# spram_fb_arbiter_flat

===== src/rtl/spram_fb_pkg.sv =====
// Shared types and constants for the SP256K frame-buffer arbiter.
// Grant and power-state encodings, SPRAM geometry, FIFO entry layout.
package spram_fb_pkg;

  localparam int SPRAM_AW = 14;
  localparam int SPRAM_DW = 16;
  localparam logic [3:0] MASK_ALL = 4'b1111;

  typedef enum logic [1:0] {
    G_IDLE,
    G_READ,
    G_WRITE
  } grant_e;

  typedef enum logic [1:0] {
    P_ACTIVE,
    P_STANDBY,
    P_WAKE
  } pstate_e;

  typedef struct packed {
    logic [SPRAM_AW-1:0] addr;
    logic [SPRAM_DW-1:0] data;
  } wentry_t;

endpackage


===== src/rtl/spram_fb_arbiter_if.sv =====
// Client-side bus of the frame-buffer arbiter: camera write
// handshake, VGA read request handshake and read data return.
// master = clients (packer + fetcher), slave = arbiter.
interface spram_fb_arbiter_if;
  import spram_fb_pkg::*;

  logic                wr_valid;
  logic                wr_ready;
  logic [SPRAM_AW-1:0] wr_addr;
  logic [SPRAM_DW-1:0] wr_data;
  logic                rd_req_valid;
  logic                rd_req_ready;
  logic [SPRAM_AW-1:0] rd_addr;
  logic                rd_data_valid;
  logic [SPRAM_DW-1:0] rd_data;

  modport master (
    output wr_valid, wr_addr, wr_data,
    output rd_req_valid, rd_addr,
    input  wr_ready, rd_req_ready,
    input  rd_data_valid, rd_data
  );

  modport slave (
    input  wr_valid, wr_addr, wr_data,
    input  rd_req_valid, rd_addr,
    output wr_ready, rd_req_ready,
    output rd_data_valid, rd_data
  );

endinterface


===== src/rtl/spram_fb_wfifo.sv =====
// Synchronous write FIFO of {addr,data} entries with occupancy.
// Ports: CLK, RST, push/push_entry, pop, head, level.
module spram_fb_wfifo
  import spram_fb_pkg::*;
#(
  parameter int DEPTH = 8,
  localparam int PW = $clog2(DEPTH),
  localparam int LW = PW + 1
) (
  input  logic          CLK,
  input  logic          RST,
  input  logic          push,
  input  wentry_t       push_entry,
  input  logic          pop,
  output wentry_t       head,
  output logic [LW-1:0] level
);

  wentry_t mem [DEPTH];
  logic [PW-1:0] wptr;
  logic [PW-1:0] rptr;

  always_ff @(posedge CLK) begin
    if (push) mem[wptr] <= push_entry;
  end

  always_ff @(posedge CLK) begin
    if (RST) begin
      wptr  <= '0;
      rptr  <= '0;
      level <= '0;
    end else begin
      if (push) wptr <= wptr + PW'(1);
      if (pop)  rptr <= rptr + PW'(1);
      unique case ({push, pop})
        2'b10:   level <= level + LW'(1);
        2'b01:   level <= level - LW'(1);
        default: level <= level;
      endcase
    end
  end

  assign head = mem[rptr];

endmodule


===== src/rtl/spram_fb_arbiter.sv =====
// Shares one SP256K between camera writes (FIFO-buffered) and VGA
// reads. Ports: CLK, RST, bus (client if), fifo_level, spram_* pins.
// Optional macro SPRAM_FB_STDBY_EN adds idle standby/wake states.
module spram_fb_arbiter
  import spram_fb_pkg::*;
#(
  parameter int WFIFO_DEPTH  = 8,
  parameter int URGENT_LEVEL = 6,
  localparam int LW = $clog2(WFIFO_DEPTH) + 1
) (
  input  logic                CLK,
  input  logic                RST,
  spram_fb_arbiter_if.slave   bus,
  output logic [LW-1:0]       fifo_level,
  output logic [SPRAM_AW-1:0] spram_ad,
  output logic [SPRAM_DW-1:0] spram_di,
  output logic [3:0]          spram_maskwe,
  output logic                spram_we,
  output logic                spram_cs,
  output logic                spram_stdby,
  output logic                spram_sleep,
  output logic                spram_pwroff_n,
  input  logic [SPRAM_DW-1:0] spram_do
);

  grant_e  grant;
  pstate_e state;
  wentry_t head;
  wentry_t push_entry;
  logic    urgent;
  logic    active;
  logic    has_data;
  logic    push;
  logic    pop;
  logic    rvalid_q;

  assign urgent   = fifo_level >= LW'(URGENT_LEVEL);
  assign has_data = fifo_level != '0;
  assign active   = state == P_ACTIVE;

  assign bus.wr_ready     = fifo_level < LW'(WFIFO_DEPTH);
  assign bus.rd_req_ready = active && !urgent;

  assign push = bus.wr_valid && bus.wr_ready;
  assign pop  = grant == G_WRITE;
  assign push_entry = '{addr: bus.wr_addr, data: bus.wr_data};

  spram_fb_wfifo #(
    .DEPTH(WFIFO_DEPTH)
  ) u_wfifo (
    .CLK        (CLK),
    .RST        (RST),
    .push       (push),
    .push_entry (push_entry),
    .pop        (pop),
    .head       (head),
    .level      (fifo_level)
  );

`ifdef SPRAM_FB_STDBY_EN
  pstate_e    state_nx;
  logic [3:0] idle_cnt;

  always_ff @(posedge CLK) begin
    if (RST) begin
      state    <= P_ACTIVE;
      idle_cnt <= '0;
    end else begin
      state <= state_nx;
      if (active && grant == G_IDLE)
        idle_cnt <= idle_cnt + 4'd1;
      else
        idle_cnt <= '0;
    end
  end

  // idle_cnt==15 plus this idle cycle is the 16th in a row
  always_comb begin
    state_nx = state;
    unique case (state)
      P_ACTIVE:
        if (grant == G_IDLE && idle_cnt == 4'hF)
          state_nx = P_STANDBY;
      P_STANDBY:
        if (bus.rd_req_valid || bus.wr_valid)
          state_nx = P_WAKE;
      P_WAKE:
        state_nx = P_ACTIVE;
      default:
        state_nx = P_ACTIVE;
    endcase
  end

  assign spram_stdby = state == P_STANDBY;
`else
  assign state       = P_ACTIVE;
  assign spram_stdby = 1'b0;
`endif

  // No access is issued while RST is held, so the RAM is untouched.
  always_comb begin
    grant = G_IDLE;
    if (active && !RST) begin
      unique case (1'b1)
        urgent:
          grant = G_WRITE;
        !urgent && bus.rd_req_valid:
          grant = G_READ;
        !urgent && !bus.rd_req_valid && has_data:
          grant = G_WRITE;
        default:
          grant = G_IDLE;
      endcase
    end
  end

  always_comb begin
    spram_cs     = 1'b0;
    spram_we     = 1'b0;
    spram_maskwe = '0;
    spram_ad     = bus.rd_addr;
    spram_di     = head.data;
    unique case (grant)
      G_WRITE: begin
        spram_cs     = 1'b1;
        spram_we     = 1'b1;
        spram_maskwe = MASK_ALL;
        spram_ad     = head.addr;
      end
      G_READ: begin
        spram_cs = 1'b1;
      end
      default: begin
        spram_cs = 1'b0;
      end
    endcase
  end

  always_ff @(posedge CLK) begin
    if (RST) rvalid_q <= 1'b0;
    else     rvalid_q <= grant == G_READ;
  end

  // A reset landing on the data cycle suppresses the pulse at once.
  assign bus.rd_data_valid = rvalid_q && !RST;
  assign bus.rd_data = bus.rd_data_valid ? spram_do : '0;

  assign spram_sleep    = 1'b0;
  assign spram_pwroff_n = 1'b1;

endmodule


===== src/flat_wrapper.sv =====
// flat-port wrapper written by rule: the top's interface ports become plain ports
module spram_fb_arbiter_flat import spram_fb_pkg::*;
#(
  parameter int WFIFO_DEPTH  = 8,
  parameter int URGENT_LEVEL = 6,
  localparam int LW = $clog2(WFIFO_DEPTH) + 1
)
  (CLK, RST, fifo_level, spram_ad, spram_di, spram_maskwe, spram_we, spram_cs, spram_stdby, spram_sleep, spram_pwroff_n, spram_do, bus_wr_valid, bus_wr_addr, bus_wr_data, bus_rd_req_valid, bus_rd_addr, bus_wr_ready, bus_rd_req_ready, bus_rd_data_valid, bus_rd_data);
  spram_fb_arbiter_if bus_i ();
  input  logic CLK;
  input  logic RST;
  output logic [LW-1:0] fifo_level;
  output logic [SPRAM_AW-1:0] spram_ad;
  output logic [SPRAM_DW-1:0] spram_di;
  output logic [3:0] spram_maskwe;
  output logic spram_we;
  output logic spram_cs;
  output logic spram_stdby;
  output logic spram_sleep;
  output logic spram_pwroff_n;
  input  logic [SPRAM_DW-1:0] spram_do;
  input wire logic [$bits(bus_i.wr_valid)-1:0] bus_wr_valid;
  input wire logic [$bits(bus_i.wr_addr)-1:0] bus_wr_addr;
  input wire logic [$bits(bus_i.wr_data)-1:0] bus_wr_data;
  input wire logic [$bits(bus_i.rd_req_valid)-1:0] bus_rd_req_valid;
  input wire logic [$bits(bus_i.rd_addr)-1:0] bus_rd_addr;
  output wire logic [$bits(bus_i.wr_ready)-1:0] bus_wr_ready;
  output wire logic [$bits(bus_i.rd_req_ready)-1:0] bus_rd_req_ready;
  output wire logic [$bits(bus_i.rd_data_valid)-1:0] bus_rd_data_valid;
  output wire logic [$bits(bus_i.rd_data)-1:0] bus_rd_data;
  assign bus_i.wr_valid = bus_wr_valid;
  assign bus_i.wr_addr = bus_wr_addr;
  assign bus_i.wr_data = bus_wr_data;
  assign bus_i.rd_req_valid = bus_rd_req_valid;
  assign bus_i.rd_addr = bus_rd_addr;
  assign bus_wr_ready = bus_i.wr_ready;
  assign bus_rd_req_ready = bus_i.rd_req_ready;
  assign bus_rd_data_valid = bus_i.rd_data_valid;
  assign bus_rd_data = bus_i.rd_data;
  spram_fb_arbiter #(.WFIFO_DEPTH(WFIFO_DEPTH), .URGENT_LEVEL(URGENT_LEVEL)) u_core (.CLK(CLK), .RST(RST), .bus(bus_i), .fifo_level(fifo_level), .spram_ad(spram_ad), .spram_di(spram_di), .spram_maskwe(spram_maskwe), .spram_we(spram_we), .spram_cs(spram_cs), .spram_stdby(spram_stdby), .spram_sleep(spram_sleep), .spram_pwroff_n(spram_pwroff_n), .spram_do(spram_do));
endmodule

===== config.mk =====
export PLATFORM = sky130hd
export DESIGN_NAME = spram_fb_arbiter_flat
export DESIGN_NICKNAME = d
export VERILOG_FILES = /design/src/rtl/spram_fb_pkg.sv /design/src/rtl/spram_fb_arbiter_if.sv /design/src/rtl/spram_fb_wfifo.sv /design/src/rtl/spram_fb_arbiter.sv /design/src/flat_wrapper.sv
export SDC_FILE = /design/constraint.sdc
export NUM_CORES = 1
export LEC_CHECK = 0
export CELL_PAD_IN_SITES_DETAIL_PLACEMENT = 1
export CELL_PAD_IN_SITES_GLOBAL_PLACEMENT = 1
export CORE_ASPECT_RATIO = 0.5
export CORE_MARGIN = 5
export CORE_UTILIZATION = 45
export CTS_BUF_LIST = sky130_fd_sc_hd__clkbuf_4 sky130_fd_sc_hd__clkbuf_8 sky130_fd_sc_hd__clkbuf_16
export DETAILED_ROUTE_END_ITERATION = 12
export GPL_TIMING_DRIVEN = 0
export PLACE_DENSITY_LB_ADDON = 0.1
export SYNTH_ARGS = -nofsm -noshare
export SYNTH_HDL_FRONTEND = slang
export SYNTH_SLANG_ARGS = --single-unit

===== constraint.sdc =====
create_clock -name CLK -period 12.35 [get_ports CLK]
set_clock_uncertainty 0.15 [all_clocks]
set_input_delay 2.47 -clock CLK [delete_from_list [all_inputs] [get_ports CLK]]
set_output_delay 2.47 -clock CLK [all_outputs]
set_load 0.05 [all_outputs]

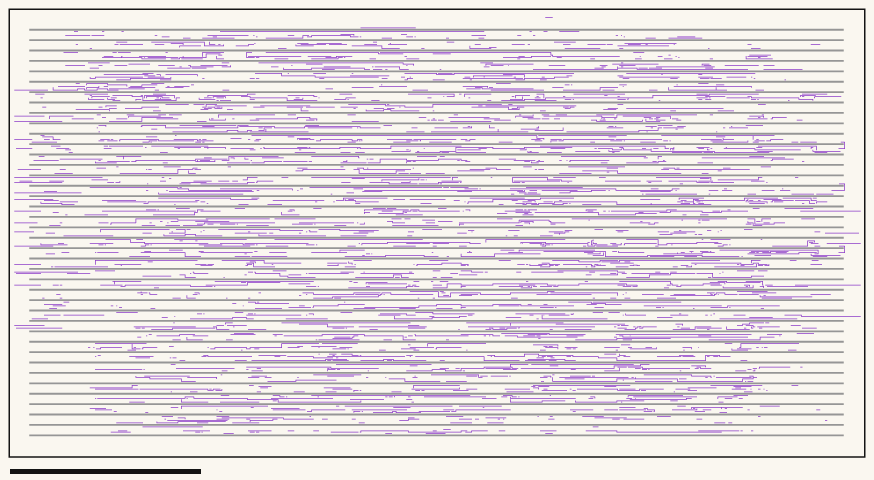
**Above:** spram_fb_arbiter_flat (met1 routing).
Bar = 50 um. Supply wires on this layer in grey.
wire length on this layer: 10,600 um
share of all routed wire: 45%
main direction: horizontal
wire length reported by the detailed router: 23,400 um
GRT met1 Usage: 0.252
routed vias: 5,489

==> run notes <==
The run finished with clean final reports. The DRC violation count after routing was 0. The synthesis report lists the most area-consuming cells as sky130_fd_sc_hd__edfxtp_1 70%, sky130_fd_sc_hd__mux4_1 6.4%, sky130_fd_sc_hd__mux2i_1 5.8%, sky130_fd_sc_hd__dfxtp_1 2.7%, sky130_fd_sc_hd__a22oi_1 2.1%.

The total instance count after detailed placement is 997. For the utilization after layout, the log shows 0.567. Per the synth stats, the flop cell with the highest instance count is sky130_fd_sc_hd__edfxtp_1. The final RePlAce weighted congestion was 0.716; the cell area after technology mapping was 10,200 um2. The fraction of power spent switching nets was 0.258.

The logs give 33 for the distinct cell type count of the synthesized netlist and 9.73 ns for the endpoint required time on the critical path. Summing all non-filler instances in the final layout gives an area of 12,800 um2. The clock tree buffer depth is 3. The worst-case setup margin in the final layout is 3.84 ns, and the number of clock sinks seen by CTS is 254. In the final layout, the registers with the most flip-flops are u_core.u_wfifo.mem x240, u_core.u_wfifo.level x4. The power attributed to sequential cells was 0.000983 W; the total of cells resized after clock tree synthesis was 0. The run gives 0.453 for the initial core utilization. The share of the synthesized area in the top cell type works out to 0.704. The register with the most flip-flops in the layout has 240 of them. According to the floorplan report, the total die area is 26,100 um2. STA classifies the critical path startpoint as an input port.
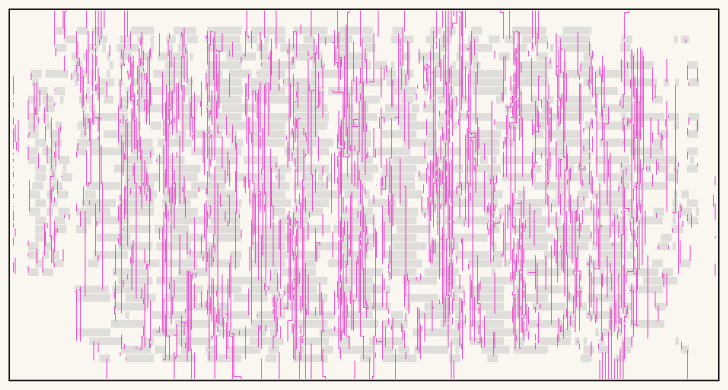
**Above:** spram_fb_arbiter_flat (signal wires on met2).
longest straight run: 56.4 um
main direction: vertical
met2 Resource Use GR: 0.303

-- per-layer routing --
layer	part of all wire	wire (um)	vias to the layer above	track usage
met5	0.00056	13	-	0
met4	0.013	292	2	0.0302
met3	0.052	1220	28	0.0362
met2	0.48	11200	127	0.303
met1	0.45	10600	2820	0.252
li1	-	-	2512	-
-- worst min-delay path, delay by kind of cell, from the launching register on --
family | cells | cell delay [ns]
muxes | 1 | 0.12
DFF | 1 | 0.31
and+or+nand+nor | 1 | 0.06
-- cells by family after synthesis --
group	count (synthesis)	share of synthesized area
buffers and inverters	53	0.0299
DFF	254	0.731
AOI/OAI and AO/OA	50	0.0316
xor gates and xnor gates	7	0.00599
and+or+nand+nor	73	0.0363
adders and majority gates	7	0.00855
other	2	0.000733
muxes	108	0.156
-- worst paths after layout --
kind / startpoint / end / slack [ns] / cells past startpoint
worst min-delay path: u_core.u_wfifo.rptr[1] / flop / 0.40 / 2
worst max register to register: u_core.u_wfifo.level[1] / u_core.u_wfifo.level[2] / 9.32 / 13
worst min register to register: u_core.u_wfifo.rptr[1] / flop / 0.40 / 2
worst max-delay path: RST / spram_ad[11] / 3.84 / 8

# apb_i2c_regs

===== config.mk =====
export PLATFORM = sky130hd
export DESIGN_NAME = apb_i2c_regs
export DESIGN_NICKNAME = d
export VERILOG_FILES = /design/src/rtl/apb_i2c_regs.sv
export SDC_FILE = /design/constraint.sdc
export NUM_CORES = 1
export LEC_CHECK = 0
export ABC_AREA = 1
export CAP_MARGIN = 15
export CELL_PAD_IN_SITES_DETAIL_PLACEMENT = 1
export CELL_PAD_IN_SITES_GLOBAL_PLACEMENT = 1
export CORE_ASPECT_RATIO = 0.75
export CORE_MARGIN = 3
export CORE_UTILIZATION = 45
export CTS_CLUSTER_DIAMETER = 120
export DETAILED_ROUTE_END_ITERATION = 8
export PLACE_DENSITY = 0.94
export SYNTH_ARGS = -nofsm -noshare
export SYNTH_HDL_FRONTEND = slang
export SYNTH_SLANG_ARGS = --single-unit

===== constraint.sdc =====
create_clock -name clk_i -period 5.5 [get_ports clk_i]
set_input_delay 1.1 -clock clk_i [delete_from_list [all_inputs] [get_ports clk_i]]
set_output_delay 1.1 -clock clk_i [all_outputs]
set_load 0.02 [all_outputs]

===== src/rtl/apb_i2c_regs.sv =====
// APB register front-end for an I2C master: CTRL/STATUS/SADDR/PRESCALE plus TX/RX byte FIFOs.
// Every APB transfer takes one wait state; full FIFOs drop pushes and raise sticky overflow flags.

module apb_i2c_regs_fifo #(
    parameter int DEPTH = 4,
    parameter int W     = 8
) (
    input  logic         clk_i,
    input  logic         rst_i,
    input  logic         flush_i,
    input  logic         push_i,
    input  logic [W-1:0] dat_i,
    input  logic         pop_i,
    output logic [W-1:0] head_o,
    output logic         full_o,
    output logic         empty_o,
    output logic         acc_o
);
    localparam int AW = $clog2(DEPTH);
    localparam int CW = AW + 1;

    logic [W-1:0]  mem_q [DEPTH];
    logic [AW-1:0] wptr_q, wptr_d;
    logic [AW-1:0] rptr_q, rptr_d;
    logic [CW-1:0] cnt_q, cnt_d;
    logic          do_pop;

    assign full_o  = (cnt_q == CW'(DEPTH));
    assign empty_o = (cnt_q == '0);
    assign do_pop  = pop_i & ~empty_o;
    // A full FIFO still takes a push when the head leaves in the same cycle.
    assign acc_o   = push_i & (~full_o | do_pop);
    assign head_o  = mem_q[rptr_q];

    always_comb begin
        wptr_d = wptr_q;
        rptr_d = rptr_q;
        cnt_d  = cnt_q;
        if (flush_i) begin
            wptr_d = '0;
            rptr_d = '0;
            cnt_d  = '0;
        end else begin
            if (acc_o)  wptr_d = wptr_q + 1'b1;
            if (do_pop) rptr_d = rptr_q + 1'b1;
            if (acc_o && !do_pop)      cnt_d = cnt_q + 1'b1;
            else if (do_pop && !acc_o) cnt_d = cnt_q - 1'b1;
        end
    end

    always_ff @(posedge clk_i or posedge rst_i) begin
        if (rst_i) begin
            wptr_q <= '0;
            rptr_q <= '0;
            cnt_q  <= '0;
        end else begin
            wptr_q <= wptr_d;
            rptr_q <= rptr_d;
            cnt_q  <= cnt_d;
        end
    end

    always_ff @(posedge clk_i) begin
        if (acc_o && !flush_i) mem_q[wptr_q] <= dat_i;
    end
endmodule

module apb_i2c_regs #(
    parameter int         TX_DEPTH     = 4,
    parameter int         RX_DEPTH     = 4,
    parameter logic [7:0] PRESCALE_RST = 8'd49
) (
    input  logic       clk_i,
    input  logic       reset_i,
    input  logic       psel,
    input  logic       penable,
    input  logic       pwrite,
    input  logic [2:0] paddr,
    input  logic [7:0] pwdata,
    output logic [7:0] prdata,
    output logic       pready,
    output logic [7:0] tx_data_o,
    output logic       tx_valid_o,
    input  logic       tx_ready_i,
    input  logic [7:0] rx_data_i,
    input  logic       rx_valid_i,
    input  logic       nack_i,
    input  logic       busy_i,
    output logic       start_o,
    output logic       stop_o,
    output logic       rw_o,
    output logic       enable_o,
    output logic [6:0] slave_addr_o,
    output logic [7:0] prescale_o
);
    localparam logic [2:0] A_CTRL  = 3'd0;
    localparam logic [2:0] A_STAT  = 3'd1;
    localparam logic [2:0] A_SADDR = 3'd2;
    localparam logic [2:0] A_PRESC = 3'd3;
    localparam logic [2:0] A_TXD   = 3'd4;
    localparam logic [2:0] A_RXD   = 3'd5;

    logic       pready_q, pready_d;
    logic [7:0] prdata_q, prdata_d;
    logic       en_q, en_d, rw_q, rw_d;
    logic       start_q, start_d, stop_q, stop_d;
    logic [6:0] saddr_q, saddr_d;
    logic [7:0] presc_q, presc_d;
    logic       nack_q, nack_d, rx_ovf_q, rx_ovf_d, tx_ovf_q, tx_ovf_d;
    logic       rx_pend_q, rx_pend_d;

    logic       acc_rise, commit, wr_ctrl, wr_stat, flush;
    logic       tx_push, tx_pop, tx_acc, tx_full, tx_empty;
    logic       rx_pop, rx_acc, rx_full, rx_empty;
    logic [7:0] rx_head, rdata;

    assign acc_rise = psel & penable & ~pready_q;
    assign commit   = psel & penable & pready_q;
    assign wr_ctrl  = commit & pwrite & (paddr == A_CTRL);
    assign wr_stat  = commit & pwrite & (paddr == A_STAT);
    assign flush    = wr_ctrl & en_q & ~pwdata[0];
    assign tx_push  = commit & pwrite & (paddr == A_TXD);
    assign tx_pop   = tx_valid_o & tx_ready_i;
    // Pop decision is latched when the data is sampled, so a byte arriving
    // between sample and commit is never silently consumed.
    assign rx_pop   = commit & rx_pend_q;

    apb_i2c_regs_fifo #(.DEPTH(TX_DEPTH), .W(8)) u_tx_fifo (
        .clk_i(clk_i), .rst_i(reset_i), .flush_i(flush),
        .push_i(tx_push), .dat_i(pwdata), .pop_i(tx_pop),
        .head_o(tx_data_o), .full_o(tx_full), .empty_o(tx_empty), .acc_o(tx_acc)
    );

    apb_i2c_regs_fifo #(.DEPTH(RX_DEPTH), .W(8)) u_rx_fifo (
        .clk_i(clk_i), .rst_i(reset_i), .flush_i(flush),
        .push_i(rx_valid_i), .dat_i(rx_data_i), .pop_i(rx_pop),
        .head_o(rx_head), .full_o(rx_full), .empty_o(rx_empty), .acc_o(rx_acc)
    );

    always_comb begin
        rdata = 8'h00;
        case (paddr)
            A_CTRL:  rdata = {4'b0, rw_q, 2'b0, en_q};
            A_STAT:  rdata = {tx_ovf_q, rx_ovf_q, nack_q, rx_full, rx_empty,
                              tx_empty, tx_full, busy_i};
            A_SADDR: rdata = {1'b0, saddr_q};
            A_PRESC: rdata = presc_q;
            A_RXD:   rdata = rx_empty ? 8'h00 : rx_head;
            default: rdata = 8'h00;
        endcase
    end

    always_comb begin
        pready_d  = acc_rise;
        prdata_d  = prdata_q;
        rx_pend_d = acc_rise & ~pwrite & (paddr == A_RXD) & ~rx_empty;
        en_d      = en_q;
        rw_d      = rw_q;
        start_d   = 1'b0;
        stop_d    = 1'b0;
        saddr_d   = saddr_q;
        presc_d   = presc_q;
        if (acc_rise && !pwrite) prdata_d = rdata;
        if (wr_ctrl) begin
            en_d    = pwdata[0];
            rw_d    = pwdata[3];
            start_d = pwdata[1] & pwdata[0];
            stop_d  = pwdata[2] & pwdata[0];
        end
        if (commit && pwrite && paddr == A_SADDR) saddr_d = pwdata[6:0];
        if (commit && pwrite && paddr == A_PRESC) presc_d = pwdata;
        // Sticky flags: a new event in the clearing cycle keeps the flag set.
        nack_d   = (nack_q   & ~(wr_stat & pwdata[5])) | nack_i;
        rx_ovf_d = (rx_ovf_q & ~(wr_stat & pwdata[6])) | (rx_valid_i & ~rx_acc & ~flush);
        tx_ovf_d = (tx_ovf_q & ~(wr_stat & pwdata[7])) | (tx_push & ~tx_acc);
    end

    always_ff @(posedge clk_i or posedge reset_i) begin
        if (reset_i) begin
            pready_q  <= 1'b0;
            prdata_q  <= 8'h00;
            rx_pend_q <= 1'b0;
            en_q      <= 1'b0;
            rw_q      <= 1'b0;
            start_q   <= 1'b0;
            stop_q    <= 1'b0;
            saddr_q   <= 7'h00;
            presc_q   <= PRESCALE_RST;
            nack_q    <= 1'b0;
            rx_ovf_q  <= 1'b0;
            tx_ovf_q  <= 1'b0;
        end else begin
            pready_q  <= pready_d;
            prdata_q  <= prdata_d;
            rx_pend_q <= rx_pend_d;
            en_q      <= en_d;
            rw_q      <= rw_d;
            start_q   <= start_d;
            stop_q    <= stop_d;
            saddr_q   <= saddr_d;
            presc_q   <= presc_d;
            nack_q    <= nack_d;
            rx_ovf_q  <= rx_ovf_d;
            tx_ovf_q  <= tx_ovf_d;
        end
    end

    assign pready       = pready_q;
    assign prdata       = prdata_q;
    assign tx_valid_o   = ~tx_empty;
    assign start_o      = start_q;
    assign stop_o       = stop_q;
    assign rw_o         = rw_q;
    assign enable_o     = en_q;
    assign slave_addr_o = saddr_q;
    assign prescale_o   = presc_q;
endmodule


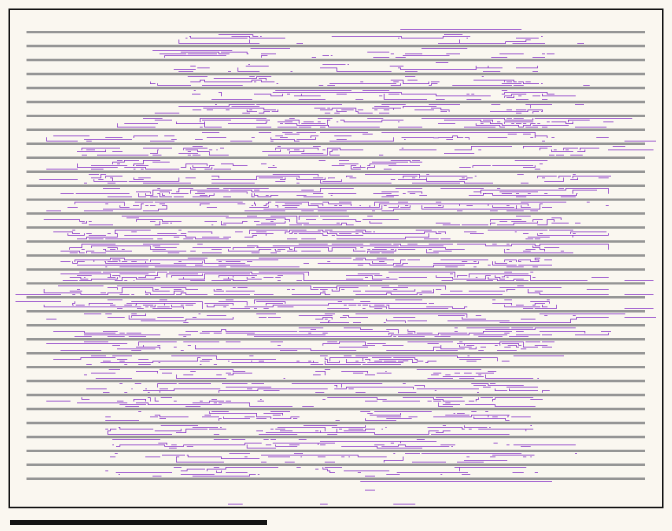
**Above:** apb_i2c_regs (met1 routing).
Bar = 50 um. Supply wires on this layer in grey.
main direction: horizontal
wire length on this layer: 6,100 um
share of all routed wire: 42%
GRT met1 Usage: 0.314
wire length reported by the detailed router: 14,600 um
routed vias: 3,930

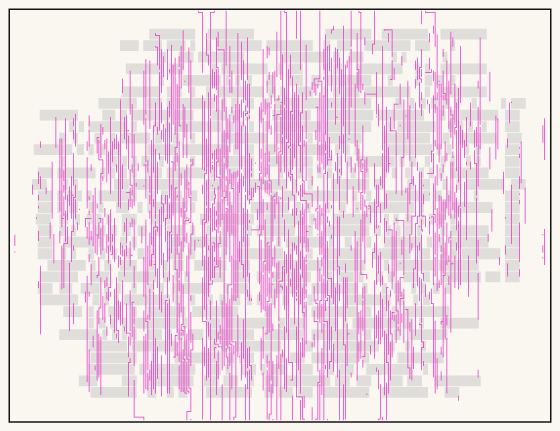
**Above:** apb_i2c_regs (signal wires on met2).
wire length on this layer: 7,340 um
nets with wire on the layer: 539
main direction: vertical
longest straight run: 42.8 um
share of all routed wire: 50%
met2 Resource Use GR: 0.404

## metrics by stage
step / setup WS [ns] / power, W / area (um2) / hold WS (ns)
4_1_cts: 1.88 / 0.00246 / 5990 / 0.498
3_3_place_gp: 2.31 / 0.00174 / 5700 / 0.463
2_1_floorplan: 3.03 / 0.00149 / 4950 / 0.478
6_report: 1.87 / 0.00246 / 5990 / 0.491
3_5_place_dp: 2.09 / 0.00181 / 5700 / 0.479
5_1_grt: 1.64 / 0.00258 / 5990 / 0.526
## how the worst min path moves through the flow
stage	start	endpoint	slack (ns)
floorplan	rx_ovf_q	rx_ovf_q	0.48
detailed placement	prdata[4]	prdata[4]	0.48
global route	prdata[2]	prdata[2]	0.53
CTS	prdata[4]	prdata[4]	0.50
finish	prdata[4]	prdata[4]	0.49
global placement	prdata[3]	prdata[3]	0.46
## worst register-to-register path, cell delays in order, from the launching register on
cell and delay (ns):
sky130_fd_sc_hd__dfrtp_1 0.43, sky130_fd_sc_hd__nand3_2 0.19, sky130_fd_sc_hd__nor2_8 0.22, sky130_fd_sc_hd__nand2_4 0.10, sky130_fd_sc_hd__nor2_4 0.12, sky130_fd_sc_hd__inv_2 0.07, sky130_fd_sc_hd__nor2_1 0.71
==> run notes <==
The count of inverters not on the clock network in the layout was 48. By instance count, the leading cell after synthesis is sky130_fd_sc_hd__nand2_1. The run gives 6100 um for the wire length on met1.

TritonRoute output was used to compute an average wire per cell of 21.1 um. The non-clock buffer share of cell area is 0.107. Most used routing layer: met2.

The most critical setup path has its startpoint at u_tx_fifo.rptr_q[0]. Dominant kind of cell: flip-flops and latches. The met3 global-route usage is 0.0624. On the critical path the largest part of the delay comes from buffers and inverters. The leakage component of the power was reported as 2.48 nW. Count of hold-fix buffers inserted at cts: 0. The run gives 4,228 for the via count of the first global-routing pass. The flow ran to the end, and the final reports show no timing, DRC or antenna violations. The run gives 0.275 GHz as the highest achievable clock rate. According to the floorplan report, the die width is 127 um.

The share of flip-flops with an asynchronous set or reset works out to 0.418. At the worst endpoint, the arrival time is 2.53 ns. The count of flip-flops with a built-in enable after synthesis came out at 64.

With the fraction of synthesized cell area in xor and xnor cells at 0.00354, the number of logic stages on the critical path including buffering is 4. Global router's overall resource usage: 0.244. For the number of nets with antenna violations after routing, the log shows 0.

# vga_capture

**vga_capture: met1 routing**

Bar = 50 um. Supply wires on this layer in grey.
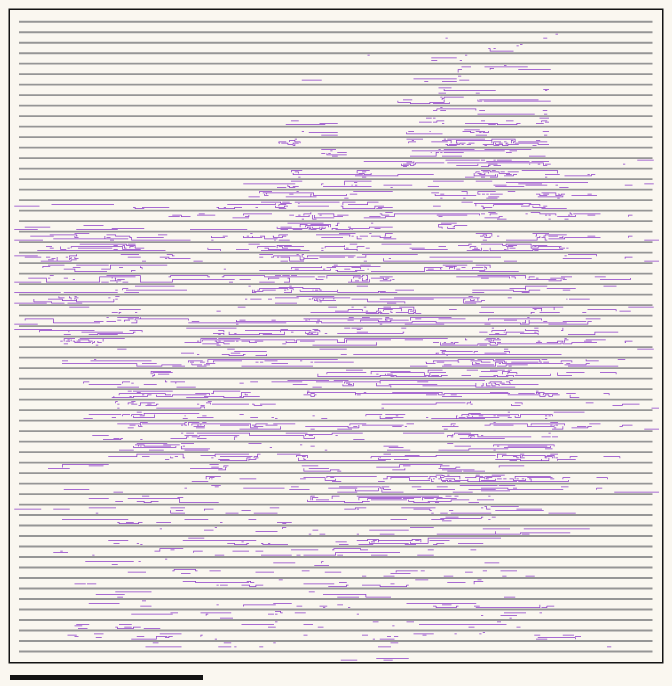
**vga_capture: signal wires on met2**

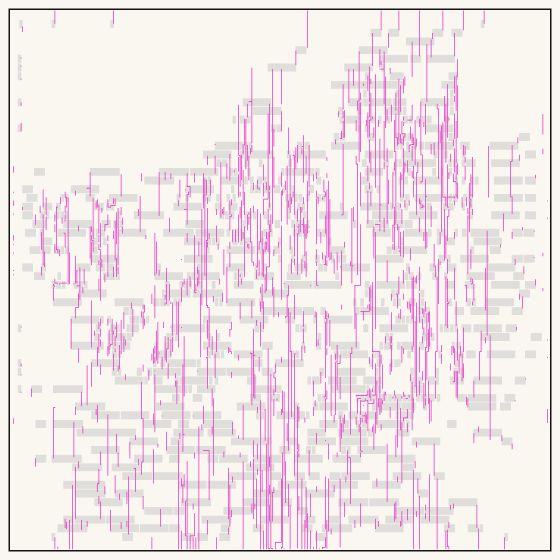
===== src/rtl/vga_capture.sv =====
`default_nettype none
// +-----------------------------------------------------------------------------+
// | vga_capture: sink-side VGA timing recovery, lock qualification and pixel    |
// | capture. Optional per-frame CRC built when CAPTURE_CRC_EN is defined.       |
// | Revision: 1.0                                                               |
// +-----------------------------------------------------------------------------+
module vga_capture #(
  parameter int H_TOTAL    = 1586,
  parameter int V_TOTAL    = 526,
  parameter int H_START    = 286,
  parameter int H_ACTIVE   = 1219,
  parameter int V_START    = 36,
  parameter int V_ACTIVE   = 479,
  parameter int H_TOL      = 2,
  parameter int LOCK_LINES = 8
) (
  input  logic        CLOCK_50,
  input  logic        RESET,
  input  logic        VGA_HS,
  input  logic        VGA_VS,
  input  logic [3:0]  VGA_R,
  input  logic [3:0]  VGA_G,
  input  logic [3:0]  VGA_B,
  output logic [11:0] pix_x,
  output logic [11:0] pix_y,
  output logic [3:0]  pix_r,
  output logic [3:0]  pix_g,
  output logic [3:0]  pix_b,
  output logic        pix_valid,
  output logic        frame_start,
  output logic        locked,
  output logic [11:0] line_len,
  output logic [7:0]  err_count,
  output logic [15:0] frame_crc
);

  localparam logic [11:0] H_MIN   = 12'(H_TOTAL - H_TOL);
  localparam logic [11:0] H_MAX   = 12'(H_TOTAL + H_TOL);
  localparam logic [11:0] HS_C    = 12'(H_START);
  localparam logic [11:0] HE_C    = 12'(H_START + H_ACTIVE);
  localparam logic [11:0] VS_C    = 12'(V_START);
  localparam logic [11:0] VE_C    = 12'(V_START + V_ACTIVE);
  localparam logic [11:0] VT_C    = 12'(V_TOTAL);
  localparam logic [11:0] LOCK_N  = 12'(LOCK_LINES);
  localparam logic [11:0] CNT_MAX = 12'hFFF;

  typedef enum logic [1:0] {SEARCH = 2'd0, MEASURE = 2'd1, LOCKED = 2'd2} state_t;

  function automatic logic [11:0] sat12(input logic [11:0] v);
    return (v == CNT_MAX) ? v : v + 12'd1;
  endfunction

  // Sync and colour share one chain so they stay aligned; {HS, VS, R, G, B}.
  logic [13:0] sync1_q, sync2_q;
  logic [1:0]  hist_q;
  logic        hse_q, vse_q;
  logic [11:0] rgb1_q, rgb2_q;

  always_ff @(posedge CLOCK_50 or posedge RESET) begin
    if (RESET) begin
      sync1_q <= '1;
      sync2_q <= '1;
      hist_q  <= 2'b11;
      hse_q   <= 1'b0;
      vse_q   <= 1'b0;
      rgb1_q  <= '0;
      rgb2_q  <= '0;
    end else begin
      sync1_q <= {VGA_HS, VGA_VS, VGA_R, VGA_G, VGA_B};
      sync2_q <= sync1_q;
      hist_q  <= sync2_q[13:12];
      hse_q   <= hist_q[1] & ~sync2_q[13];
      vse_q   <= hist_q[0] & ~sync2_q[12];
      rgb1_q  <= sync2_q[11:0];
      rgb2_q  <= rgb1_q;
    end
  end

  state_t      state_q, state_d;
  logic [11:0] h_cnt_q, h_cnt_d, v_cnt_q, v_cnt_d;
  logic [11:0] line_len_q, line_len_d, frame_lines_q, frame_lines_d;
  logic [11:0] good_lines_q, good_lines_d;
  logic        first_frame_q, first_frame_d, frame_start_q, frame_start_d;
  logic [7:0]  err_count_q, err_count_d;
  logic        pix_valid_q, pix_valid_d;
  logic [11:0] pix_x_q, pix_x_d, pix_y_q, pix_y_d, pix_rgb_q, pix_rgb_d;
  logic [11:0] meas_len, frame_cnt, good_next;
  logic        line_good, lost;

  always_comb begin
    state_d       = state_q;
    h_cnt_d       = sat12(h_cnt_q);
    v_cnt_d       = v_cnt_q;
    line_len_d    = line_len_q;
    frame_lines_d = frame_lines_q;
    good_lines_d  = good_lines_q;
    first_frame_d = first_frame_q;
    frame_start_d = 1'b0;
    err_count_d   = err_count_q;
    lost          = 1'b0;
    good_next     = good_lines_q;
    meas_len      = h_cnt_q + 12'd1;
    line_good     = (meas_len >= H_MIN) && (meas_len <= H_MAX);
    frame_cnt     = frame_lines_q + {11'd0, hse_q};

    if (hse_q) begin
      line_len_d    = meas_len;
      h_cnt_d       = '0;
      v_cnt_d       = sat12(v_cnt_q);
      frame_lines_d = sat12(frame_lines_q);
    end
    if (vse_q) begin
      v_cnt_d       = '0;
      frame_lines_d = '0;
      frame_start_d = 1'b1;
    end

    case (state_q)
      SEARCH: begin
        if (hse_q) begin
          state_d      = MEASURE;
          good_lines_d = '0;
        end
      end
      MEASURE: begin
        if (hse_q && !line_good) begin
          state_d = SEARCH;
        end else begin
          if (hse_q && (good_lines_q < LOCK_N)) good_next = good_lines_q + 12'd1;
          good_lines_d = good_next;
          if (vse_q && (good_next >= LOCK_N)) begin
            state_d       = LOCKED;
            first_frame_d = 1'b1;
          end
        end
      end
      LOCKED: begin
        // Bad line takes precedence over the frame-length check in the same cycle.
        if (hse_q && !line_good)                               lost = 1'b1;
        else if (vse_q && !first_frame_q && frame_cnt != VT_C) lost = 1'b1;
        else if (h_cnt_q == CNT_MAX)                           lost = 1'b1;
        if (vse_q) first_frame_d = 1'b0;
        if (lost) begin
          state_d     = SEARCH;
          err_count_d = (err_count_q == 8'hFF) ? err_count_q : err_count_q + 8'd1;
        end
      end
      default: state_d = SEARCH;
    endcase

    pix_valid_d = (state_q == LOCKED) && (h_cnt_q >= HS_C) && (h_cnt_q < HE_C)
                  && (v_cnt_q >= VS_C) && (v_cnt_q < VE_C);
    pix_x_d     = h_cnt_q - HS_C;
    pix_y_d     = v_cnt_q - VS_C;
    pix_rgb_d   = rgb2_q;
  end

  always_ff @(posedge CLOCK_50 or posedge RESET) begin
    if (RESET) begin
      state_q       <= SEARCH;
      h_cnt_q       <= '0;
      v_cnt_q       <= '0;
      line_len_q    <= '0;
      frame_lines_q <= '0;
      good_lines_q  <= '0;
      first_frame_q <= 1'b0;
      frame_start_q <= 1'b0;
      err_count_q   <= '0;
      pix_valid_q   <= 1'b0;
      pix_x_q       <= '0;
      pix_y_q       <= '0;
      pix_rgb_q     <= '0;
    end else begin
      state_q       <= state_d;
      h_cnt_q       <= h_cnt_d;
      v_cnt_q       <= v_cnt_d;
      line_len_q    <= line_len_d;
      frame_lines_q <= frame_lines_d;
      good_lines_q  <= good_lines_d;
      first_frame_q <= first_frame_d;
      frame_start_q <= frame_start_d;
      err_count_q   <= err_count_d;
      pix_valid_q   <= pix_valid_d;
      pix_x_q       <= pix_x_d;
      pix_y_q       <= pix_y_d;
      pix_rgb_q     <= pix_rgb_d;
    end
  end

`ifdef CAPTURE_CRC_EN
  function automatic logic [15:0] crc12(input logic [15:0] c, input logic [11:0] w);
    logic [15:0] r;
    r = c;
    for (int i = 11; i >= 0; i--) begin
      r = (r[15] ^ w[i]) ? ({r[14:0], 1'b0} ^ 16'h1021) : {r[14:0], 1'b0};
    end
    return r;
  endfunction

  logic [15:0] crc_acc_q, crc_acc_d, frame_crc_q, frame_crc_d;

  always_comb begin
    crc_acc_d   = crc_acc_q;
    frame_crc_d = frame_crc_q;
    if (pix_valid_q) crc_acc_d = crc12(crc_acc_q, pix_rgb_q);
    if (vse_q && state_q == LOCKED) begin
      frame_crc_d = crc_acc_q;
      crc_acc_d   = 16'hFFFF;
    end
    if (state_q != LOCKED && state_d == LOCKED) crc_acc_d = 16'hFFFF;
  end

  always_ff @(posedge CLOCK_50 or posedge RESET) begin
    if (RESET) begin
      crc_acc_q   <= 16'hFFFF;
      frame_crc_q <= '0;
    end else begin
      crc_acc_q   <= crc_acc_d;
      frame_crc_q <= frame_crc_d;
    end
  end

  assign frame_crc = frame_crc_q;
`else
  assign frame_crc = 16'h0000;
`endif

  assign pix_x       = pix_x_q;
  assign pix_y       = pix_y_q;
  assign {pix_r, pix_g, pix_b} = pix_rgb_q;
  assign pix_valid   = pix_valid_q;
  assign frame_start = frame_start_q;
  assign locked      = (state_q == LOCKED);
  assign line_len    = line_len_q;
  assign err_count   = err_count_q;

endmodule
`default_nettype wire


===== config.mk =====
export PLATFORM = sky130hd
export DESIGN_NAME = vga_capture
export DESIGN_NICKNAME = d
export VERILOG_FILES = /design/src/rtl/vga_capture.sv
export SDC_FILE = /design/constraint.sdc
export NUM_CORES = 1
export LEC_CHECK = 0
export ABC_AREA = 1
export CORE_MARGIN = 2
export CORE_UTILIZATION = 25
export DETAILED_ROUTE_END_ITERATION = 10
export PLACE_DENSITY = 0.4
export SYNTH_ARGS = -nofsm -noshare
export SYNTH_HDL_FRONTEND = slang
export SYNTH_SLANG_ARGS = --single-unit

===== constraint.sdc =====
create_clock -name CLOCK_50 -period 10.6 [get_ports CLOCK_50]
set_input_delay 1.06 -clock CLOCK_50 [delete_from_list [all_inputs] [get_ports CLOCK_50]]
set_output_delay 1.06 -clock CLOCK_50 [all_outputs]
set_load 0.005 [all_outputs]

==> run notes <==
The relative area of clock buffers and inverters in the final design came out at 0.0754. The run gives 0 as the count of hold-fix buffers inserted at cts. The kind of cell with the highest combined delay along the critical path is buffers and inverters. The flow ran to the end, and the final reports show no timing, DRC or antenna violations. The run gives 699 for the number of cells produced by synthesis. Once the clock tree was built, the resizer swapped 0 gates to a different size.

The transition time at the pin with the least slew margin is 0.940 ns, and the number of clock buffers in the layout is 17. The synthesized design contains 165 register bits. The run gives 4170 um2 for the register area.

Looking at the post-CTS report, the setup buffer insertion count equals 0. For this run, the post-layout net count is 812. Non-clock buffer share of cell area: 0.0888. The number of warnings reported in the stage logs is 32. The fraction of synthesized cell area in xor and xnor cells was 0.0296.

Relative max-transition margin: 0.373. The critical path runs through a total of 4 cells. Looking at the area split, the leading class of cells is flip-flops and latches. Half-perimeter wire length after detailed placement: 9710 um.

Data on the critical path is required at its endpoint by 9.54 ns. The script logs the ratio of routed vias to standard cells as 4.09. Most frequent standard cell in the layout excluding fill and tap cells: sky130_fd_sc_hd__nand2_1.

The final period utilization was 0.259; the area added between synthesis and finish was 25.1%. The post-synthesis mux area share was 0. Per the post-synthesis stats, the area per cell is 9.73 um2. Remaining global-route overflow: 0.

For hold timing, the worst endpoint is pix_rgb_q[9]. Setup repair after global routing left no endpoint under its margin. The die is 169 um wide.
## Picture notes: 'met1 routing' of vga_capture
main direction: horizontal
share of all routed wire: 50%
wire length on this layer: 7,080 um
routed vias: 4,643
wire length reported by the detailed router: 14,100 um
GRT met1 Usage: 0.147

## Picture notes: 'signal wires on met2' of vga_capture
main direction: vertical
nets with wire on the layer: 603
wire length on this layer: 6,410 um
longest straight run: 62.6 um
share of all routed wire: 46%
met2 Resource Use GR: 0.165

-- stage by stage --
step	total power, W	utilization	area, um2	worst slack [ns]	hold WS (ns)
floorplan	0.000820	-	6860	5.13	0.331
global placement	0.000902	0.294	7870	7.32	0.332
detailed placement	0.000902	0.294	7870	7.33	0.335
CTS	0.00156	0.318	8510	7.80	0.351
global route	0.00162	0.318	8510	7.61	0.352
finish	0.00153	0.318	8510	7.85	0.351
-- report_power, final --
part	total, W	internal [W]	switching (W)
Sequential	0.000713	0.000681	0.0000323
Clock	0.000647	0.000329	0.000317
Combinational	0.000171	0.0000765	0.0000944
-- per-layer routing --
layer  part of all wire  GRT usage  vias up
li1                   -          -     2368
met1               0.50      0.147     2180
met2               0.46      0.165       82
met3              0.027     0.0243       13
met4              0.015     0.0416        0
met5                  0          0        -
-- sequential cells by signal (all words and copies together), names as in the netlist, 8 cells and up --
register       count
pix_rgb_q         12
err_count          8
frame_lines_q     12
pix_rgb_d         12
pix_x             12
pix_y             12
good_lines_q      12
sync2_q           14
h_cnt_q           12
rgb1_q            12
v_cnt_q           12
line_len          12
sync1_q           14

# gbtx_daq_sched

**gbtx_daq_sched: met1 routing**

Bar = 20 um. Supply wires on this layer in grey.
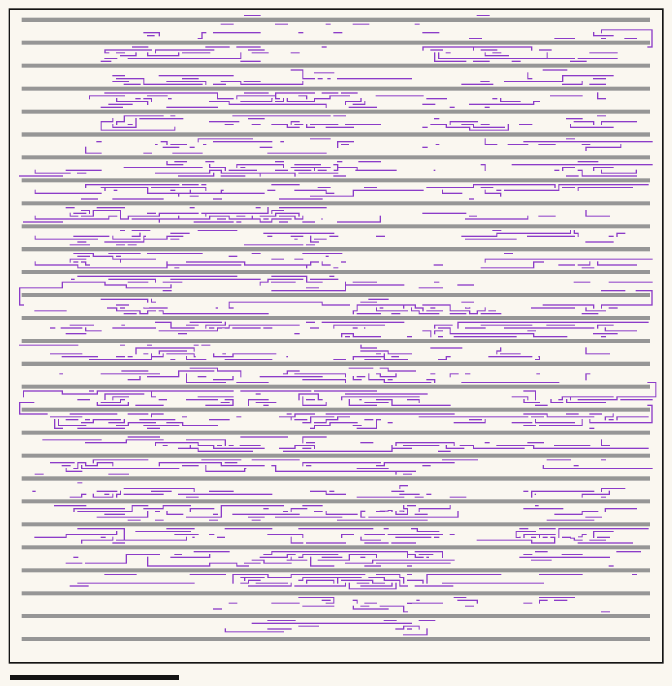
**gbtx_daq_sched: signal wires on met2**

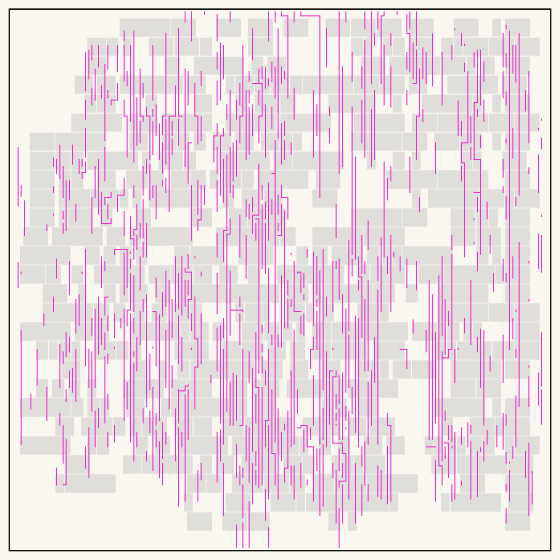
**gbtx_daq_sched: met3 routing**

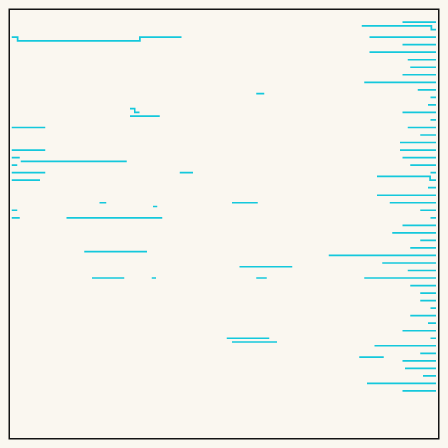
## config.mk

```make
export PLATFORM = sky130hd
export DESIGN_NAME = gbtx_daq_sched
export DESIGN_NICKNAME = d
export VERILOG_FILES = /design/src/rtl/gbtx_daq_pkg.sv /design/src/rtl/gbtx_rr_arb2.sv /design/src/rtl/gbtx_daq_sched.sv
export SDC_FILE = /design/constraint.sdc
export NUM_CORES = 1
export LEC_CHECK = 0
export CAP_MARGIN = 20
export CORE_MARGIN = 1
export CORE_UTILIZATION = 46
export DETAILED_ROUTE_END_ITERATION = 12
export MAX_ROUTING_LAYER = met4
export PLACE_DENSITY = 0.77
export SLEW_MARGIN = 25
export SYNTH_ARGS = -nofsm -noshare
export SYNTH_HDL_FRONTEND = slang
export SYNTH_SLANG_ARGS = --single-unit
```

## constraint.sdc

```tcl
create_clock -name clk -period 2.37 [get_ports clk]
set_input_delay 0.474 -clock clk [delete_from_list [all_inputs] [get_ports clk]]
set_output_delay 0.474 -clock clk [all_outputs]
set_load 0.01 [all_outputs]
```

## src/rtl/gbtx_daq_pkg.sv

```systemverilog
// Shared constants and state encoding for the GBTx DAQ word scheduler.
// Data words carry the payload with bit 18 cleared; bit 18 set marks an idle word.
package gbtx_daq_pkg;

    localparam int PAYLOAD_W = 18;
    localparam logic [18:0] IDLE_WORD = 19'h40000;

    typedef enum logic [2:0] {
        IDLE   = 3'd0,
        XFER_A = 3'd1,
        XFER_B = 3'd2,
        FLUSH  = 3'd3,
        GAP    = 3'd4
    } state_e;

    function automatic logic [18:0] mk_data_word(input logic [PAYLOAD_W-1:0] data);
        return {1'b0, data};
    endfunction

endpackage

```

## src/rtl/gbtx_rr_arb2.sv

```systemverilog
// Two-requester round-robin arbiter working at packet granularity.
// The last-served flag only moves on the advance strobe, i.e. when a packet is granted.
module gbtx_rr_arb2 (
    input  logic       clk,
    input  logic       rst,
    input  logic [1:0] req,
    input  logic       advance,
    output logic [1:0] grant
);

    logic last_b_r;

    // Grant decode: on contention the requester not served last wins
    always_comb begin
        grant = 2'b00;
        case (req)
            2'b01:   grant = 2'b01;
            2'b10:   grant = 2'b10;
            2'b11:   grant = last_b_r ? 2'b01 : 2'b10;
            default: grant = 2'b00;
        endcase
    end

    // Last-served register; B after reset so A wins the first contention
    always_ff @(posedge clk) begin
        if (rst) begin
            last_b_r <= 1'b1;
        end else if (advance && (grant != 2'b00)) begin
            last_b_r <= grant[1];
        end else begin
            last_b_r <= last_b_r;
        end
    end

endmodule

```

## src/rtl/gbtx_daq_sched.sv

```systemverilog
// Packet scheduler merging two 18-bit beat streams onto the GBTx DAQ word path.
// Truncates over-long packets (flushing the remainder) and inserts idle gaps between packets.
module gbtx_daq_sched
    import gbtx_daq_pkg::*;
#(
    parameter int MAX_PKT_LEN = 1024,
    parameter int IDLE_GAP    = 2
) (
    input  logic                 clk,
    input  logic                 rst,
    input  logic                 gbt_txrdy,
    input  logic                 a_valid,
    input  logic [PAYLOAD_W-1:0] a_data,
    input  logic                 a_last,
    output logic                 a_ready,
    input  logic                 b_valid,
    input  logic [PAYLOAD_W-1:0] b_data,
    input  logic                 b_last,
    output logic                 b_ready,
    input  logic                 clr_err,
    output logic [18:0]          daq_word,
    output logic [15:0]          pkt_cnt,
    output logic                 err_trunc
);

    localparam int CNT_W = $clog2(MAX_PKT_LEN + 1);
    localparam int GAP_W = (IDLE_GAP > 1) ? $clog2(IDLE_GAP) : 1;
    localparam logic [CNT_W-1:0] LAST_BEAT = CNT_W'(MAX_PKT_LEN - 1);
    localparam logic [GAP_W-1:0] GAP_END   = GAP_W'((IDLE_GAP > 0) ? (IDLE_GAP - 1) : 0);
    localparam state_e AFTER_PKT = (IDLE_GAP == 0) ? IDLE : GAP;

    state_e               state_r, state_s;
    logic [CNT_W-1:0]     beat_cnt_r, beat_cnt_s;
    logic [GAP_W-1:0]     gap_cnt_r, gap_cnt_s;
    logic [18:0]          word_r, word_s;
    logic [15:0]          pkt_cnt_r, pkt_cnt_s;
    logic                 err_r, err_s;
    logic                 trunc_s;
    logic                 flush_b_r, flush_b_s;
    logic                 advance_s;
    logic [1:0]           grant_s;
    logic                 sel_b_s;
    logic                 acc_s;
    logic [PAYLOAD_W-1:0] src_data_s;
    logic                 src_last_s;

    gbtx_rr_arb2 u_arb (
        .clk     (clk),
        .rst     (rst),
        .req     ({b_valid, a_valid}),
        .advance (advance_s),
        .grant   (grant_s)
    );

    assign sel_b_s    = (state_r == XFER_B) || ((state_r == FLUSH) && flush_b_r);
    assign acc_s      = sel_b_s ? (b_valid & b_ready) : (a_valid & a_ready);
    assign src_data_s = sel_b_s ? b_data : a_data;
    assign src_last_s = sel_b_s ? b_last : a_last;

    assign daq_word  = word_r;
    assign pkt_cnt   = pkt_cnt_r;
    assign err_trunc = err_r;

    // Ready decode: follow txrdy while transferring, always accept while flushing
    always_comb begin
        a_ready = 1'b0;
        b_ready = 1'b0;
        case (state_r)
            XFER_A: a_ready = gbt_txrdy;
            XFER_B: b_ready = gbt_txrdy;
            FLUSH: begin
                if (flush_b_r) begin
                    b_ready = 1'b1;
                end else begin
                    a_ready = 1'b1;
                end
            end
            default: begin
                a_ready = 1'b0;
                b_ready = 1'b0;
            end
        endcase
    end

    // Next-state, output word, counters and truncation flag
    always_comb begin
        state_s    = state_r;
        beat_cnt_s = beat_cnt_r;
        gap_cnt_s  = gap_cnt_r;
        word_s     = IDLE_WORD;
        pkt_cnt_s  = pkt_cnt_r;
        flush_b_s  = flush_b_r;
        trunc_s    = 1'b0;
        advance_s  = 1'b0;
        case (state_r)
            IDLE: begin
                if (gbt_txrdy && (a_valid || b_valid)) begin
                    advance_s  = 1'b1;
                    beat_cnt_s = {CNT_W{1'b0}};
                    state_s    = grant_s[0] ? XFER_A : XFER_B;
                end else begin
                    state_s = IDLE;
                end
            end
            XFER_A, XFER_B: begin
                if (acc_s) begin
                    word_s = mk_data_word(src_data_s);
                    if (src_last_s) begin
                        pkt_cnt_s  = pkt_cnt_r + 16'd1;
                        beat_cnt_s = {CNT_W{1'b0}};
                        gap_cnt_s  = {GAP_W{1'b0}};
                        state_s    = AFTER_PKT;
                    end else if (beat_cnt_r == LAST_BEAT) begin
                        // Beat MAX_PKT_LEN without last is still forwarded; the rest is dropped
                        trunc_s    = 1'b1;
                        flush_b_s  = (state_r == XFER_B);
                        beat_cnt_s = {CNT_W{1'b0}};
                        state_s    = FLUSH;
                    end else begin
                        beat_cnt_s = beat_cnt_r + CNT_W'(1);
                    end
                end else begin
                    state_s = state_r;
                end
            end
            FLUSH: begin
                if (acc_s && src_last_s) begin
                    gap_cnt_s = {GAP_W{1'b0}};
                    state_s   = AFTER_PKT;
                end else begin
                    state_s = FLUSH;
                end
            end
            GAP: begin
                if (gap_cnt_r == GAP_END) begin
                    gap_cnt_s = {GAP_W{1'b0}};
                    state_s   = IDLE;
                end else begin
                    gap_cnt_s = gap_cnt_r + GAP_W'(1);
                end
            end
            default: state_s = IDLE;
        endcase

        if (trunc_s) begin
            err_s = 1'b1;
        end else if (clr_err) begin
            err_s = 1'b0;
        end else begin
            err_s = err_r;
        end
    end

    // State and registered outputs; reset drops any packet in flight
    always_ff @(posedge clk) begin
        if (rst) begin
            state_r    <= IDLE;
            beat_cnt_r <= {CNT_W{1'b0}};
            gap_cnt_r  <= {GAP_W{1'b0}};
            word_r     <= IDLE_WORD;
            pkt_cnt_r  <= 16'd0;
            err_r      <= 1'b0;
            flush_b_r  <= 1'b0;
        end else begin
            state_r    <= state_s;
            beat_cnt_r <= beat_cnt_s;
            gap_cnt_r  <= gap_cnt_s;
            word_r     <= word_s;
            pkt_cnt_r  <= pkt_cnt_s;
            err_r      <= err_s;
            flush_b_r  <= flush_b_s;
        end
    end

endmodule

```

==> run notes <==
The area added between synthesis and finish came out at 44.1%. Maximum resistive drop on vdd: 0.000364 V. In this run the critical path is formed by clkdlybuf4s50_1, nor2b_2, buf_4, o211a_1, dlygate4sd2_1. The number of sequential cells reported for the layout is 53.

Largest net degree at the start of global routing: 21. The run gives 5 as the number of clock buffers in the layout. On the critical path the largest part of the delay comes from buffers and inverters. In the CTS report, the clock slew at the register clock pins of the worst setup and hold paths is listed as 0.09 ns. Subtracting the final worst setup slack from the clock period gives 2.19 ns. The run gives 0.382 for the combinational share of cell area. The run gives 0.306 for the simple-gate area share of the yosys netlist.

The number of core rows came out at 27. 82 I/O pins were placed. The detailed router finished its first iteration with 115 violations.

The share of the synthesized area in the top cell type came out at 0.407. The clock reaches the later pin of the worst-skew pair after 0.30 ns. The logs give 0 for the count of hold-fix buffers inserted at cts and 2 for the clock tree buffer depth. The clock H-tree reported by CTS has 2 levels. Total number of warnings across the stage logs: 26. In the log, the iteration count for the first detailed-route pass is 4. The run finished with clean final reports.

Utilization after layout: 0.687. The run gives 0 as the initial antenna violation count. The floorplan step defined a core boundary enclosing 5470 um2.

Count of buffering cells on the critical path with inverters included: 3. The type of origin of the critical path was an input port. Via count of the first global-routing pass: 2,482.
## Picture notes: 'met1 routing' of gbtx_daq_sched
longest straight run: 22.5 um
share of all routed wire: 45%
nets with wire on the layer: 389
main direction: horizontal
wire length on this layer: 3,080 um
wire length reported by the detailed router: 6850 um
GRT met1 Usage: 0.291
routed vias: 2,672

## Picture notes: 'signal wires on met2' of gbtx_daq_sched
main direction: vertical
share of all routed wire: 48%
nets with wire on the layer: 379
wire length on this layer: 3,260 um
longest straight run: 45.6 um
met2 Resource Use GR: 0.411

## Picture notes: 'met3 routing' of gbtx_daq_sched
longest straight run: 22.1 um
nets with wire on the layer: 71
share of all routed wire: 6.4%
met3 Track Usage GR: 0.0381

what timing repair did:
item                                    4_1_cts  5_1_grt
endpoints found under the setup margin        1        1
gates cloned                                  0        0
gates resized                                 2        1
hold endpoints to repair                      0        0
cell usage in the layout (no fill, tap or decap), drive strengths merged, types with 7 or more instances in the layout:
cell,Yosys,final
nor2,15,15
nand2,52,52
or4,11,11
o21ai,17,17
clkdlybuf4s50,0,79
inv,7,7
dfxtp,53,53
nand3,7,7
buf,6,25
a21oi,49,49
o31ai,10,10
worst paths after layout:
| check | start | to | cells past startpoint |
|---|---|---|---|
| worst max-delay path | gbt_txrdy | a_ready | 5 |
| worst min-delay path | err_trunc | err_trunc | 2 |
| worst min register to register | err_trunc | err_trunc | 2 |
| worst max register to register | state_r[0] | pkt_cnt[12] | 5 |
flip-flops by register name, indices dropped and copies added, names as in the netlist:
name,count
beat_cnt_r,11
flush_b_r,1
u_arb.last_b_r,1
gap_cnt_r,1
err_trunc,1
pkt_cnt,16
daq_word,19
state_r,3
where the power goes:
group          switching (W)  internal (W)  total (W)
Combinational       0.000425      0.000363   0.000788
Sequential         0.0000432      0.000919   0.000962
Clock               0.000295      0.000420   0.000715

# fetch_unit

[src/rtl/fetch_unit.sv]
// -----------------------------------------------------------------------------
// fetch_unit
// Instruction-fetch stage of the pipelined RISC-V core. Owns the PC, drives a
// byte address to the combinational instruction memory and captures the
// returned word into the IF/ID pipeline register. Handles stall, branch/jump
// redirect with flush, and halts fetch on a zero word or at the last word of
// the memory range.
//
// Optional feature macro: FETCH_PERF_EN
//   When defined, adds the fetch_count and stall_count performance counters.
//
// Ports:
//   clk             in   1   system clock, rising-edge
//   reset           in   1   asynchronous active-high reset
//   pc              out  32  byte address to instruction memory (word aligned)
//   instruction     in   32  word returned combinationally for pc
//   stall           in   1   hazard hold: freezes PC and IF/ID
//   redirect_valid  in   1   taken branch/jump from a later stage
//   redirect_target in   32  new fetch address when redirect_valid=1
//   if_id_valid     out  1   IF/ID holds a real instruction (0 = bubble)
//   if_id_instr     out  32  captured instruction word
//   if_id_pc        out  32  address the captured word was fetched from
//   if_id_pc_plus4  out  32  if_id_pc + 4 (link value)
//   halted          out  1   fetch FSM is in HALTED
//   misalign_err    out  1   sticky: a redirect target had nonzero bits [1:0]
//   fetch_count     out  32  (FETCH_PERF_EN) instructions captured as valid
//   stall_count     out  32  (FETCH_PERF_EN) stalled cycles while running
// -----------------------------------------------------------------------------
module fetch_unit #(
    parameter logic [31:0] RESET_PC = 32'h0000_0000,
    parameter int unsigned NUM_INST = 128
) (
    input  logic        clk,
    input  logic        reset,
    output logic [31:0] pc,
    input  logic [31:0] instruction,
    input  logic        stall,
    input  logic        redirect_valid,
    input  logic [31:0] redirect_target,
    output logic        if_id_valid,
    output logic [31:0] if_id_instr,
    output logic [31:0] if_id_pc,
    output logic [31:0] if_id_pc_plus4,
    output logic        halted,
    output logic        misalign_err
`ifdef FETCH_PERF_EN
    ,
    output logic [31:0] fetch_count,
    output logic [31:0] stall_count
`endif
);

    localparam logic [0:0]  ST_RUN    = 1'b0;
    localparam logic [0:0]  ST_HALTED = 1'b1;
    localparam logic [31:0] LAST_PC   = 32'((NUM_INST - 32'd1) * 32'd4);

    logic [0:0]  r_state;
    logic [31:0] r_pc;
    logic        r_if_id_valid;
    logic [31:0] r_if_id_instr;
    logic [31:0] r_if_id_pc;
    logic [31:0] r_if_id_pc_plus4;
    logic        r_misalign_err;

    logic [0:0]  w_state_nxt;
    logic [31:0] w_pc_nxt;
    logic        w_valid_nxt;
    logic [31:0] w_instr_nxt;
    logic [31:0] w_if_pc_nxt;
    logic [31:0] w_pc_plus4_nxt;
    logic        w_misalign_nxt;
    logic [31:0] w_pc_plus4;

    assign w_pc_plus4 = r_pc + 32'd4;

    // Next-state decode: redirect beats stall beats a normal fetch.
    always_comb begin
        w_state_nxt    = r_state;
        w_pc_nxt       = r_pc;
        w_valid_nxt    = r_if_id_valid;
        w_instr_nxt    = r_if_id_instr;
        w_if_pc_nxt    = r_if_id_pc;
        w_pc_plus4_nxt = r_if_id_pc_plus4;
        w_misalign_nxt = r_misalign_err;
        if (redirect_valid) begin
            // Flush the wrong-path word; a redirect also cancels any halt.
            w_pc_nxt    = {redirect_target[31:2], 2'b00};
            w_valid_nxt = 1'b0;
            w_state_nxt = ST_RUN;
            if (redirect_target[1:0] != 2'b00) begin
                w_misalign_nxt = 1'b1;
            end else begin
                w_misalign_nxt = r_misalign_err;
            end
        end else if (stall) begin
            w_state_nxt = r_state;
        end else begin
            case (r_state)
                ST_RUN: begin
                    w_instr_nxt    = instruction;
                    w_if_pc_nxt    = r_pc;
                    w_pc_plus4_nxt = w_pc_plus4;
                    if (instruction == 32'd0) begin
                        // End of program: pc keeps pointing at the zero word.
                        w_valid_nxt = 1'b0;
                        w_state_nxt = ST_HALTED;
                    end else if (r_pc == LAST_PC) begin
                        // Last word of memory: deliver it, then stop.
                        w_valid_nxt = 1'b1;
                        w_state_nxt = ST_HALTED;
                    end else begin
                        w_valid_nxt = 1'b1;
                        w_pc_nxt    = w_pc_plus4;
                    end
                end
                ST_HALTED: begin
                    w_valid_nxt = 1'b0;
                end
                default: begin
                    w_valid_nxt = 1'b0;
                    w_state_nxt = ST_RUN;
                end
            endcase
        end
    end

    // PC, FSM state and IF/ID pipeline register.
    always_ff @(posedge clk or posedge reset) begin
        if (reset) begin
            r_state          <= ST_RUN;
            r_pc             <= RESET_PC;
            r_if_id_valid    <= 1'b0;
            r_if_id_instr    <= 32'd0;
            r_if_id_pc       <= 32'd0;
            r_if_id_pc_plus4 <= 32'd4;
            r_misalign_err   <= 1'b0;
        end else begin
            r_state          <= w_state_nxt;
            r_pc             <= w_pc_nxt;
            r_if_id_valid    <= w_valid_nxt;
            r_if_id_instr    <= w_instr_nxt;
            r_if_id_pc       <= w_if_pc_nxt;
            r_if_id_pc_plus4 <= w_pc_plus4_nxt;
            r_misalign_err   <= w_misalign_nxt;
        end
    end

    assign pc             = r_pc;
    assign if_id_valid    = r_if_id_valid;
    assign if_id_instr    = r_if_id_instr;
    assign if_id_pc       = r_if_id_pc;
    assign if_id_pc_plus4 = r_if_id_pc_plus4;
    assign halted         = (r_state == ST_HALTED);
    assign misalign_err   = r_misalign_err;

`ifdef FETCH_PERF_EN
    logic        w_fetch_inc;
    logic        w_stall_inc;
    logic [31:0] r_fetch_count;
    logic [31:0] r_stall_count;

    // A fetch counts exactly when a normal RUN cycle loads a nonzero word.
    assign w_fetch_inc = !redirect_valid && !stall && (r_state == ST_RUN)
                         && (instruction != 32'd0);
    assign w_stall_inc = !redirect_valid && stall && (r_state == ST_RUN);

    // Free-running performance counters, wrapping modulo 2^32.
    always_ff @(posedge clk or posedge reset) begin
        if (reset) begin
            r_fetch_count <= 32'd0;
            r_stall_count <= 32'd0;
        end else begin
            if (w_fetch_inc) begin
                r_fetch_count <= r_fetch_count + 32'd1;
            end else begin
                r_fetch_count <= r_fetch_count;
            end
            if (w_stall_inc) begin
                r_stall_count <= r_stall_count + 32'd1;
            end else begin
                r_stall_count <= r_stall_count;
            end
        end
    end

    assign fetch_count = r_fetch_count;
    assign stall_count = r_stall_count;
`endif

endmodule

[config.mk]
export PLATFORM = sky130hd
export DESIGN_NAME = fetch_unit
export DESIGN_NICKNAME = d
export VERILOG_FILES = /design/src/rtl/fetch_unit.sv
export SDC_FILE = /design/constraint.sdc
export NUM_CORES = 1
export LEC_CHECK = 0
export CAP_MARGIN = 40
export CORE_AREA = 4 4 114 116
export CTS_CLUSTER_SIZE = 12
export DETAILED_ROUTE_END_ITERATION = 6
export DIE_AREA = 0 0 118 120
export GPL_TIMING_DRIVEN = 0
export PLACE_DENSITY_LB_ADDON = 0.12
export SLEW_MARGIN = 5
export SYNTH_ARGS = -nofsm -noshare
export SYNTH_HDL_FRONTEND = slang
export SYNTH_SLANG_ARGS = --single-unit
[constraint.sdc]
create_clock -name clk -period 10.23 [get_ports clk]
set_input_delay 1.5345 -clock clk [delete_from_list [all_inputs] [get_ports clk]]
set_output_delay 1.5345 -clock clk [all_outputs]
set_load 0.01 [all_outputs]
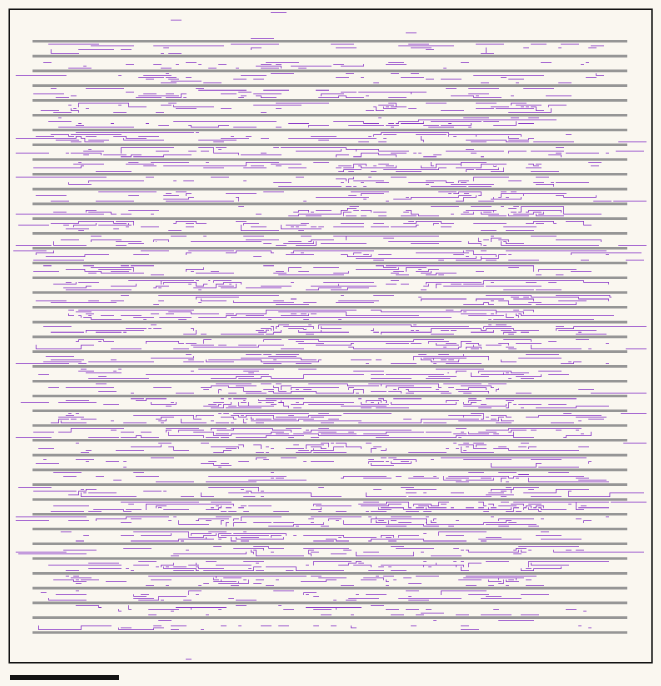
**Above:** fetch_unit (met1 routing).
Bar = 20 um. Supply wires on this layer in grey.
main direction: horizontal
share of all routed wire: 39%
wire length on this layer: 6,680 um
longest straight run: 40.5 um
nets with wire on the layer: 723
wire length reported by the detailed router: 17,200 um
GRT met1 Usage: 0.284
routed vias: 5,007

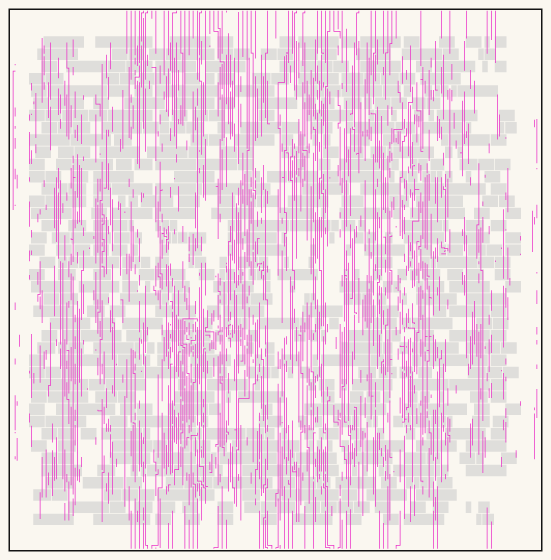
**Above:** fetch_unit (signal wires on met2).
main direction: vertical
wire length on this layer: 8,800 um
share of all routed wire: 51%
met2 Resource Use GR: 0.435

==> run notes <==
The run finished with clean final reports. Counting instances in the post-synthesis netlist gives the leading cell types as 124 x sky130_fd_sc_hd__dfrtp_1, 63 x sky130_fd_sc_hd__mux2_2, 61 x sky130_fd_sc_hd__nor2_1. The number of nets at the end of the flow was 813; the layout cell share with drive strength beyond 1 was 0.166. On the final layout, the worst clock skew is 0.00956 ns. In this run the critical path is formed by clkdlybuf4s50_1, nor3_1, clkbuf_1, clkbuf_1, clkbuf_1, a21oi_1. Highest achievable clock rate: 0.265 GHz. The tools report the final setup TNS as 0 ns. In this run the static leakage power is 3.34 nW. The number of hold buffers added after CTS was 0. The average cell area after synthesis came out at 11.0 um2. The share of the synthesized area in the top cell type came out at 0.534. The clock tree buffer depth is 2, and the clock period minus final worst setup slack is 3.77 ns.

The fraction of synthesized cell area in xor and xnor cells came out at 0.0422. The run gives 0 as the final hold violation count.
area by class of cell:
class,instances,area (um2)
plain buffers,43,243
inverters,5,23.8
multi-input cells,359,2440
clock inverters,6,55.1
fillers,949,3360
well taps,147,184
clock buffers,26,529
flip-flops and latches,125,3130
repair buffers,193,1950
worst paths after layout:
| path | start | endpoint | slack [ns] | depth (start not counted) |
|---|---|---|---|---|
| min in group asynchronous | reset | if_id_instr[5] | 1.48 | 2 |
| setup / recovery | stall | if_id_pc_plus4[6] | 6.46 | 6 |
| max in group asynchronous | reset | pc[30] | 7.99 | 3 |
| setup reg to reg | pc[2] | pc[26] | 7.62 | 6 |
| hold reg to reg | misalign_err | misalign_err | 0.46 | 1 |
| hold / removal | misalign_err | misalign_err | 0.46 | 1 |
layout by cell type, fill, tap and decap left out, drive strengths merged, types with 17 or more instances in the layout:
| cell type | synthesis | final |
|---|---|---|
| a21oi | 31 | 31 |
| a31oi | 27 | 27 |
| clkbuf | 29 | 55 |
| clkdlybuf4s50 | 0 | 192 |
| dfrtp | 124 | 124 |
| mux2 | 63 | 63 |
| nor2 | 61 | 61 |
| nor4 | 17 | 17 |
| o21ai | 29 | 29 |
| or3 | 27 | 27 |
| xor2 | 22 | 22 |

# mul_share_arbiter

**mul_share_arbiter: met1 routing**

Bar = 100 um. Supply wires on this layer in grey.
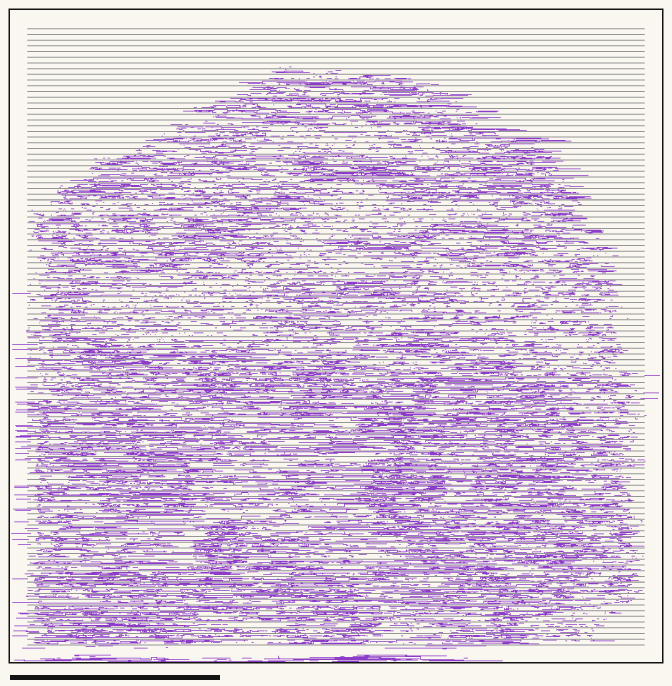
--- config.mk ---
export PLATFORM = sky130hd
export DESIGN_NAME = mul_share_arbiter
export DESIGN_NICKNAME = d
export VERILOG_FILES = /design/src/rtl/mul_share_pkg.sv /design/src/rtl/VerilogMultiplier.sv /design/src/rtl/mul_share_rr_pick.sv /design/src/rtl/mul_share_arbiter.sv
export SDC_FILE = /design/constraint.sdc
export NUM_CORES = 2
export LEC_CHECK = 0
export CAP_MARGIN = 25
export CORE_MARGIN = 8
export CORE_UTILIZATION = 50
export DETAILED_ROUTE_END_ITERATION = 10
export PLACE_DENSITY = 0.72
export SLEW_MARGIN = 40
export SYNTH_ARGS = -nofsm -noshare
export SYNTH_HDL_FRONTEND = slang
export SYNTH_SLANG_ARGS = --single-unit
--- constraint.sdc ---
create_clock -name clk -period 7.9 [get_ports clk]
set_input_delay 0.79 -clock clk [delete_from_list [all_inputs] [get_ports clk]]
set_output_delay 0.79 -clock clk [all_outputs]
set_load 0.01 [all_outputs]
--- src/rtl/mul_share_pkg.sv ---
// mul_share_pkg: shared types for the shared-multiplier arbiter.
// Holds the FSM encoding and the operand/product widths.
package mul_share_pkg;

  localparam int OPW   = 32;
  localparam int PRODW = 64;

  typedef enum logic [1:0] {
    IDLE,
    CALC,
    DONE
  } mul_share_state_t;

endpackage

--- src/rtl/VerilogMultiplier.sv ---
// VerilogMultiplier: combinational signed 32x32 multiplier.
// Full 64-bit two's-complement product, no rounding or truncation.
module VerilogMultiplier (
  input  logic signed [31:0] a,
  input  logic signed [31:0] b,
  output logic signed [63:0] p
);

  assign p = a * b;

endmodule

--- src/rtl/mul_share_rr_pick.sv ---
// mul_share_rr_pick: combinational grant selection.
// Round-robin from ptr, or lowest index under MUL_SHARE_FIXED_PRIO_EN.
module mul_share_rr_pick #(
  parameter int NREQ = 4,
  parameter int IDW  = $clog2(NREQ)
) (
  input  logic [NREQ-1:0] valid,
  input  logic [IDW-1:0]  ptr,
  output logic [NREQ-1:0] gnt,
  output logic [IDW-1:0]  gnt_id
);

`ifdef MUL_SHARE_FIXED_PRIO_EN

  logic unused_ptr;
  assign unused_ptr = ^ptr;

  // lowest valid index wins
  always_comb begin
    gnt    = '0;
    gnt_id = '0;
    for (int i = NREQ - 1; i >= 0; i--) begin
      if (valid[IDW'(i)]) begin
        gnt            = '0;
        gnt[IDW'(i)]   = 1'b1;
        gnt_id         = IDW'(i);
      end
    end
  end

`else

  // first valid index at or after ptr, wrapping
  always_comb begin
    logic found;
    int   idx;
    gnt    = '0;
    gnt_id = '0;
    found  = 1'b0;
    idx    = 0;
    for (int k = 0; k < NREQ; k++) begin
      idx = (int'(ptr) + k) % NREQ;
      if (!found && valid[IDW'(idx)]) begin
        found          = 1'b1;
        gnt[IDW'(idx)] = 1'b1;
        gnt_id         = IDW'(idx);
      end
    end
  end

`endif

endmodule

--- src/rtl/mul_share_arbiter.sv ---
// mul_share_arbiter: one slow signed multiplier shared by NREQ units.
// Define MUL_SHARE_FIXED_PRIO_EN for fixed lowest-index priority.
module mul_share_arbiter
  import mul_share_pkg::*;
#(
  parameter int NREQ    = 4,
  parameter int MUL_LAT = 3,
  parameter int IDW     = $clog2(NREQ)
) (
  input  logic                 clk,
  input  logic                 rst,
  input  logic [NREQ-1:0]      req_valid,
  output logic [NREQ-1:0]      req_ready,
  input  logic [NREQ*OPW-1:0]  req_a,
  input  logic [NREQ*OPW-1:0]  req_b,
  output logic                 rsp_valid,
  input  logic                 rsp_ready,
  output logic [PRODW-1:0]     rsp_c,
  output logic [IDW-1:0]       rsp_id,
  output logic                 busy
);

  localparam int CW = (MUL_LAT > 1) ? $clog2(MUL_LAT) : 1;

  mul_share_state_t state_q;
  mul_share_state_t state_d;

  logic [CW-1:0]          cnt_q;
  logic signed [OPW-1:0]  a_q;
  logic signed [OPW-1:0]  b_q;
  logic [IDW-1:0]         id_q;
  logic [IDW-1:0]         ptr_q;
  logic signed [PRODW-1:0] prod;
  logic [NREQ-1:0]        gnt;
  logic [IDW-1:0]         gnt_id;
  logic                   idle;
  logic                   accept;

  assign idle   = (state_q == IDLE);
  assign accept = idle && (|req_valid);

  mul_share_rr_pick #(
    .NREQ (NREQ),
    .IDW  (IDW)
  ) u_pick (
    .valid  (req_valid),
    .ptr    (ptr_q),
    .gnt    (gnt),
    .gnt_id (gnt_id)
  );

  VerilogMultiplier u_mul (
    .a (a_q),
    .b (b_q),
    .p (prod)
  );

  assign req_ready = (rst && idle) ? gnt : '0;
  assign rsp_valid = (state_q == DONE);
  assign busy      = !idle;

  // state register
  always_ff @(posedge clk or negedge rst) begin
    if (!rst) state_q <= IDLE;
    else      state_q <= state_d;
  end

  // next-state: accept, count down, wait for consumer
  always_comb begin
    state_d = state_q;
    unique case (state_q)
      IDLE:    if (accept) state_d = CALC;
      CALC:    if (cnt_q == '0) state_d = DONE;
      DONE:    if (rsp_ready) state_d = IDLE;
      default: state_d = IDLE;
    endcase
  end

  // operand capture, latency counter, product capture
  always_ff @(posedge clk or negedge rst) begin
    if (!rst) begin
      a_q    <= '0;
      b_q    <= '0;
      id_q   <= '0;
      cnt_q  <= '0;
      rsp_c  <= '0;
      rsp_id <= '0;
    end else if (accept) begin
      a_q   <= req_a[int'(gnt_id)*OPW +: OPW];
      b_q   <= req_b[int'(gnt_id)*OPW +: OPW];
      id_q  <= gnt_id;
      cnt_q <= CW'(MUL_LAT - 1);
    end else if (state_q == CALC) begin
      if (cnt_q == '0) begin
        rsp_c  <= prod;
        rsp_id <= id_q;
      end else begin
        cnt_q <= cnt_q - CW'(1);
      end
    end
  end

`ifdef MUL_SHARE_FIXED_PRIO_EN
  assign ptr_q = '0;
`else
  // rotate priority past the last accepted requester
  always_ff @(posedge clk or negedge rst) begin
    if (!rst) begin
      ptr_q <= '0;
    end else if (accept) begin
      if (gnt_id == IDW'(NREQ - 1)) ptr_q <= '0;
      else                          ptr_q <= gnt_id + IDW'(1);
    end
  end
`endif

endmodule

==> run notes <==
The flow ran to the end, and the final reports show no timing, DRC or antenna violations. The run gives 7.69 ns for the clock period minus final worst setup slack. Summing all multi-input logic gate instances after layout gives 35,600 um2.

The global route stage reports its total congestion overflow as 0. Library cell used as clock root buffer: sky130_fd_sc_hd__clkbuf_16. The sequential cell count of the final layout was 138. The first global-routing pass estimated 209,000 um of wire. Looking at the clock tree report, the H-tree level count equals 4.

With the initial core utilization at 0.503, the share of flip-flops with an asynchronous set or reset is 1.00. Multi-input combinational cells in the finished layout were counted as 3,489.

The cell count after synthesis came out at 4,863. The reg-to-reg setup timing slack was 0.21 ns. The run gives 0.481 for the relative max-transition margin. Number of clock buffers in the layout: 18.

The die covers 96,600 um2. The via count of the first global-routing pass was 36.6k. The non-clock buffer share of cell area works out to 0.109. Per the cell usage report, the commonest logic cell in the layout is sky130_fd_sc_hd__fa_1.
Notes on 'met1 routing' of mul_share_arbiter above:
main direction: horizontal
nets with wire on the layer: 5,972
longest straight run: 84.6 um
wire length reported by the detailed router: 130,000 um
GRT met1 Usage: 0.358
routed vias: 33.9k

-- routing by layer --
layer  routed length, um  global-route usage  vias up
met5                  63                   0        -
met4                5040              0.0902       10
met3               10200              0.0541      280
met2               64800               0.463     1285
met1               50300               0.358    17522
li1                    -                   -    14816
-- flip-flops by register name, indices dropped and copies added, names as in the netlist, named ones only --
| signal | cells |
|---|---|
| a_q | 32 |
| b_q | 32 |
| cnt_q | 2 |
| id_q | 2 |
| ptr_q | 1 |
| rsp_c | 64 |
| rsp_id | 2 |
| state_q | 2 |
-- metrics by stage --
step,hold slack (ns),util,TNS [ns],cells
CTS,0.247,0.575,0,6277
detailed placement,0.469,0.569,-1.06,6245
global route,0.255,0.580,-0.132,6299
global placement,0.462,0.569,-0.399,6245
finish,0.231,0.580,0,6300
floorplan,0.446,-,0,4863

# axi_read_responder

## src/rtl/axi_pkg.sv

```systemverilog
// Shared AXI read-side types and helpers: burst/response encodings, the R-beat packet layout,
// and the per-beat address step and request legality rules.
package axi_pkg;

  typedef enum logic [1:0] {
    BurstFixed = 2'b00,
    BurstIncr  = 2'b01,
    BurstWrap  = 2'b10,
    BurstRsvd  = 2'b11
  } burst_e;

  typedef enum logic [1:0] {
    RespOkay   = 2'b00,
    RespExokay = 2'b01,
    RespSlverr = 2'b10,
    RespDecerr = 2'b11
  } resp_e;

  localparam int unsigned AXI_ID_W = 4;

  typedef struct packed {
    logic [AXI_ID_W-1:0] id;
    logic [31:0]         data;
    resp_e               resp;
    logic                last;
  } r_pkt_t;

  localparam int unsigned R_PKT_W = $bits(r_pkt_t);

  // Requests the engine answers with SLVERR on every beat instead of touching the backend.
  function automatic logic bad_req(input logic [1:0] burst, input logic [2:0] size,
                                   input logic [7:0] len);
    logic wrap_len_ok;
    wrap_len_ok = (len == 8'd1) || (len == 8'd3) || (len == 8'd7) || (len == 8'd15);
    return (burst == BurstRsvd) || (size > 3'd2) || ((burst == BurstWrap) && !wrap_len_ok);
  endfunction

  function automatic logic [31:0] next_addr(input logic [31:0] addr, input burst_e burst,
                                            input logic [2:0] size, input logic [7:0] len);
    logic [31:0] step;
    logic [31:0] mask;
    step = 32'd1 << size;
    mask = (({24'd0, len} + 32'd1) << size) - 32'd1;
    case (burst)
      BurstIncr: next_addr = addr + step;
      BurstWrap: next_addr = (addr & ~mask) | ((addr + step) & mask);
      default:   next_addr = addr;
    endcase
  endfunction

endpackage

```

## src/rtl/r_out_queue.sv

```systemverilog
// Two-entry synchronous FIFO for R beats; push and pop may coincide, including when full.
module r_out_queue #(
  parameter int unsigned Width = 39
) (
  input  logic             clk,
  input  logic             rst,
  input  logic             push,
  input  logic [Width-1:0] push_data,
  input  logic             pop,
  output logic [Width-1:0] head,
  output logic             full,
  output logic             empty
);

  logic [Width-1:0] mem_q [2];
  logic             wr_ptr_q;
  logic             rd_ptr_q;
  logic [1:0]       count_q;
  logic             do_push;
  logic             do_pop;

  assign do_pop  = pop & (count_q != 2'd0);
  assign do_push = push & ((count_q != 2'd2) | do_pop);

  always_ff @(posedge clk) begin
    if (rst) begin
      mem_q[0] <= '0;
      mem_q[1] <= '0;
      wr_ptr_q <= 1'b0;
      rd_ptr_q <= 1'b0;
      count_q  <= 2'd0;
    end else begin
      if (do_push) begin
        mem_q[wr_ptr_q] <= push_data;
        wr_ptr_q        <= ~wr_ptr_q;
      end
      if (do_pop) begin
        rd_ptr_q <= ~rd_ptr_q;
      end
      count_q <= count_q + {1'b0, do_push} - {1'b0, do_pop};
    end
  end

  assign head  = mem_q[rd_ptr_q];
  assign full  = (count_q == 2'd2);
  assign empty = (count_q == 2'd0);

endmodule

```

## src/rtl/axi_read_responder.sv

```systemverilog
// AXI4 read-side slave engine: one AR at a time, one backend word read per beat, R beats
// returned through a 2-entry queue with credit-based issue so no beat is lost under stall.
module axi_read_responder
  import axi_pkg::*;
#(
  parameter int unsigned ID_W   = 4,
  parameter int unsigned MEM_AW = 14
) (
  input  logic              clk,
  input  logic              rst,
  input  logic [ID_W-1:0]   arid,
  input  logic [31:0]       araddr,
  input  logic [7:0]        arlen,
  input  logic [2:0]        arsize,
  input  logic [1:0]        arburst,
  input  logic              arvalid,
  output logic              arready,
  output logic [ID_W-1:0]   rid,
  output logic [31:0]       rdata,
  output logic [1:0]        rresp,
  output logic              rlast,
  output logic              rvalid,
  input  logic              rready,
  output logic              mem_ce,
  output logic [MEM_AW-1:0] mem_addr,
  input  logic [31:0]       mem_rdata
);

  localparam int unsigned PktW = ID_W + R_PKT_W - AXI_ID_W;

  typedef enum logic [1:0] {StIdle, StIssue, StDrain} state_e;

  state_e            state_q, state_d;
  logic [ID_W-1:0]   id_q;
  logic [31:0]       addr_q;
  logic [7:0]        len_q;
  logic [7:0]        beats_left_q;
  logic [2:0]        size_q;
  burst_e            burst_q;
  logic              err_q;
  logic              inflight_q;
  logic              inflight_last_q;

  logic              pop;
  logic              issue;
  logic              last_issue;
  logic              err_push;
  logic              credit;
  logic [2:0]        occ;
  logic [1:0]        q_count;
  logic              q_full;
  logic              q_empty;
  logic              q_push;
  logic              q_pop;
  logic [PktW-1:0]   q_head;
  logic [PktW-1:0]   q_push_data;
  logic [PktW-1:0]   mem_pkt;
  logic [PktW-1:0]   err_pkt;
  logic [PktW-1:0]   head_pkt;
  logic [PktW-1:0]   out_pkt;

  assign q_count = {q_full, ~q_full & ~q_empty};
  assign occ     = {1'b0, q_count} + {2'b00, inflight_q};
  assign pop     = rvalid & rready;
  assign credit  = (occ - {2'b00, pop}) < 3'd2;

  assign issue      = (state_q == StIssue) & credit;
  assign last_issue = (beats_left_q == 8'd0);
  assign mem_ce     = issue & ~err_q;
  assign err_push   = issue & err_q;
  assign mem_addr   = addr_q[MEM_AW+1:2];

  assign mem_pkt = {id_q, mem_rdata, RespOkay, inflight_last_q};
  assign err_pkt = {id_q, 32'd0, RespSlverr, last_issue};

  // The returning read is presented straight from the backend when the queue is empty, and
  // only parked in the queue if it is not taken that cycle; this keeps AR-to-R at two cycles.
  assign rvalid      = ~q_empty | inflight_q;
  assign head_pkt    = q_empty ? mem_pkt : q_head;
  assign q_pop       = pop & ~q_empty;
  assign q_push      = err_push | (inflight_q & ~(q_empty & pop));
  assign q_push_data = err_push ? err_pkt : mem_pkt;

  assign out_pkt = rvalid ? head_pkt : '0;
  assign {rid, rdata, rresp, rlast} = out_pkt;

  r_out_queue #(
    .Width (PktW)
  ) u_r_out_queue (
    .clk       (clk),
    .rst       (rst),
    .push      (q_push),
    .push_data (q_push_data),
    .pop       (q_pop),
    .head      (q_head),
    .full      (q_full),
    .empty     (q_empty)
  );

  always_comb begin
    state_d = state_q;
    arready = 1'b0;
    unique case (state_q)
      StIdle: begin
        arready = 1'b1;
        if (arvalid) begin
          state_d = StIssue;
        end
      end
      StIssue: begin
        if (issue && last_issue) begin
          state_d = StDrain;
        end
      end
      StDrain: begin
        if (pop && rlast) begin
          state_d = StIdle;
        end
      end
      default: state_d = StIdle;
    endcase
  end

  always_ff @(posedge clk) begin
    if (rst) begin
      state_q         <= StIdle;
      id_q            <= '0;
      addr_q          <= '0;
      len_q           <= '0;
      beats_left_q    <= '0;
      size_q          <= '0;
      burst_q         <= BurstFixed;
      err_q           <= 1'b0;
      inflight_q      <= 1'b0;
      inflight_last_q <= 1'b0;
    end else begin
      state_q         <= state_d;
      inflight_q      <= mem_ce;
      inflight_last_q <= last_issue;
      if (state_q == StIdle && arvalid) begin
        id_q         <= arid;
        addr_q       <= araddr;
        len_q        <= arlen;
        beats_left_q <= arlen;
        size_q       <= arsize;
        burst_q      <= burst_e'(arburst);
        err_q        <= bad_req(arburst, arsize, arlen);
      end else if (issue) begin
        addr_q       <= next_addr(addr_q, burst_q, size_q, len_q);
        beats_left_q <= beats_left_q - 8'd1;
      end
    end
  end

endmodule

```

## config.mk

```make
export PLATFORM = sky130hd
export DESIGN_NAME = axi_read_responder
export DESIGN_NICKNAME = d
export VERILOG_FILES = /design/src/rtl/axi_pkg.sv /design/src/rtl/r_out_queue.sv /design/src/rtl/axi_read_responder.sv
export SDC_FILE = /design/constraint.sdc
export NUM_CORES = 1
export LEC_CHECK = 0
export CORE_UTILIZATION = 55
export CTS_CLUSTER_DIAMETER = 200
export CTS_CLUSTER_SIZE = 10
export DETAILED_ROUTE_END_ITERATION = 8
export DONT_BUFFER_PORTS = 1
export PLACE_DENSITY = 0.79
export SLEW_MARGIN = 40
export SYNTH_ARGS = -nofsm -noshare
export SYNTH_HDL_FRONTEND = slang
export SYNTH_SLANG_ARGS = --single-unit
```

## constraint.sdc

```tcl
create_clock -name clk -period 4.4 [get_ports clk]
set_input_delay 0.88 -clock clk [delete_from_list [all_inputs] [get_ports clk]]
set_output_delay 0.88 -clock clk [all_outputs]
set_load 0.01 [all_outputs]
```

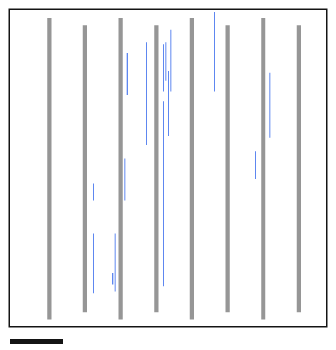
**Above:** axi_read_responder (the metal 4 layer).
Bar = 20 um. Supply wires on this layer in grey.
share of all routed wire: 1.8%
longest straight run: 70.0 um
nets with wire on the layer: 12
main direction: vertical
wire length on this layer: 339 um
wire length reported by the detailed router: 18,300 um
routed vias: 6,173

==> run notes <==
The run finished with clean final reports. The biggest slice of the area belongs to combinational gates. Summed over all nets, the switching power comes to 0.00166 W. The worst setup path is captured at a flop.

With the number of nets at the end of the flow at 893, the worst-case setup margin in the final layout is 0.757 ns. Internal power comes to 0.00284 W. In this run the horizontal extent of the chip is 120 um. The synthesized-area fraction occupied by adder cells came out at 0.0270. Non-clock inverters in the final layout number 15. The area taken by multi-input logic gates was 3980 um2. In the layout the commonest cells are 76 x sky130_fd_sc_hd__edfxtp_1, 75 x sky130_fd_sc_hd__and3_1, 61 x sky130_fd_sc_hd__nand2_1, 60 x sky130_fd_sc_hd__o21ai_0, 54 x sky130_fd_sc_hd__nor2_1. For the final-layout fill cell count, the log shows 1,124.

The skew report gives the latency at the later pin of the worst-skew pair as 0.43 ns. With the number of clock sinks seen by CTS at 127, the number of cells produced by synthesis is 835. The simple-gate area share of the yosys netlist was 0.230.

The number of setup violations in the final report is 0. The iteration count recorded for the first detailed-route pass is 8. Entering global routing, the biggest net connects 68 pins.

Setup repair after global routing left no endpoint under its margin. The tally of buffers added on design ports works out to 0.
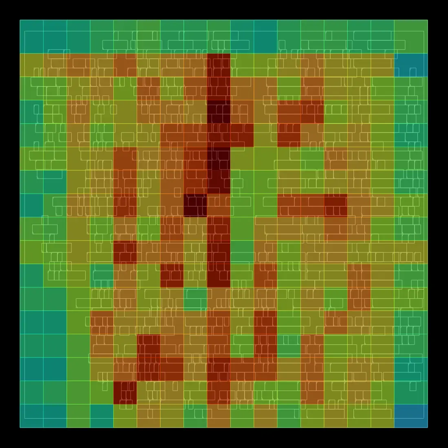
**Above:** axi_read_responder (congestion heat map).
GRT met1 Usage: 0.301
met3 Track Usage GR: 0.0656
highest-utilization routing layer at the global route stage: met2

-- power groups by stage --
stage               Combinational [W]  Clock [W]  Sequential (W)
finish                        0.00144    0.00137         0.00169
global route                  0.00159    0.00143         0.00171
CTS                           0.00144    0.00137         0.00168
detailed placement            0.00143          0         0.00171
global placement              0.00136          0         0.00169
floorplan                     0.00126          0         0.00157
-- worst max-delay path: stages, from the launching register on --
cell and delay (ns):
sky130_fd_sc_hd__dfxtp_1 0.61, sky130_fd_sc_hd__ha_1 0.38, sky130_fd_sc_hd__nand3_2 0.22, sky130_fd_sc_hd__o211a_1 0.28, sky130_fd_sc_hd__nor4_1 0.27, sky130_fd_sc_hd__o21ai_1 0.26, sky130_fd_sc_hd__o31ai_2 0.42, sky130_fd_sc_hd__nand3b_4 0.12
sky130_fd_sc_hd__o311a_1 0.36, sky130_fd_sc_hd__o311ai_2 0.25, sky130_fd_sc_hd__mux2_1 0.34
-- metal layers --
metal / track usage / wire length [um]
met5: 0 / 0
met4: 0.0856 / 338
met3: 0.0656 / 1080
met2: 0.446 / 9210
met1: 0.301 / 7650

# ascon_perm_seq

**ascon_perm_seq: met1 routing**

Bar = 100 um. Supply wires on this layer in grey.
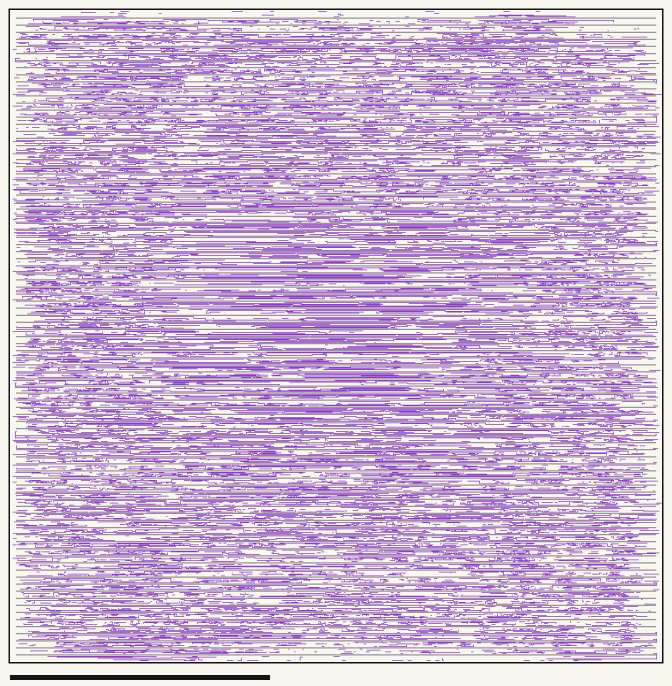
[src/rtl/ascon_perm_seq.sv]
// rtl/ascon_perm_seq.sv - iterative Ascon permutation, one round (Pc, Ps, Pl) per clock
// ascon_ps is the bit-sliced substitution layer shared with the rest of the cipher datapath.

module ascon_ps (
  input  logic [319:0] state_in,
  output logic [319:0] state_out
);

  logic [63:0] x0, x1, x2, x3, x4;
  logic [63:0] t0, t1, t2, t3, t4;

  always_comb begin
    x0 = state_in[319:256];
    x1 = state_in[255:192];
    x2 = state_in[191:128];
    x3 = state_in[127:64];
    x4 = state_in[63:0];

    x0 = x0 ^ x4;
    x4 = x4 ^ x3;
    x2 = x2 ^ x1;

    t0 = ~x0 & x1;
    t1 = ~x1 & x2;
    t2 = ~x2 & x3;
    t3 = ~x3 & x4;
    t4 = ~x4 & x0;

    x0 = x0 ^ t1;
    x1 = x1 ^ t2;
    x2 = x2 ^ t3;
    x3 = x3 ^ t4;
    x4 = x4 ^ t0;

    x1 = x1 ^ x0;
    x0 = x0 ^ x4;
    x3 = x3 ^ x2;
    x2 = ~x2;

    state_out = {x0, x1, x2, x3, x4};
  end

endmodule

module ascon_perm_seq #(
  parameter int ROUNDS_A = 12,
  parameter int ROUNDS_B = 6
) (
  input  logic         clock_i,
  input  logic         resetb_i,
  input  logic         start_i,
  input  logic         rounds_a_i,
  input  logic [319:0] state_i,
  output logic [319:0] state_o,
  output logic         busy_o,
  output logic         done_o
);

  typedef enum logic {IDLE, RUN} fsm_t;

  // The last round is always r = 11, so a shorter run simply starts later.
  localparam logic [3:0] FIRST_A = 4'(12 - ROUNDS_A);
  localparam logic [3:0] FIRST_B = 4'(12 - ROUNDS_B);

  fsm_t         fsm;
  logic [3:0]   round;
  logic [7:0]   rc;
  logic [319:0] sbox_in;
  logic [319:0] sbox_out;
  logic [319:0] round_out;

  function automatic logic [63:0] ror(input logic [63:0] v, input int unsigned n);
    return (v >> n) | (v << (64 - n));
  endfunction

  assign rc = {4'hF - round, round};

  always_comb begin
    sbox_in = state_o;
    sbox_in[135:128] = state_o[135:128] ^ rc;
  end

  ascon_ps u_ps (
    .state_in  (sbox_in),
    .state_out (sbox_out)
  );

  logic [63:0] s0, s1, s2, s3, s4;

  always_comb begin
    s0 = sbox_out[319:256];
    s1 = sbox_out[255:192];
    s2 = sbox_out[191:128];
    s3 = sbox_out[127:64];
    s4 = sbox_out[63:0];
    round_out = {s0 ^ ror(s0, 19) ^ ror(s0, 28),
                 s1 ^ ror(s1, 61) ^ ror(s1, 39),
                 s2 ^ ror(s2, 1)  ^ ror(s2, 6),
                 s3 ^ ror(s3, 10) ^ ror(s3, 17),
                 s4 ^ ror(s4, 7)  ^ ror(s4, 41)};
  end

  always_ff @(posedge clock_i or negedge resetb_i) begin
    if (!resetb_i) begin
      fsm     <= IDLE;
      round   <= '0;
      state_o <= '0;
      busy_o  <= 1'b0;
      done_o  <= 1'b0;
    end else begin
      done_o <= 1'b0;
      case (fsm)
        IDLE: begin
          if (start_i) begin
            fsm     <= RUN;
            busy_o  <= 1'b1;
            state_o <= state_i;
            round   <= rounds_a_i ? FIRST_A : FIRST_B;
          end
        end
        RUN: begin
          state_o <= round_out;
          // Counter parks at 11 on the final round instead of wrapping.
          if (round == 4'd11) begin
            fsm    <= IDLE;
            busy_o <= 1'b0;
            done_o <= 1'b1;
          end else begin
            round <= round + 4'd1;
          end
        end
        default: fsm <= IDLE;
      endcase
    end
  end

endmodule

[config.mk]
export PLATFORM = sky130hd
export DESIGN_NAME = ascon_perm_seq
export DESIGN_NICKNAME = d
export VERILOG_FILES = /design/src/rtl/ascon_perm_seq.sv
export SDC_FILE = /design/constraint.sdc
export NUM_CORES = 1
export LEC_CHECK = 0
export ABC_CLOCK_PERIOD_IN_PS = 2500
export CAP_MARGIN = 30
export CORE_MARGIN = 2
export CORE_UTILIZATION = 50
export CTS_BUF_LIST = sky130_fd_sc_hd__clkbuf_16
export CTS_CLUSTER_DIAMETER = 200
export DETAILED_ROUTE_END_ITERATION = 7
export GPL_TIMING_DRIVEN = 0
export PLACE_DENSITY = 0.87
export SLEW_MARGIN = 30
export SYNTH_ARGS = -nofsm -noshare
export SYNTH_HDL_FRONTEND = slang
export SYNTH_SLANG_ARGS = --single-unit
[constraint.sdc]
create_clock -name clock_i -period 2.5 [get_ports clock_i]
set_input_delay 0.5 -clock clock_i [delete_from_list [all_inputs] [get_ports clock_i]]
set_output_delay 0.5 -clock clock_i [all_outputs]
set_load 0.005 [all_outputs]
==> run notes <==
The worst-case setup margin in the final layout is -0.140 ns, and the number of flip-flops in the largest register is 320. The timing report gives the worst reg2reg path a setup slack of -0.14 ns. Across all hold checks on the routed design, the worst slack comes to 0.414 ns.

The tools report the number of setup violations in the final report as 53. STA classifies the critical path endpoint as a flop. The maximum fanout count along the critical path was 10; the number of non-clock buffers was 805.

Combinational share of cell area: 0.560. The run finished, with violations left. For this run the aggregate overflow at the end of global routing stands at 0.

The report lists the number of cells resized after CTS as 224. Dominant register cell in the synthesized netlist: sky130_fd_sc_hd__dfrtp_1. Per the detail_route report, vias per standard cell equal 6.58. The worst clock skew is 0.0271 ns, and the number of synthesis warnings is 0. The checks that failed: setup timing.

At the pin with the least slew margin, the transition time is 1.18 ns.
Notes on 'met1 routing' of ascon_perm_seq above:
main direction: horizontal
longest straight run: 159 um
GRT met1 Usage: 0.675
routed vias: 30.0k
wire length reported by the detailed router: 173,000 um

-- stage by stage --
stage,cell area [um2],util,instances
2_1_floorplan,30400,-,3030
3_3_place_gp,37800,0.628,4456
3_5_place_dp,38500,0.639,4464
4_1_cts,41400,0.687,4544
5_1_grt,42200,0.700,4556
6_report,42200,0.701,4564
-- cell usage in the layout (no fill, tap or decap), drive strengths merged, types with 98 or more instances in the layout --
cell type,n
dfrtp,327
o211a,111
xor2,223
clkbuf,162
nor2,174
nor2b,99
inv,170
mux2i,99
a211oi,98
clkdlybuf4s50,643
nand2,323
xnor2,419
o21ai,198
ha,129
xnor3,247
a21oi,214
-- layer usage --
metal | vias up | share of wire
li1 | 11721 | -
met1 | 14719 | 0.35
met2 | 2840 | 0.42
met3 | 746 | 0.13
met4 | 8 | 0.097
met5 | - | 0.00034
-- worst max path at each step --
stage | from | endpoint | slack [ns] | depth (start not counted)
floorplan | round[3] | state_o[121] | 0.28 | 7
global placement | resetb_i | state_o[151] | -14.57 | 1
detailed placement | start_i | state_o[215] | -1.18 | 7
CTS | round[0] | state_o[192] | -0.005 | 7
global route | state_o[305] | state_o[241] | -0.08 | 5
finish | fsm | state_o[196] | -0.14 | 6

# clock_divider_prog

### src/rtl/clock_divider_prog.sv
// Runtime-programmable integer clock divider producing a registered o_clk waveform and o_tick pulse.
// Define CLKDIV_DUTY_EN to add the i_high port for a programmable high time.
module clock_divider_prog #(
    parameter int CNT_W     = 16,
    parameter int DIV_RESET = 10
) (
    input  logic             i_clk,
    input  logic             i_rst,
    input  logic             i_en,
    input  logic [CNT_W-1:0] i_div,
    input  logic             i_div_valid,
`ifdef CLKDIV_DUTY_EN
    input  logic [CNT_W-1:0] i_high,
`endif
    output logic             o_div_ready,
    output logic             o_div_err,
    output logic             o_clk,
    output logic             o_tick
);

    localparam logic [CNT_W-1:0] DIV_RST  = CNT_W'(DIV_RESET);
    localparam logic [CNT_W-1:0] HIGH_RST = CNT_W'(DIV_RESET - (DIV_RESET >> 1));

    logic [CNT_W-1:0] count_q, count_d;
    logic [CNT_W-1:0] div_q, div_d;
    logic [CNT_W-1:0] high_q, high_d;
    logic [CNT_W-1:0] pend_div_q, pend_div_d;
    logic [CNT_W-1:0] pend_high_q, pend_high_d;
    logic             pend_q, pend_d;
    logic             run_q;
    logic             clk_q, clk_d;
    logic             tick_q, tick_d;
    logic             err_q, err_d;

    logic [CNT_W-1:0] req_high;
    logic             req_legal;
    logic             accept;
    logic             wrap;
    logic             boundary;
    logic             apply;

`ifdef CLKDIV_DUTY_EN
    assign req_high  = i_high;
    assign req_legal = (i_div >= CNT_W'(2)) && (i_high >= CNT_W'(1))
                       && (i_high <= i_div - CNT_W'(1));
`else
    assign req_high  = i_div - (i_div >> 1);
    assign req_legal = (i_div >= CNT_W'(2));
`endif

    // A period boundary is the start of a run, the wrap of a running period, or idle.
    assign accept   = i_div_valid && !pend_q;
    assign wrap     = run_q && (count_q == div_q - CNT_W'(1));
    assign boundary = !i_en || !run_q || wrap;
    assign apply    = pend_q && boundary;

    always_comb begin
        div_d       = div_q;
        high_d      = high_q;
        pend_d      = pend_q;
        pend_div_d  = pend_div_q;
        pend_high_d = pend_high_q;
        err_d       = 1'b0;
        count_d     = boundary ? '0 : count_q + CNT_W'(1);

        if (apply) begin
            div_d  = pend_div_q;
            high_d = pend_high_q;
            pend_d = 1'b0;
        end else if (accept) begin
            if (req_legal) begin
                pend_d      = 1'b1;
                pend_div_d  = i_div;
                pend_high_d = req_high;
            end else begin
                err_d = 1'b1;
            end
        end

        clk_d  = i_en && (count_d < high_d);
        tick_d = i_en && (count_d == '0);
    end

    always_ff @(posedge i_clk) begin
        if (i_rst) begin
            count_q     <= '0;
            div_q       <= DIV_RST;
            high_q      <= HIGH_RST;
            pend_q      <= 1'b0;
            pend_div_q  <= '0;
            pend_high_q <= '0;
            run_q       <= 1'b0;
            clk_q       <= 1'b0;
            tick_q      <= 1'b0;
            err_q       <= 1'b0;
        end else begin
            count_q     <= count_d;
            div_q       <= div_d;
            high_q      <= high_d;
            pend_q      <= pend_d;
            pend_div_q  <= pend_div_d;
            pend_high_q <= pend_high_d;
            run_q       <= i_en;
            clk_q       <= clk_d;
            tick_q      <= tick_d;
            err_q       <= err_d;
        end
    end

    assign o_div_ready = !pend_q;
    assign o_div_err   = err_q;
    assign o_clk       = clk_q;
    assign o_tick      = tick_q;

endmodule

### config.mk
export PLATFORM = sky130hd
export DESIGN_NAME = clock_divider_prog
export DESIGN_NICKNAME = d
export VERILOG_FILES = /design/src/rtl/clock_divider_prog.sv
export SDC_FILE = /design/constraint.sdc
export NUM_CORES = 1
export LEC_CHECK = 0
export CAP_MARGIN = 30
export CORE_MARGIN = 2
export CORE_UTILIZATION = 55
export DETAILED_ROUTE_END_ITERATION = 6
export GPL_TIMING_DRIVEN = 1
export PLACE_DENSITY = 0.78
export RECOVER_POWER = 50
export SLEW_MARGIN = 0
export SYNTH_ARGS = -nofsm -noshare
export SYNTH_HDL_FRONTEND = slang
export SYNTH_SLANG_ARGS = --single-unit
### constraint.sdc
create_clock -name i_clk -period 5.5 [get_ports i_clk]
set_input_delay 1.1 -clock i_clk [delete_from_list [all_inputs] [get_ports i_clk]]
set_output_delay 1.1 -clock i_clk [all_outputs]
set_load 0.02 [all_outputs]
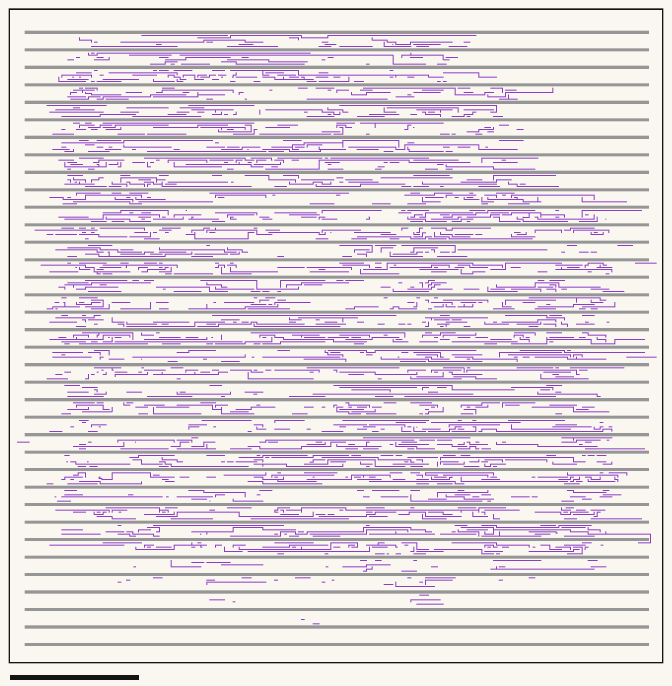
**Above:** clock_divider_prog (met1 routing).
Bar = 20 um. Supply wires on this layer in grey.
share of all routed wire: 48%
nets with wire on the layer: 634
wire length on this layer: 5,630 um
wire length reported by the detailed router: 11,700 um
routed vias: 4,272

==> run notes <==
The flow ran to the end, and the final reports show no timing, DRC or antenna violations. The reg-to-reg setup timing slack was 0.97 ns. The run gives 735 for the total instance count after detailed placement. The synthesized-area fraction occupied by adder cells works out to 0.109. The source of the worst register-to-register timing path was div_q[0]. The tree is rooted in a sky130_fd_sc_hd__clkbuf_8. The relative max-transition margin was 0.362.

The highest metal layer with signal wires was met4. The tools report the endpoint required time on the critical path as 5.81 ns. Walking the worst path, the cells encountered are inv_1, ha_1, o21ba_2, a221oi_1, a41oi_1, a211o_1, nor4_1, a31o_1, nor2_1, ha_1, a21o_1, a21o_1, a21o_1, a21oi_1, o311a_1, o21ai_0, nor3_1, a21o_1. Per the TritonCTS log, the buffer count is 9. The run gives 4,057 for the via count of the first global-routing pass. The tools report the final setup TNS as 0 ns. In the final run the clock tree shows a worst skew of 0.0120 ns. In the synthesized netlist the dominant register cell turns out to be sky130_fd_sc_hd__dfxtp_1.
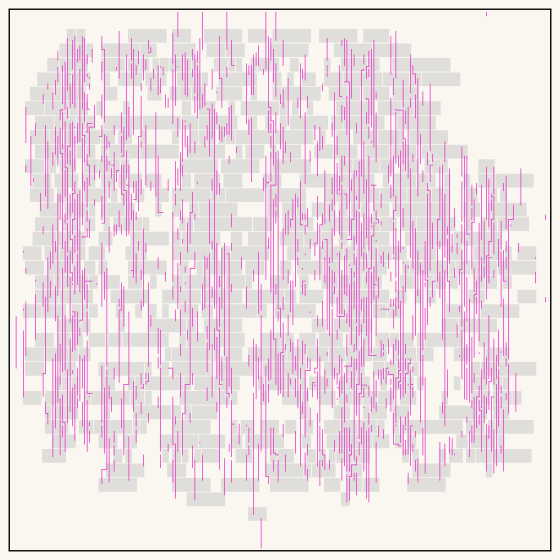
**Above:** clock_divider_prog (signal wires on met2).
wire length on this layer: 5,210 um
share of all routed wire: 44%
met2 Resource Use GR: 0.377

[state kept, by name, indices dropped and copies added (netlist names)]
signal,cells
run_q,1
count_q,16
o_tick,1
high_q,16
pend_q,1
o_div_err,1
o_clk,1
div_q,16
pend_div_q,16
pend_high_q,16
[cell type report]
type                    count  area (um2)
clock buffers              10         128
repair buffers             28         255
fillers                   805        3570
multi-input cells         463        3210
clock inverters             6         109
inverters                  30         113
well taps                 129         161
flip-flops and latches     85        1700
[worst reg2reg max path: cells and delay by family, from the launching register on]
kind | cells | cell delay [ns]
compound gates | 12 | 2.69
fa+ha+maj | 2 | 0.62
flops | 1 | 0.44
buf+inv | 1 | 0.07
simple gates | 3 | 0.67
[where the power goes]
| group | switching, W | internal [W] | total, W |
|---|---|---|---|
| registers | 0.0000238 | 0.000643 | 0.000667 |
| logic | 0.000130 | 0.000101 | 0.000231 |
| clock network | 0.000231 | 0.000302 | 0.000533 |
| total | 0.000385 | 0.00105 | 0.00143 |
[how the worst max path moves through the flow]
stage               cells past startpoint  endpoint
detailed placement                     18     o_clk
floorplan                              19     o_clk
global placement                       18     o_clk
CTS                                    18     o_clk
finish                                 18     o_clk
global route                           18     o_clk

# dl_demux3_buf_flat

**dl_demux3_buf_flat: the metal 4 layer**

Bar = 50 um. Supply wires on this layer in grey.
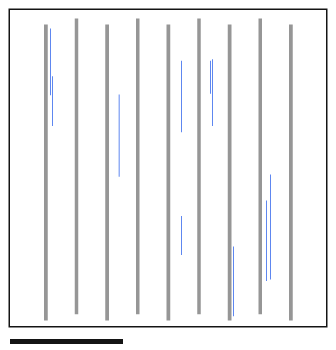
**dl_demux3_buf_flat: signal wires on met2**

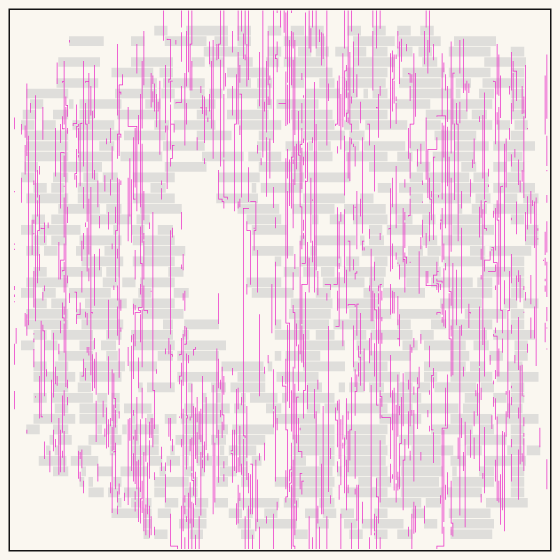
**dl_demux3_buf_flat: met3 routing**

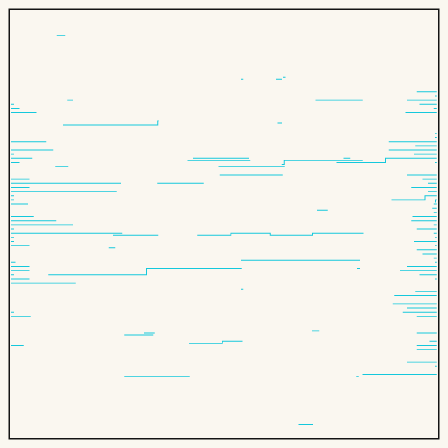
[config.mk]
export PLATFORM = sky130hd
export DESIGN_NAME = dl_demux3_buf_flat
export DESIGN_NICKNAME = d
export VERILOG_FILES = /design/src/rtl/dl_demux3_buf_if.sv /design/src/rtl/dl_demux3_buf.sv /design/src/flat_wrapper.sv
export SDC_FILE = /design/constraint.sdc
export NUM_CORES = 1
export LEC_CHECK = 0
export CELL_PAD_IN_SITES_DETAIL_PLACEMENT = 1
export CELL_PAD_IN_SITES_GLOBAL_PLACEMENT = 2
export CORE_MARGIN = 2
export CORE_UTILIZATION = 41
export CTS_CLUSTER_SIZE = 20
export DETAILED_ROUTE_END_ITERATION = 10
export GPL_TIMING_DRIVEN = 0
export PLACE_DENSITY = 0.8
export SYNTH_ARGS = -nofsm -noshare
export SYNTH_HDL_FRONTEND = slang
export SYNTH_SLANG_ARGS = --single-unit
[constraint.sdc]
create_clock -name clk -period 8.9 [get_ports clk]
set_input_delay 1.78 -clock clk [delete_from_list [all_inputs] [get_ports clk]]
set_output_delay 1.78 -clock clk [all_outputs]
set_load 0.1 [all_outputs]
[src/rtl/dl_demux3_buf_if.sv]
// Bundle of the upstream beat channel, the three downstream channels and the
// sticky select-error flag for dl_demux3_buf.
interface dl_demux3_buf_if #(parameter int NUM_BITS = 32);
   logic                in_val;
   logic                in_rdy;
   logic [NUM_BITS-1:0] in_data;
   logic [1:0]          in_sel;
   logic                out0_val, out1_val, out2_val;
   logic                out0_rdy, out1_rdy, out2_rdy;
   logic [NUM_BITS-1:0] out0_data, out1_data, out2_data;
   logic                sel_err;

   modport master (
      output in_val, in_data, in_sel, out0_rdy, out1_rdy, out2_rdy,
      input  in_rdy, out0_val, out1_val, out2_val,
      input  out0_data, out1_data, out2_data, sel_err
   );

   modport slave (
      input  in_val, in_data, in_sel, out0_rdy, out1_rdy, out2_rdy,
      output in_rdy, out0_val, out1_val, out2_val,
      output out0_data, out1_data, out2_data, sel_err
   );
endinterface

[src/rtl/dl_demux3_buf.sv]
// One-to-three demux; every output has its own 2-entry FIFO so a stalled
// output never blocks beats for the others. Beats with select 3 are dropped.
module dl_demux3_buf_fifo #(parameter int W = 32) (
   input  logic         clk,
   input  logic         rst_n,
   input  logic         push,
   input  logic [W-1:0] wdata,
   input  logic         pop,
   output logic         full,
   output logic         val,
   output logic [W-1:0] rdata
);
   logic [1:0][W-1:0] mem;
   logic              wr_ptr, rd_ptr;
   logic [1:0]        cnt;

   // storage needs no reset: rdata is only looked at while cnt != 0
   always_ff @(posedge clk)
      if (push) mem[wr_ptr] <= wdata;

   always_ff @(posedge clk) begin
      if (!rst_n) begin
         wr_ptr <= 1'b0;
         rd_ptr <= 1'b0;
         cnt    <= 2'd0;
      end else begin
         if (push) wr_ptr <= ~wr_ptr;
         if (pop)  rd_ptr <= ~rd_ptr;
         case ({push, pop})
            2'b10:   cnt <= cnt + 2'd1;
            2'b01:   cnt <= cnt - 2'd1;
            default: cnt <= cnt;
         endcase
      end
   end

   assign full  = (cnt == 2'd2);
   assign val   = (cnt != 2'd0);
   assign rdata = mem[rd_ptr];
endmodule

module dl_demux3_buf #(parameter int NUM_BITS = 32) (
   input logic            clk,
   input logic            rst_n,
   dl_demux3_buf_if.slave bus
);
   localparam int NUM_LANES = 3;

   logic [NUM_LANES-1:0]               push, pop, full, val, rdy;
   logic [NUM_LANES-1:0][NUM_BITS-1:0] rdata;
   logic                               in_rdy;
   logic                               sel_err_q;

   assign rdy = {bus.out2_rdy, bus.out1_rdy, bus.out0_rdy};
   assign pop = val & rdy;

   // in_rdy looks only at registered fullness; select 3 is always taken
   always_comb begin
      in_rdy = 1'b1;
      push   = '0;
      for (int i = 0; i < NUM_LANES; i++)
         if (bus.in_sel == 2'(i)) in_rdy = !full[i];
      for (int i = 0; i < NUM_LANES; i++)
         push[i] = bus.in_val && in_rdy && (bus.in_sel == 2'(i));
   end

   always_ff @(posedge clk) begin
      if (!rst_n)                                 sel_err_q <= 1'b0;
      else if (bus.in_val && bus.in_sel == 2'd3) sel_err_q <= 1'b1;
   end

   for (genvar g = 0; g < NUM_LANES; g++) begin : g_lane
      dl_demux3_buf_fifo #(.W(NUM_BITS)) u_fifo (
         .clk   (clk),
         .rst_n (rst_n),
         .push  (push[g]),
         .wdata (bus.in_data),
         .pop   (pop[g]),
         .full  (full[g]),
         .val   (val[g]),
         .rdata (rdata[g])
      );
   end

   assign bus.in_rdy    = in_rdy;
   assign bus.sel_err   = sel_err_q;
   assign bus.out0_val  = val[0];
   assign bus.out1_val  = val[1];
   assign bus.out2_val  = val[2];
   assign bus.out0_data = rdata[0];
   assign bus.out1_data = rdata[1];
   assign bus.out2_data = rdata[2];
endmodule

[src/flat_wrapper.sv]
// flat-port wrapper written by rule: the top's interface ports become plain ports
module dl_demux3_buf_flat 
#(parameter int NUM_BITS = 32)
  (clk, rst_n, bus_in_val, bus_in_data, bus_in_sel, bus_out0_rdy, bus_out1_rdy, bus_out2_rdy, bus_in_rdy, bus_out0_val, bus_out1_val, bus_out2_val, bus_out0_data, bus_out1_data, bus_out2_data, bus_sel_err);
  dl_demux3_buf_if #(.NUM_BITS(NUM_BITS)) bus_i ();
  input logic clk;
  input logic rst_n;
  input wire logic [$bits(bus_i.in_val)-1:0] bus_in_val;
  input wire logic [$bits(bus_i.in_data)-1:0] bus_in_data;
  input wire logic [$bits(bus_i.in_sel)-1:0] bus_in_sel;
  input wire logic [$bits(bus_i.out0_rdy)-1:0] bus_out0_rdy;
  input wire logic [$bits(bus_i.out1_rdy)-1:0] bus_out1_rdy;
  input wire logic [$bits(bus_i.out2_rdy)-1:0] bus_out2_rdy;
  output wire logic [$bits(bus_i.in_rdy)-1:0] bus_in_rdy;
  output wire logic [$bits(bus_i.out0_val)-1:0] bus_out0_val;
  output wire logic [$bits(bus_i.out1_val)-1:0] bus_out1_val;
  output wire logic [$bits(bus_i.out2_val)-1:0] bus_out2_val;
  output wire logic [$bits(bus_i.out0_data)-1:0] bus_out0_data;
  output wire logic [$bits(bus_i.out1_data)-1:0] bus_out1_data;
  output wire logic [$bits(bus_i.out2_data)-1:0] bus_out2_data;
  output wire logic [$bits(bus_i.sel_err)-1:0] bus_sel_err;
  assign bus_i.in_val = bus_in_val;
  assign bus_i.in_data = bus_in_data;
  assign bus_i.in_sel = bus_in_sel;
  assign bus_i.out0_rdy = bus_out0_rdy;
  assign bus_i.out1_rdy = bus_out1_rdy;
  assign bus_i.out2_rdy = bus_out2_rdy;
  assign bus_in_rdy = bus_i.in_rdy;
  assign bus_out0_val = bus_i.out0_val;
  assign bus_out1_val = bus_i.out1_val;
  assign bus_out2_val = bus_i.out2_val;
  assign bus_out0_data = bus_i.out0_data;
  assign bus_out1_data = bus_i.out1_data;
  assign bus_out2_data = bus_i.out2_data;
  assign bus_sel_err = bus_i.sel_err;
  dl_demux3_buf #(.NUM_BITS(NUM_BITS)) u_core (.clk(clk), .rst_n(rst_n), .bus(bus_i));
endmodule
==> run notes <==
After clock tree synthesis, the flow added hold-fix buffers numbering 0. The flow ran to the end, and the final reports show no timing, DRC or antenna violations. Flop share of the area: 0.598.

For reference, the clock transition at the flip-flops on the worst setup and hold paths is 0.06 ns. Highest achievable clock rate: 0.176 GHz. The min-delay analysis places its worst path in the category reg2reg. The path with the worst hold slack has its endpoint at u_core.bus.sel_err. Tracing the worst setup path back leads to its startpoint at bus_in_sel[1]. The final RePlAce weighted congestion is 0.689, and the die boundary height is 140 um.

Share of synthesized area occupied by flip-flops and latches: 0.795. The run gives 0.559 for the utilization after layout. The worst setup path is captured at an output port.

The routed wirelength on the met1 layer is recorded as 7400 um. The register with the most flip-flops is u_core.g_lane.u_fifo.mem. In this run, synthesis produced a sequential element count of 205. The fraction of power spent switching nets is 0.347. In the final timing run, aggregate negative setup slack is 0 ns. According to the report, the first pass of detailed routing completed in 4 iterations.

The tools report the number of cells produced by synthesis as 380. At the worst endpoint, the required time is 7.12 ns. The routed design could run at a clock period as short as 5.69 ns. The hold path startpoint was u_core.bus.sel_err. Setup repair after global routing left no endpoint under its margin.

The pre-CTS setup check shows a worst slack of 3.18 ns.
## Picture notes: 'the metal 4 layer' of dl_demux3_buf_flat
main direction: vertical
longest straight run: 46.2 um
share of all routed wire: 1.7%
nets with wire on the layer: 6
routed vias: 4,017
wire length reported by the detailed router: 17,100 um

## Picture notes: 'signal wires on met2' of dl_demux3_buf_flat
nets with wire on the layer: 547
share of all routed wire: 49%
wire length on this layer: 8,410 um
longest straight run: 72.4 um
met2 Resource Use GR: 0.297

## Picture notes: 'met3 routing' of dl_demux3_buf_flat
wire length on this layer: 1,030 um
longest straight run: 38.6 um
main direction: horizontal
nets with wire on the layer: 93
met3 Track Usage GR: 0.0431

-- cell usage after synthesis --
cell type	count
sky130_fd_sc_hd__xnor2_1	6
sky130_fd_sc_hd__buf_2	9
sky130_fd_sc_hd__a21oi_1	4
sky130_fd_sc_hd__edfxtp_1	192
sky130_fd_sc_hd__dfxtp_1	13
sky130_fd_sc_hd__nor2b_2	1
sky130_fd_sc_hd__mux2_2	96
sky130_fd_sc_hd__nand3_1	2
sky130_fd_sc_hd__a31oi_1	1
sky130_fd_sc_hd__nor2_1	12
sky130_fd_sc_hd__o21ai_0	4
sky130_fd_sc_hd__a21bo_2	1
sky130_fd_sc_hd__o31ai_1	1
sky130_fd_sc_hd__o21a_1	3
sky130_fd_sc_hd__xor2_1	3
sky130_fd_sc_hd__nand2_1	5
sky130_fd_sc_hd__or2_2	3
sky130_fd_sc_hd__or4_4	1
sky130_fd_sc_hd__nor2b_1	1
sky130_fd_sc_hd__ha_1	3
sky130_fd_sc_hd__or3_1	3
sky130_fd_sc_hd__inv_1	6
sky130_fd_sc_hd__nand2b_1	2
sky130_fd_sc_hd__mux2i_1	3
sky130_fd_sc_hd__or3_2	1
sky130_fd_sc_hd__clkbuf_1	4


==> screenshots <==
The metal 4 layer.
picture 1
Bar = 100 um. Supply wires on this layer in grey.
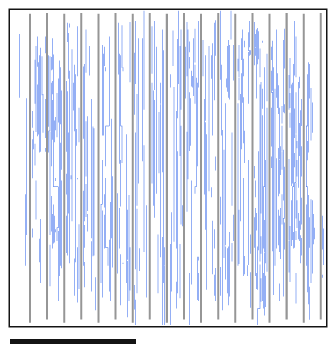
picture 2
Bar = 50 um. Supply wires on this layer in grey.
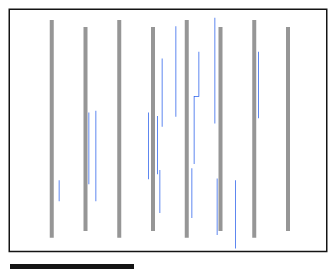
picture 3
Bar = 50 um. Supply wires on this layer in grey.
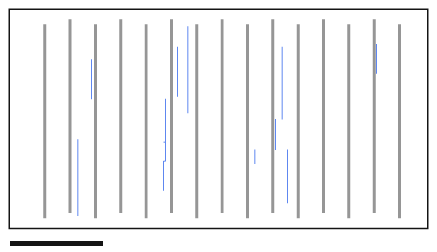
picture 4
Bar = 20 um. Supply wires on this layer in grey.
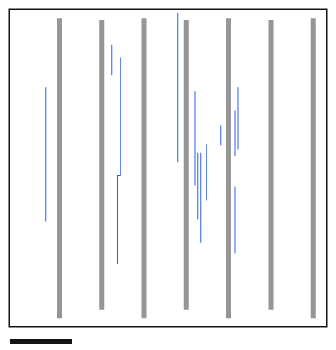
picture 5
Bar = 20 um. Supply wires on this layer in grey.
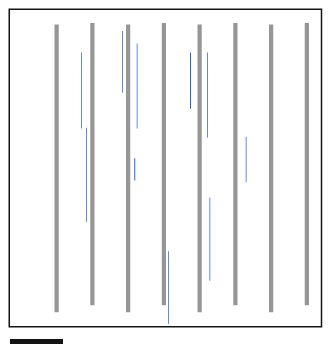
picture 6
Bar = 100 um. Supply wires on this layer in grey.
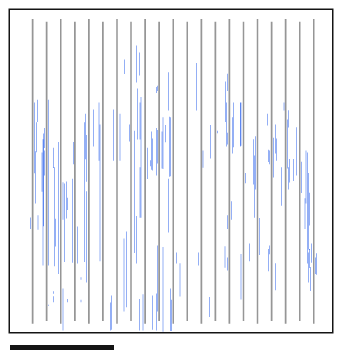
- clock_divider_prog = picture 4
- mul_share_arbiter = picture 6
- ascon_perm_seq = picture 1
- fetch_unit = picture 5
- spram_fb_arbiter_flat = picture 3
- apb_i2c_regs = picture 2


==> layout pictures side by side <==
Met3 routing.
image #1
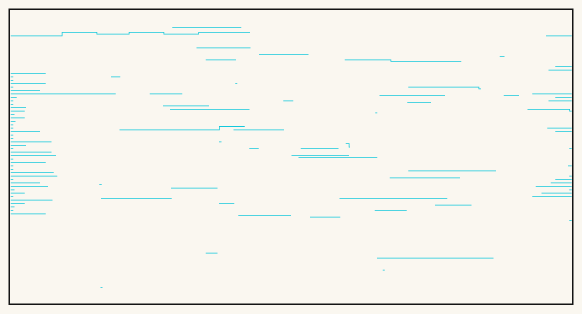
image #2
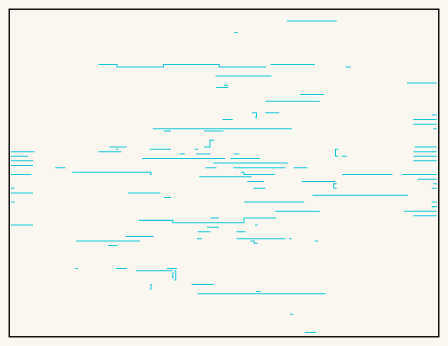
image #3
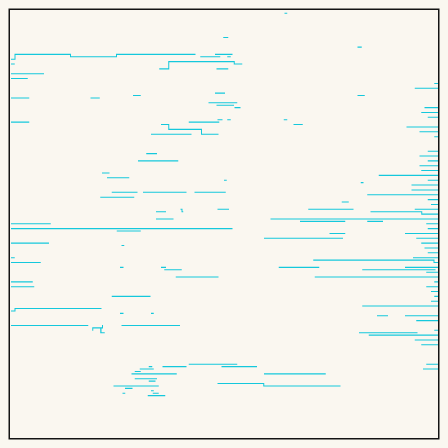
image #4
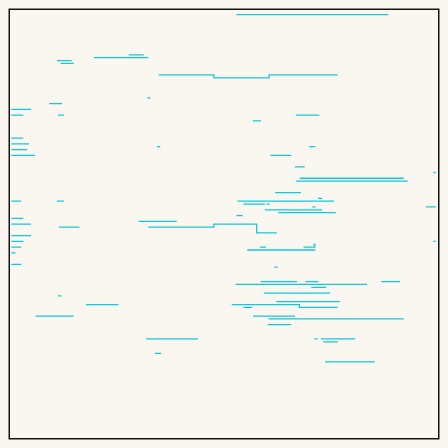
image #5
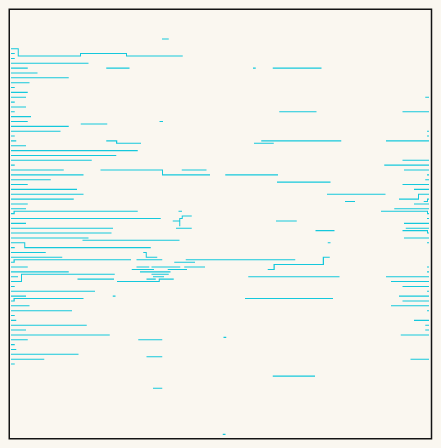
image #6
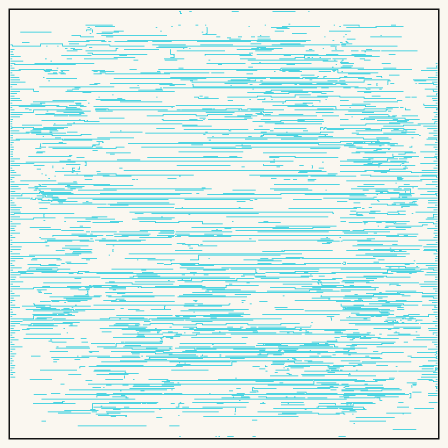
image #5: fetch_unit
image #4: clock_divider_prog
image #1: spram_fb_arbiter_flat
image #3: axi_read_responder
image #6: ascon_perm_seq
image #2: apb_i2c_regs

No activity file was given, so power comes from the tool's default toggle rates.
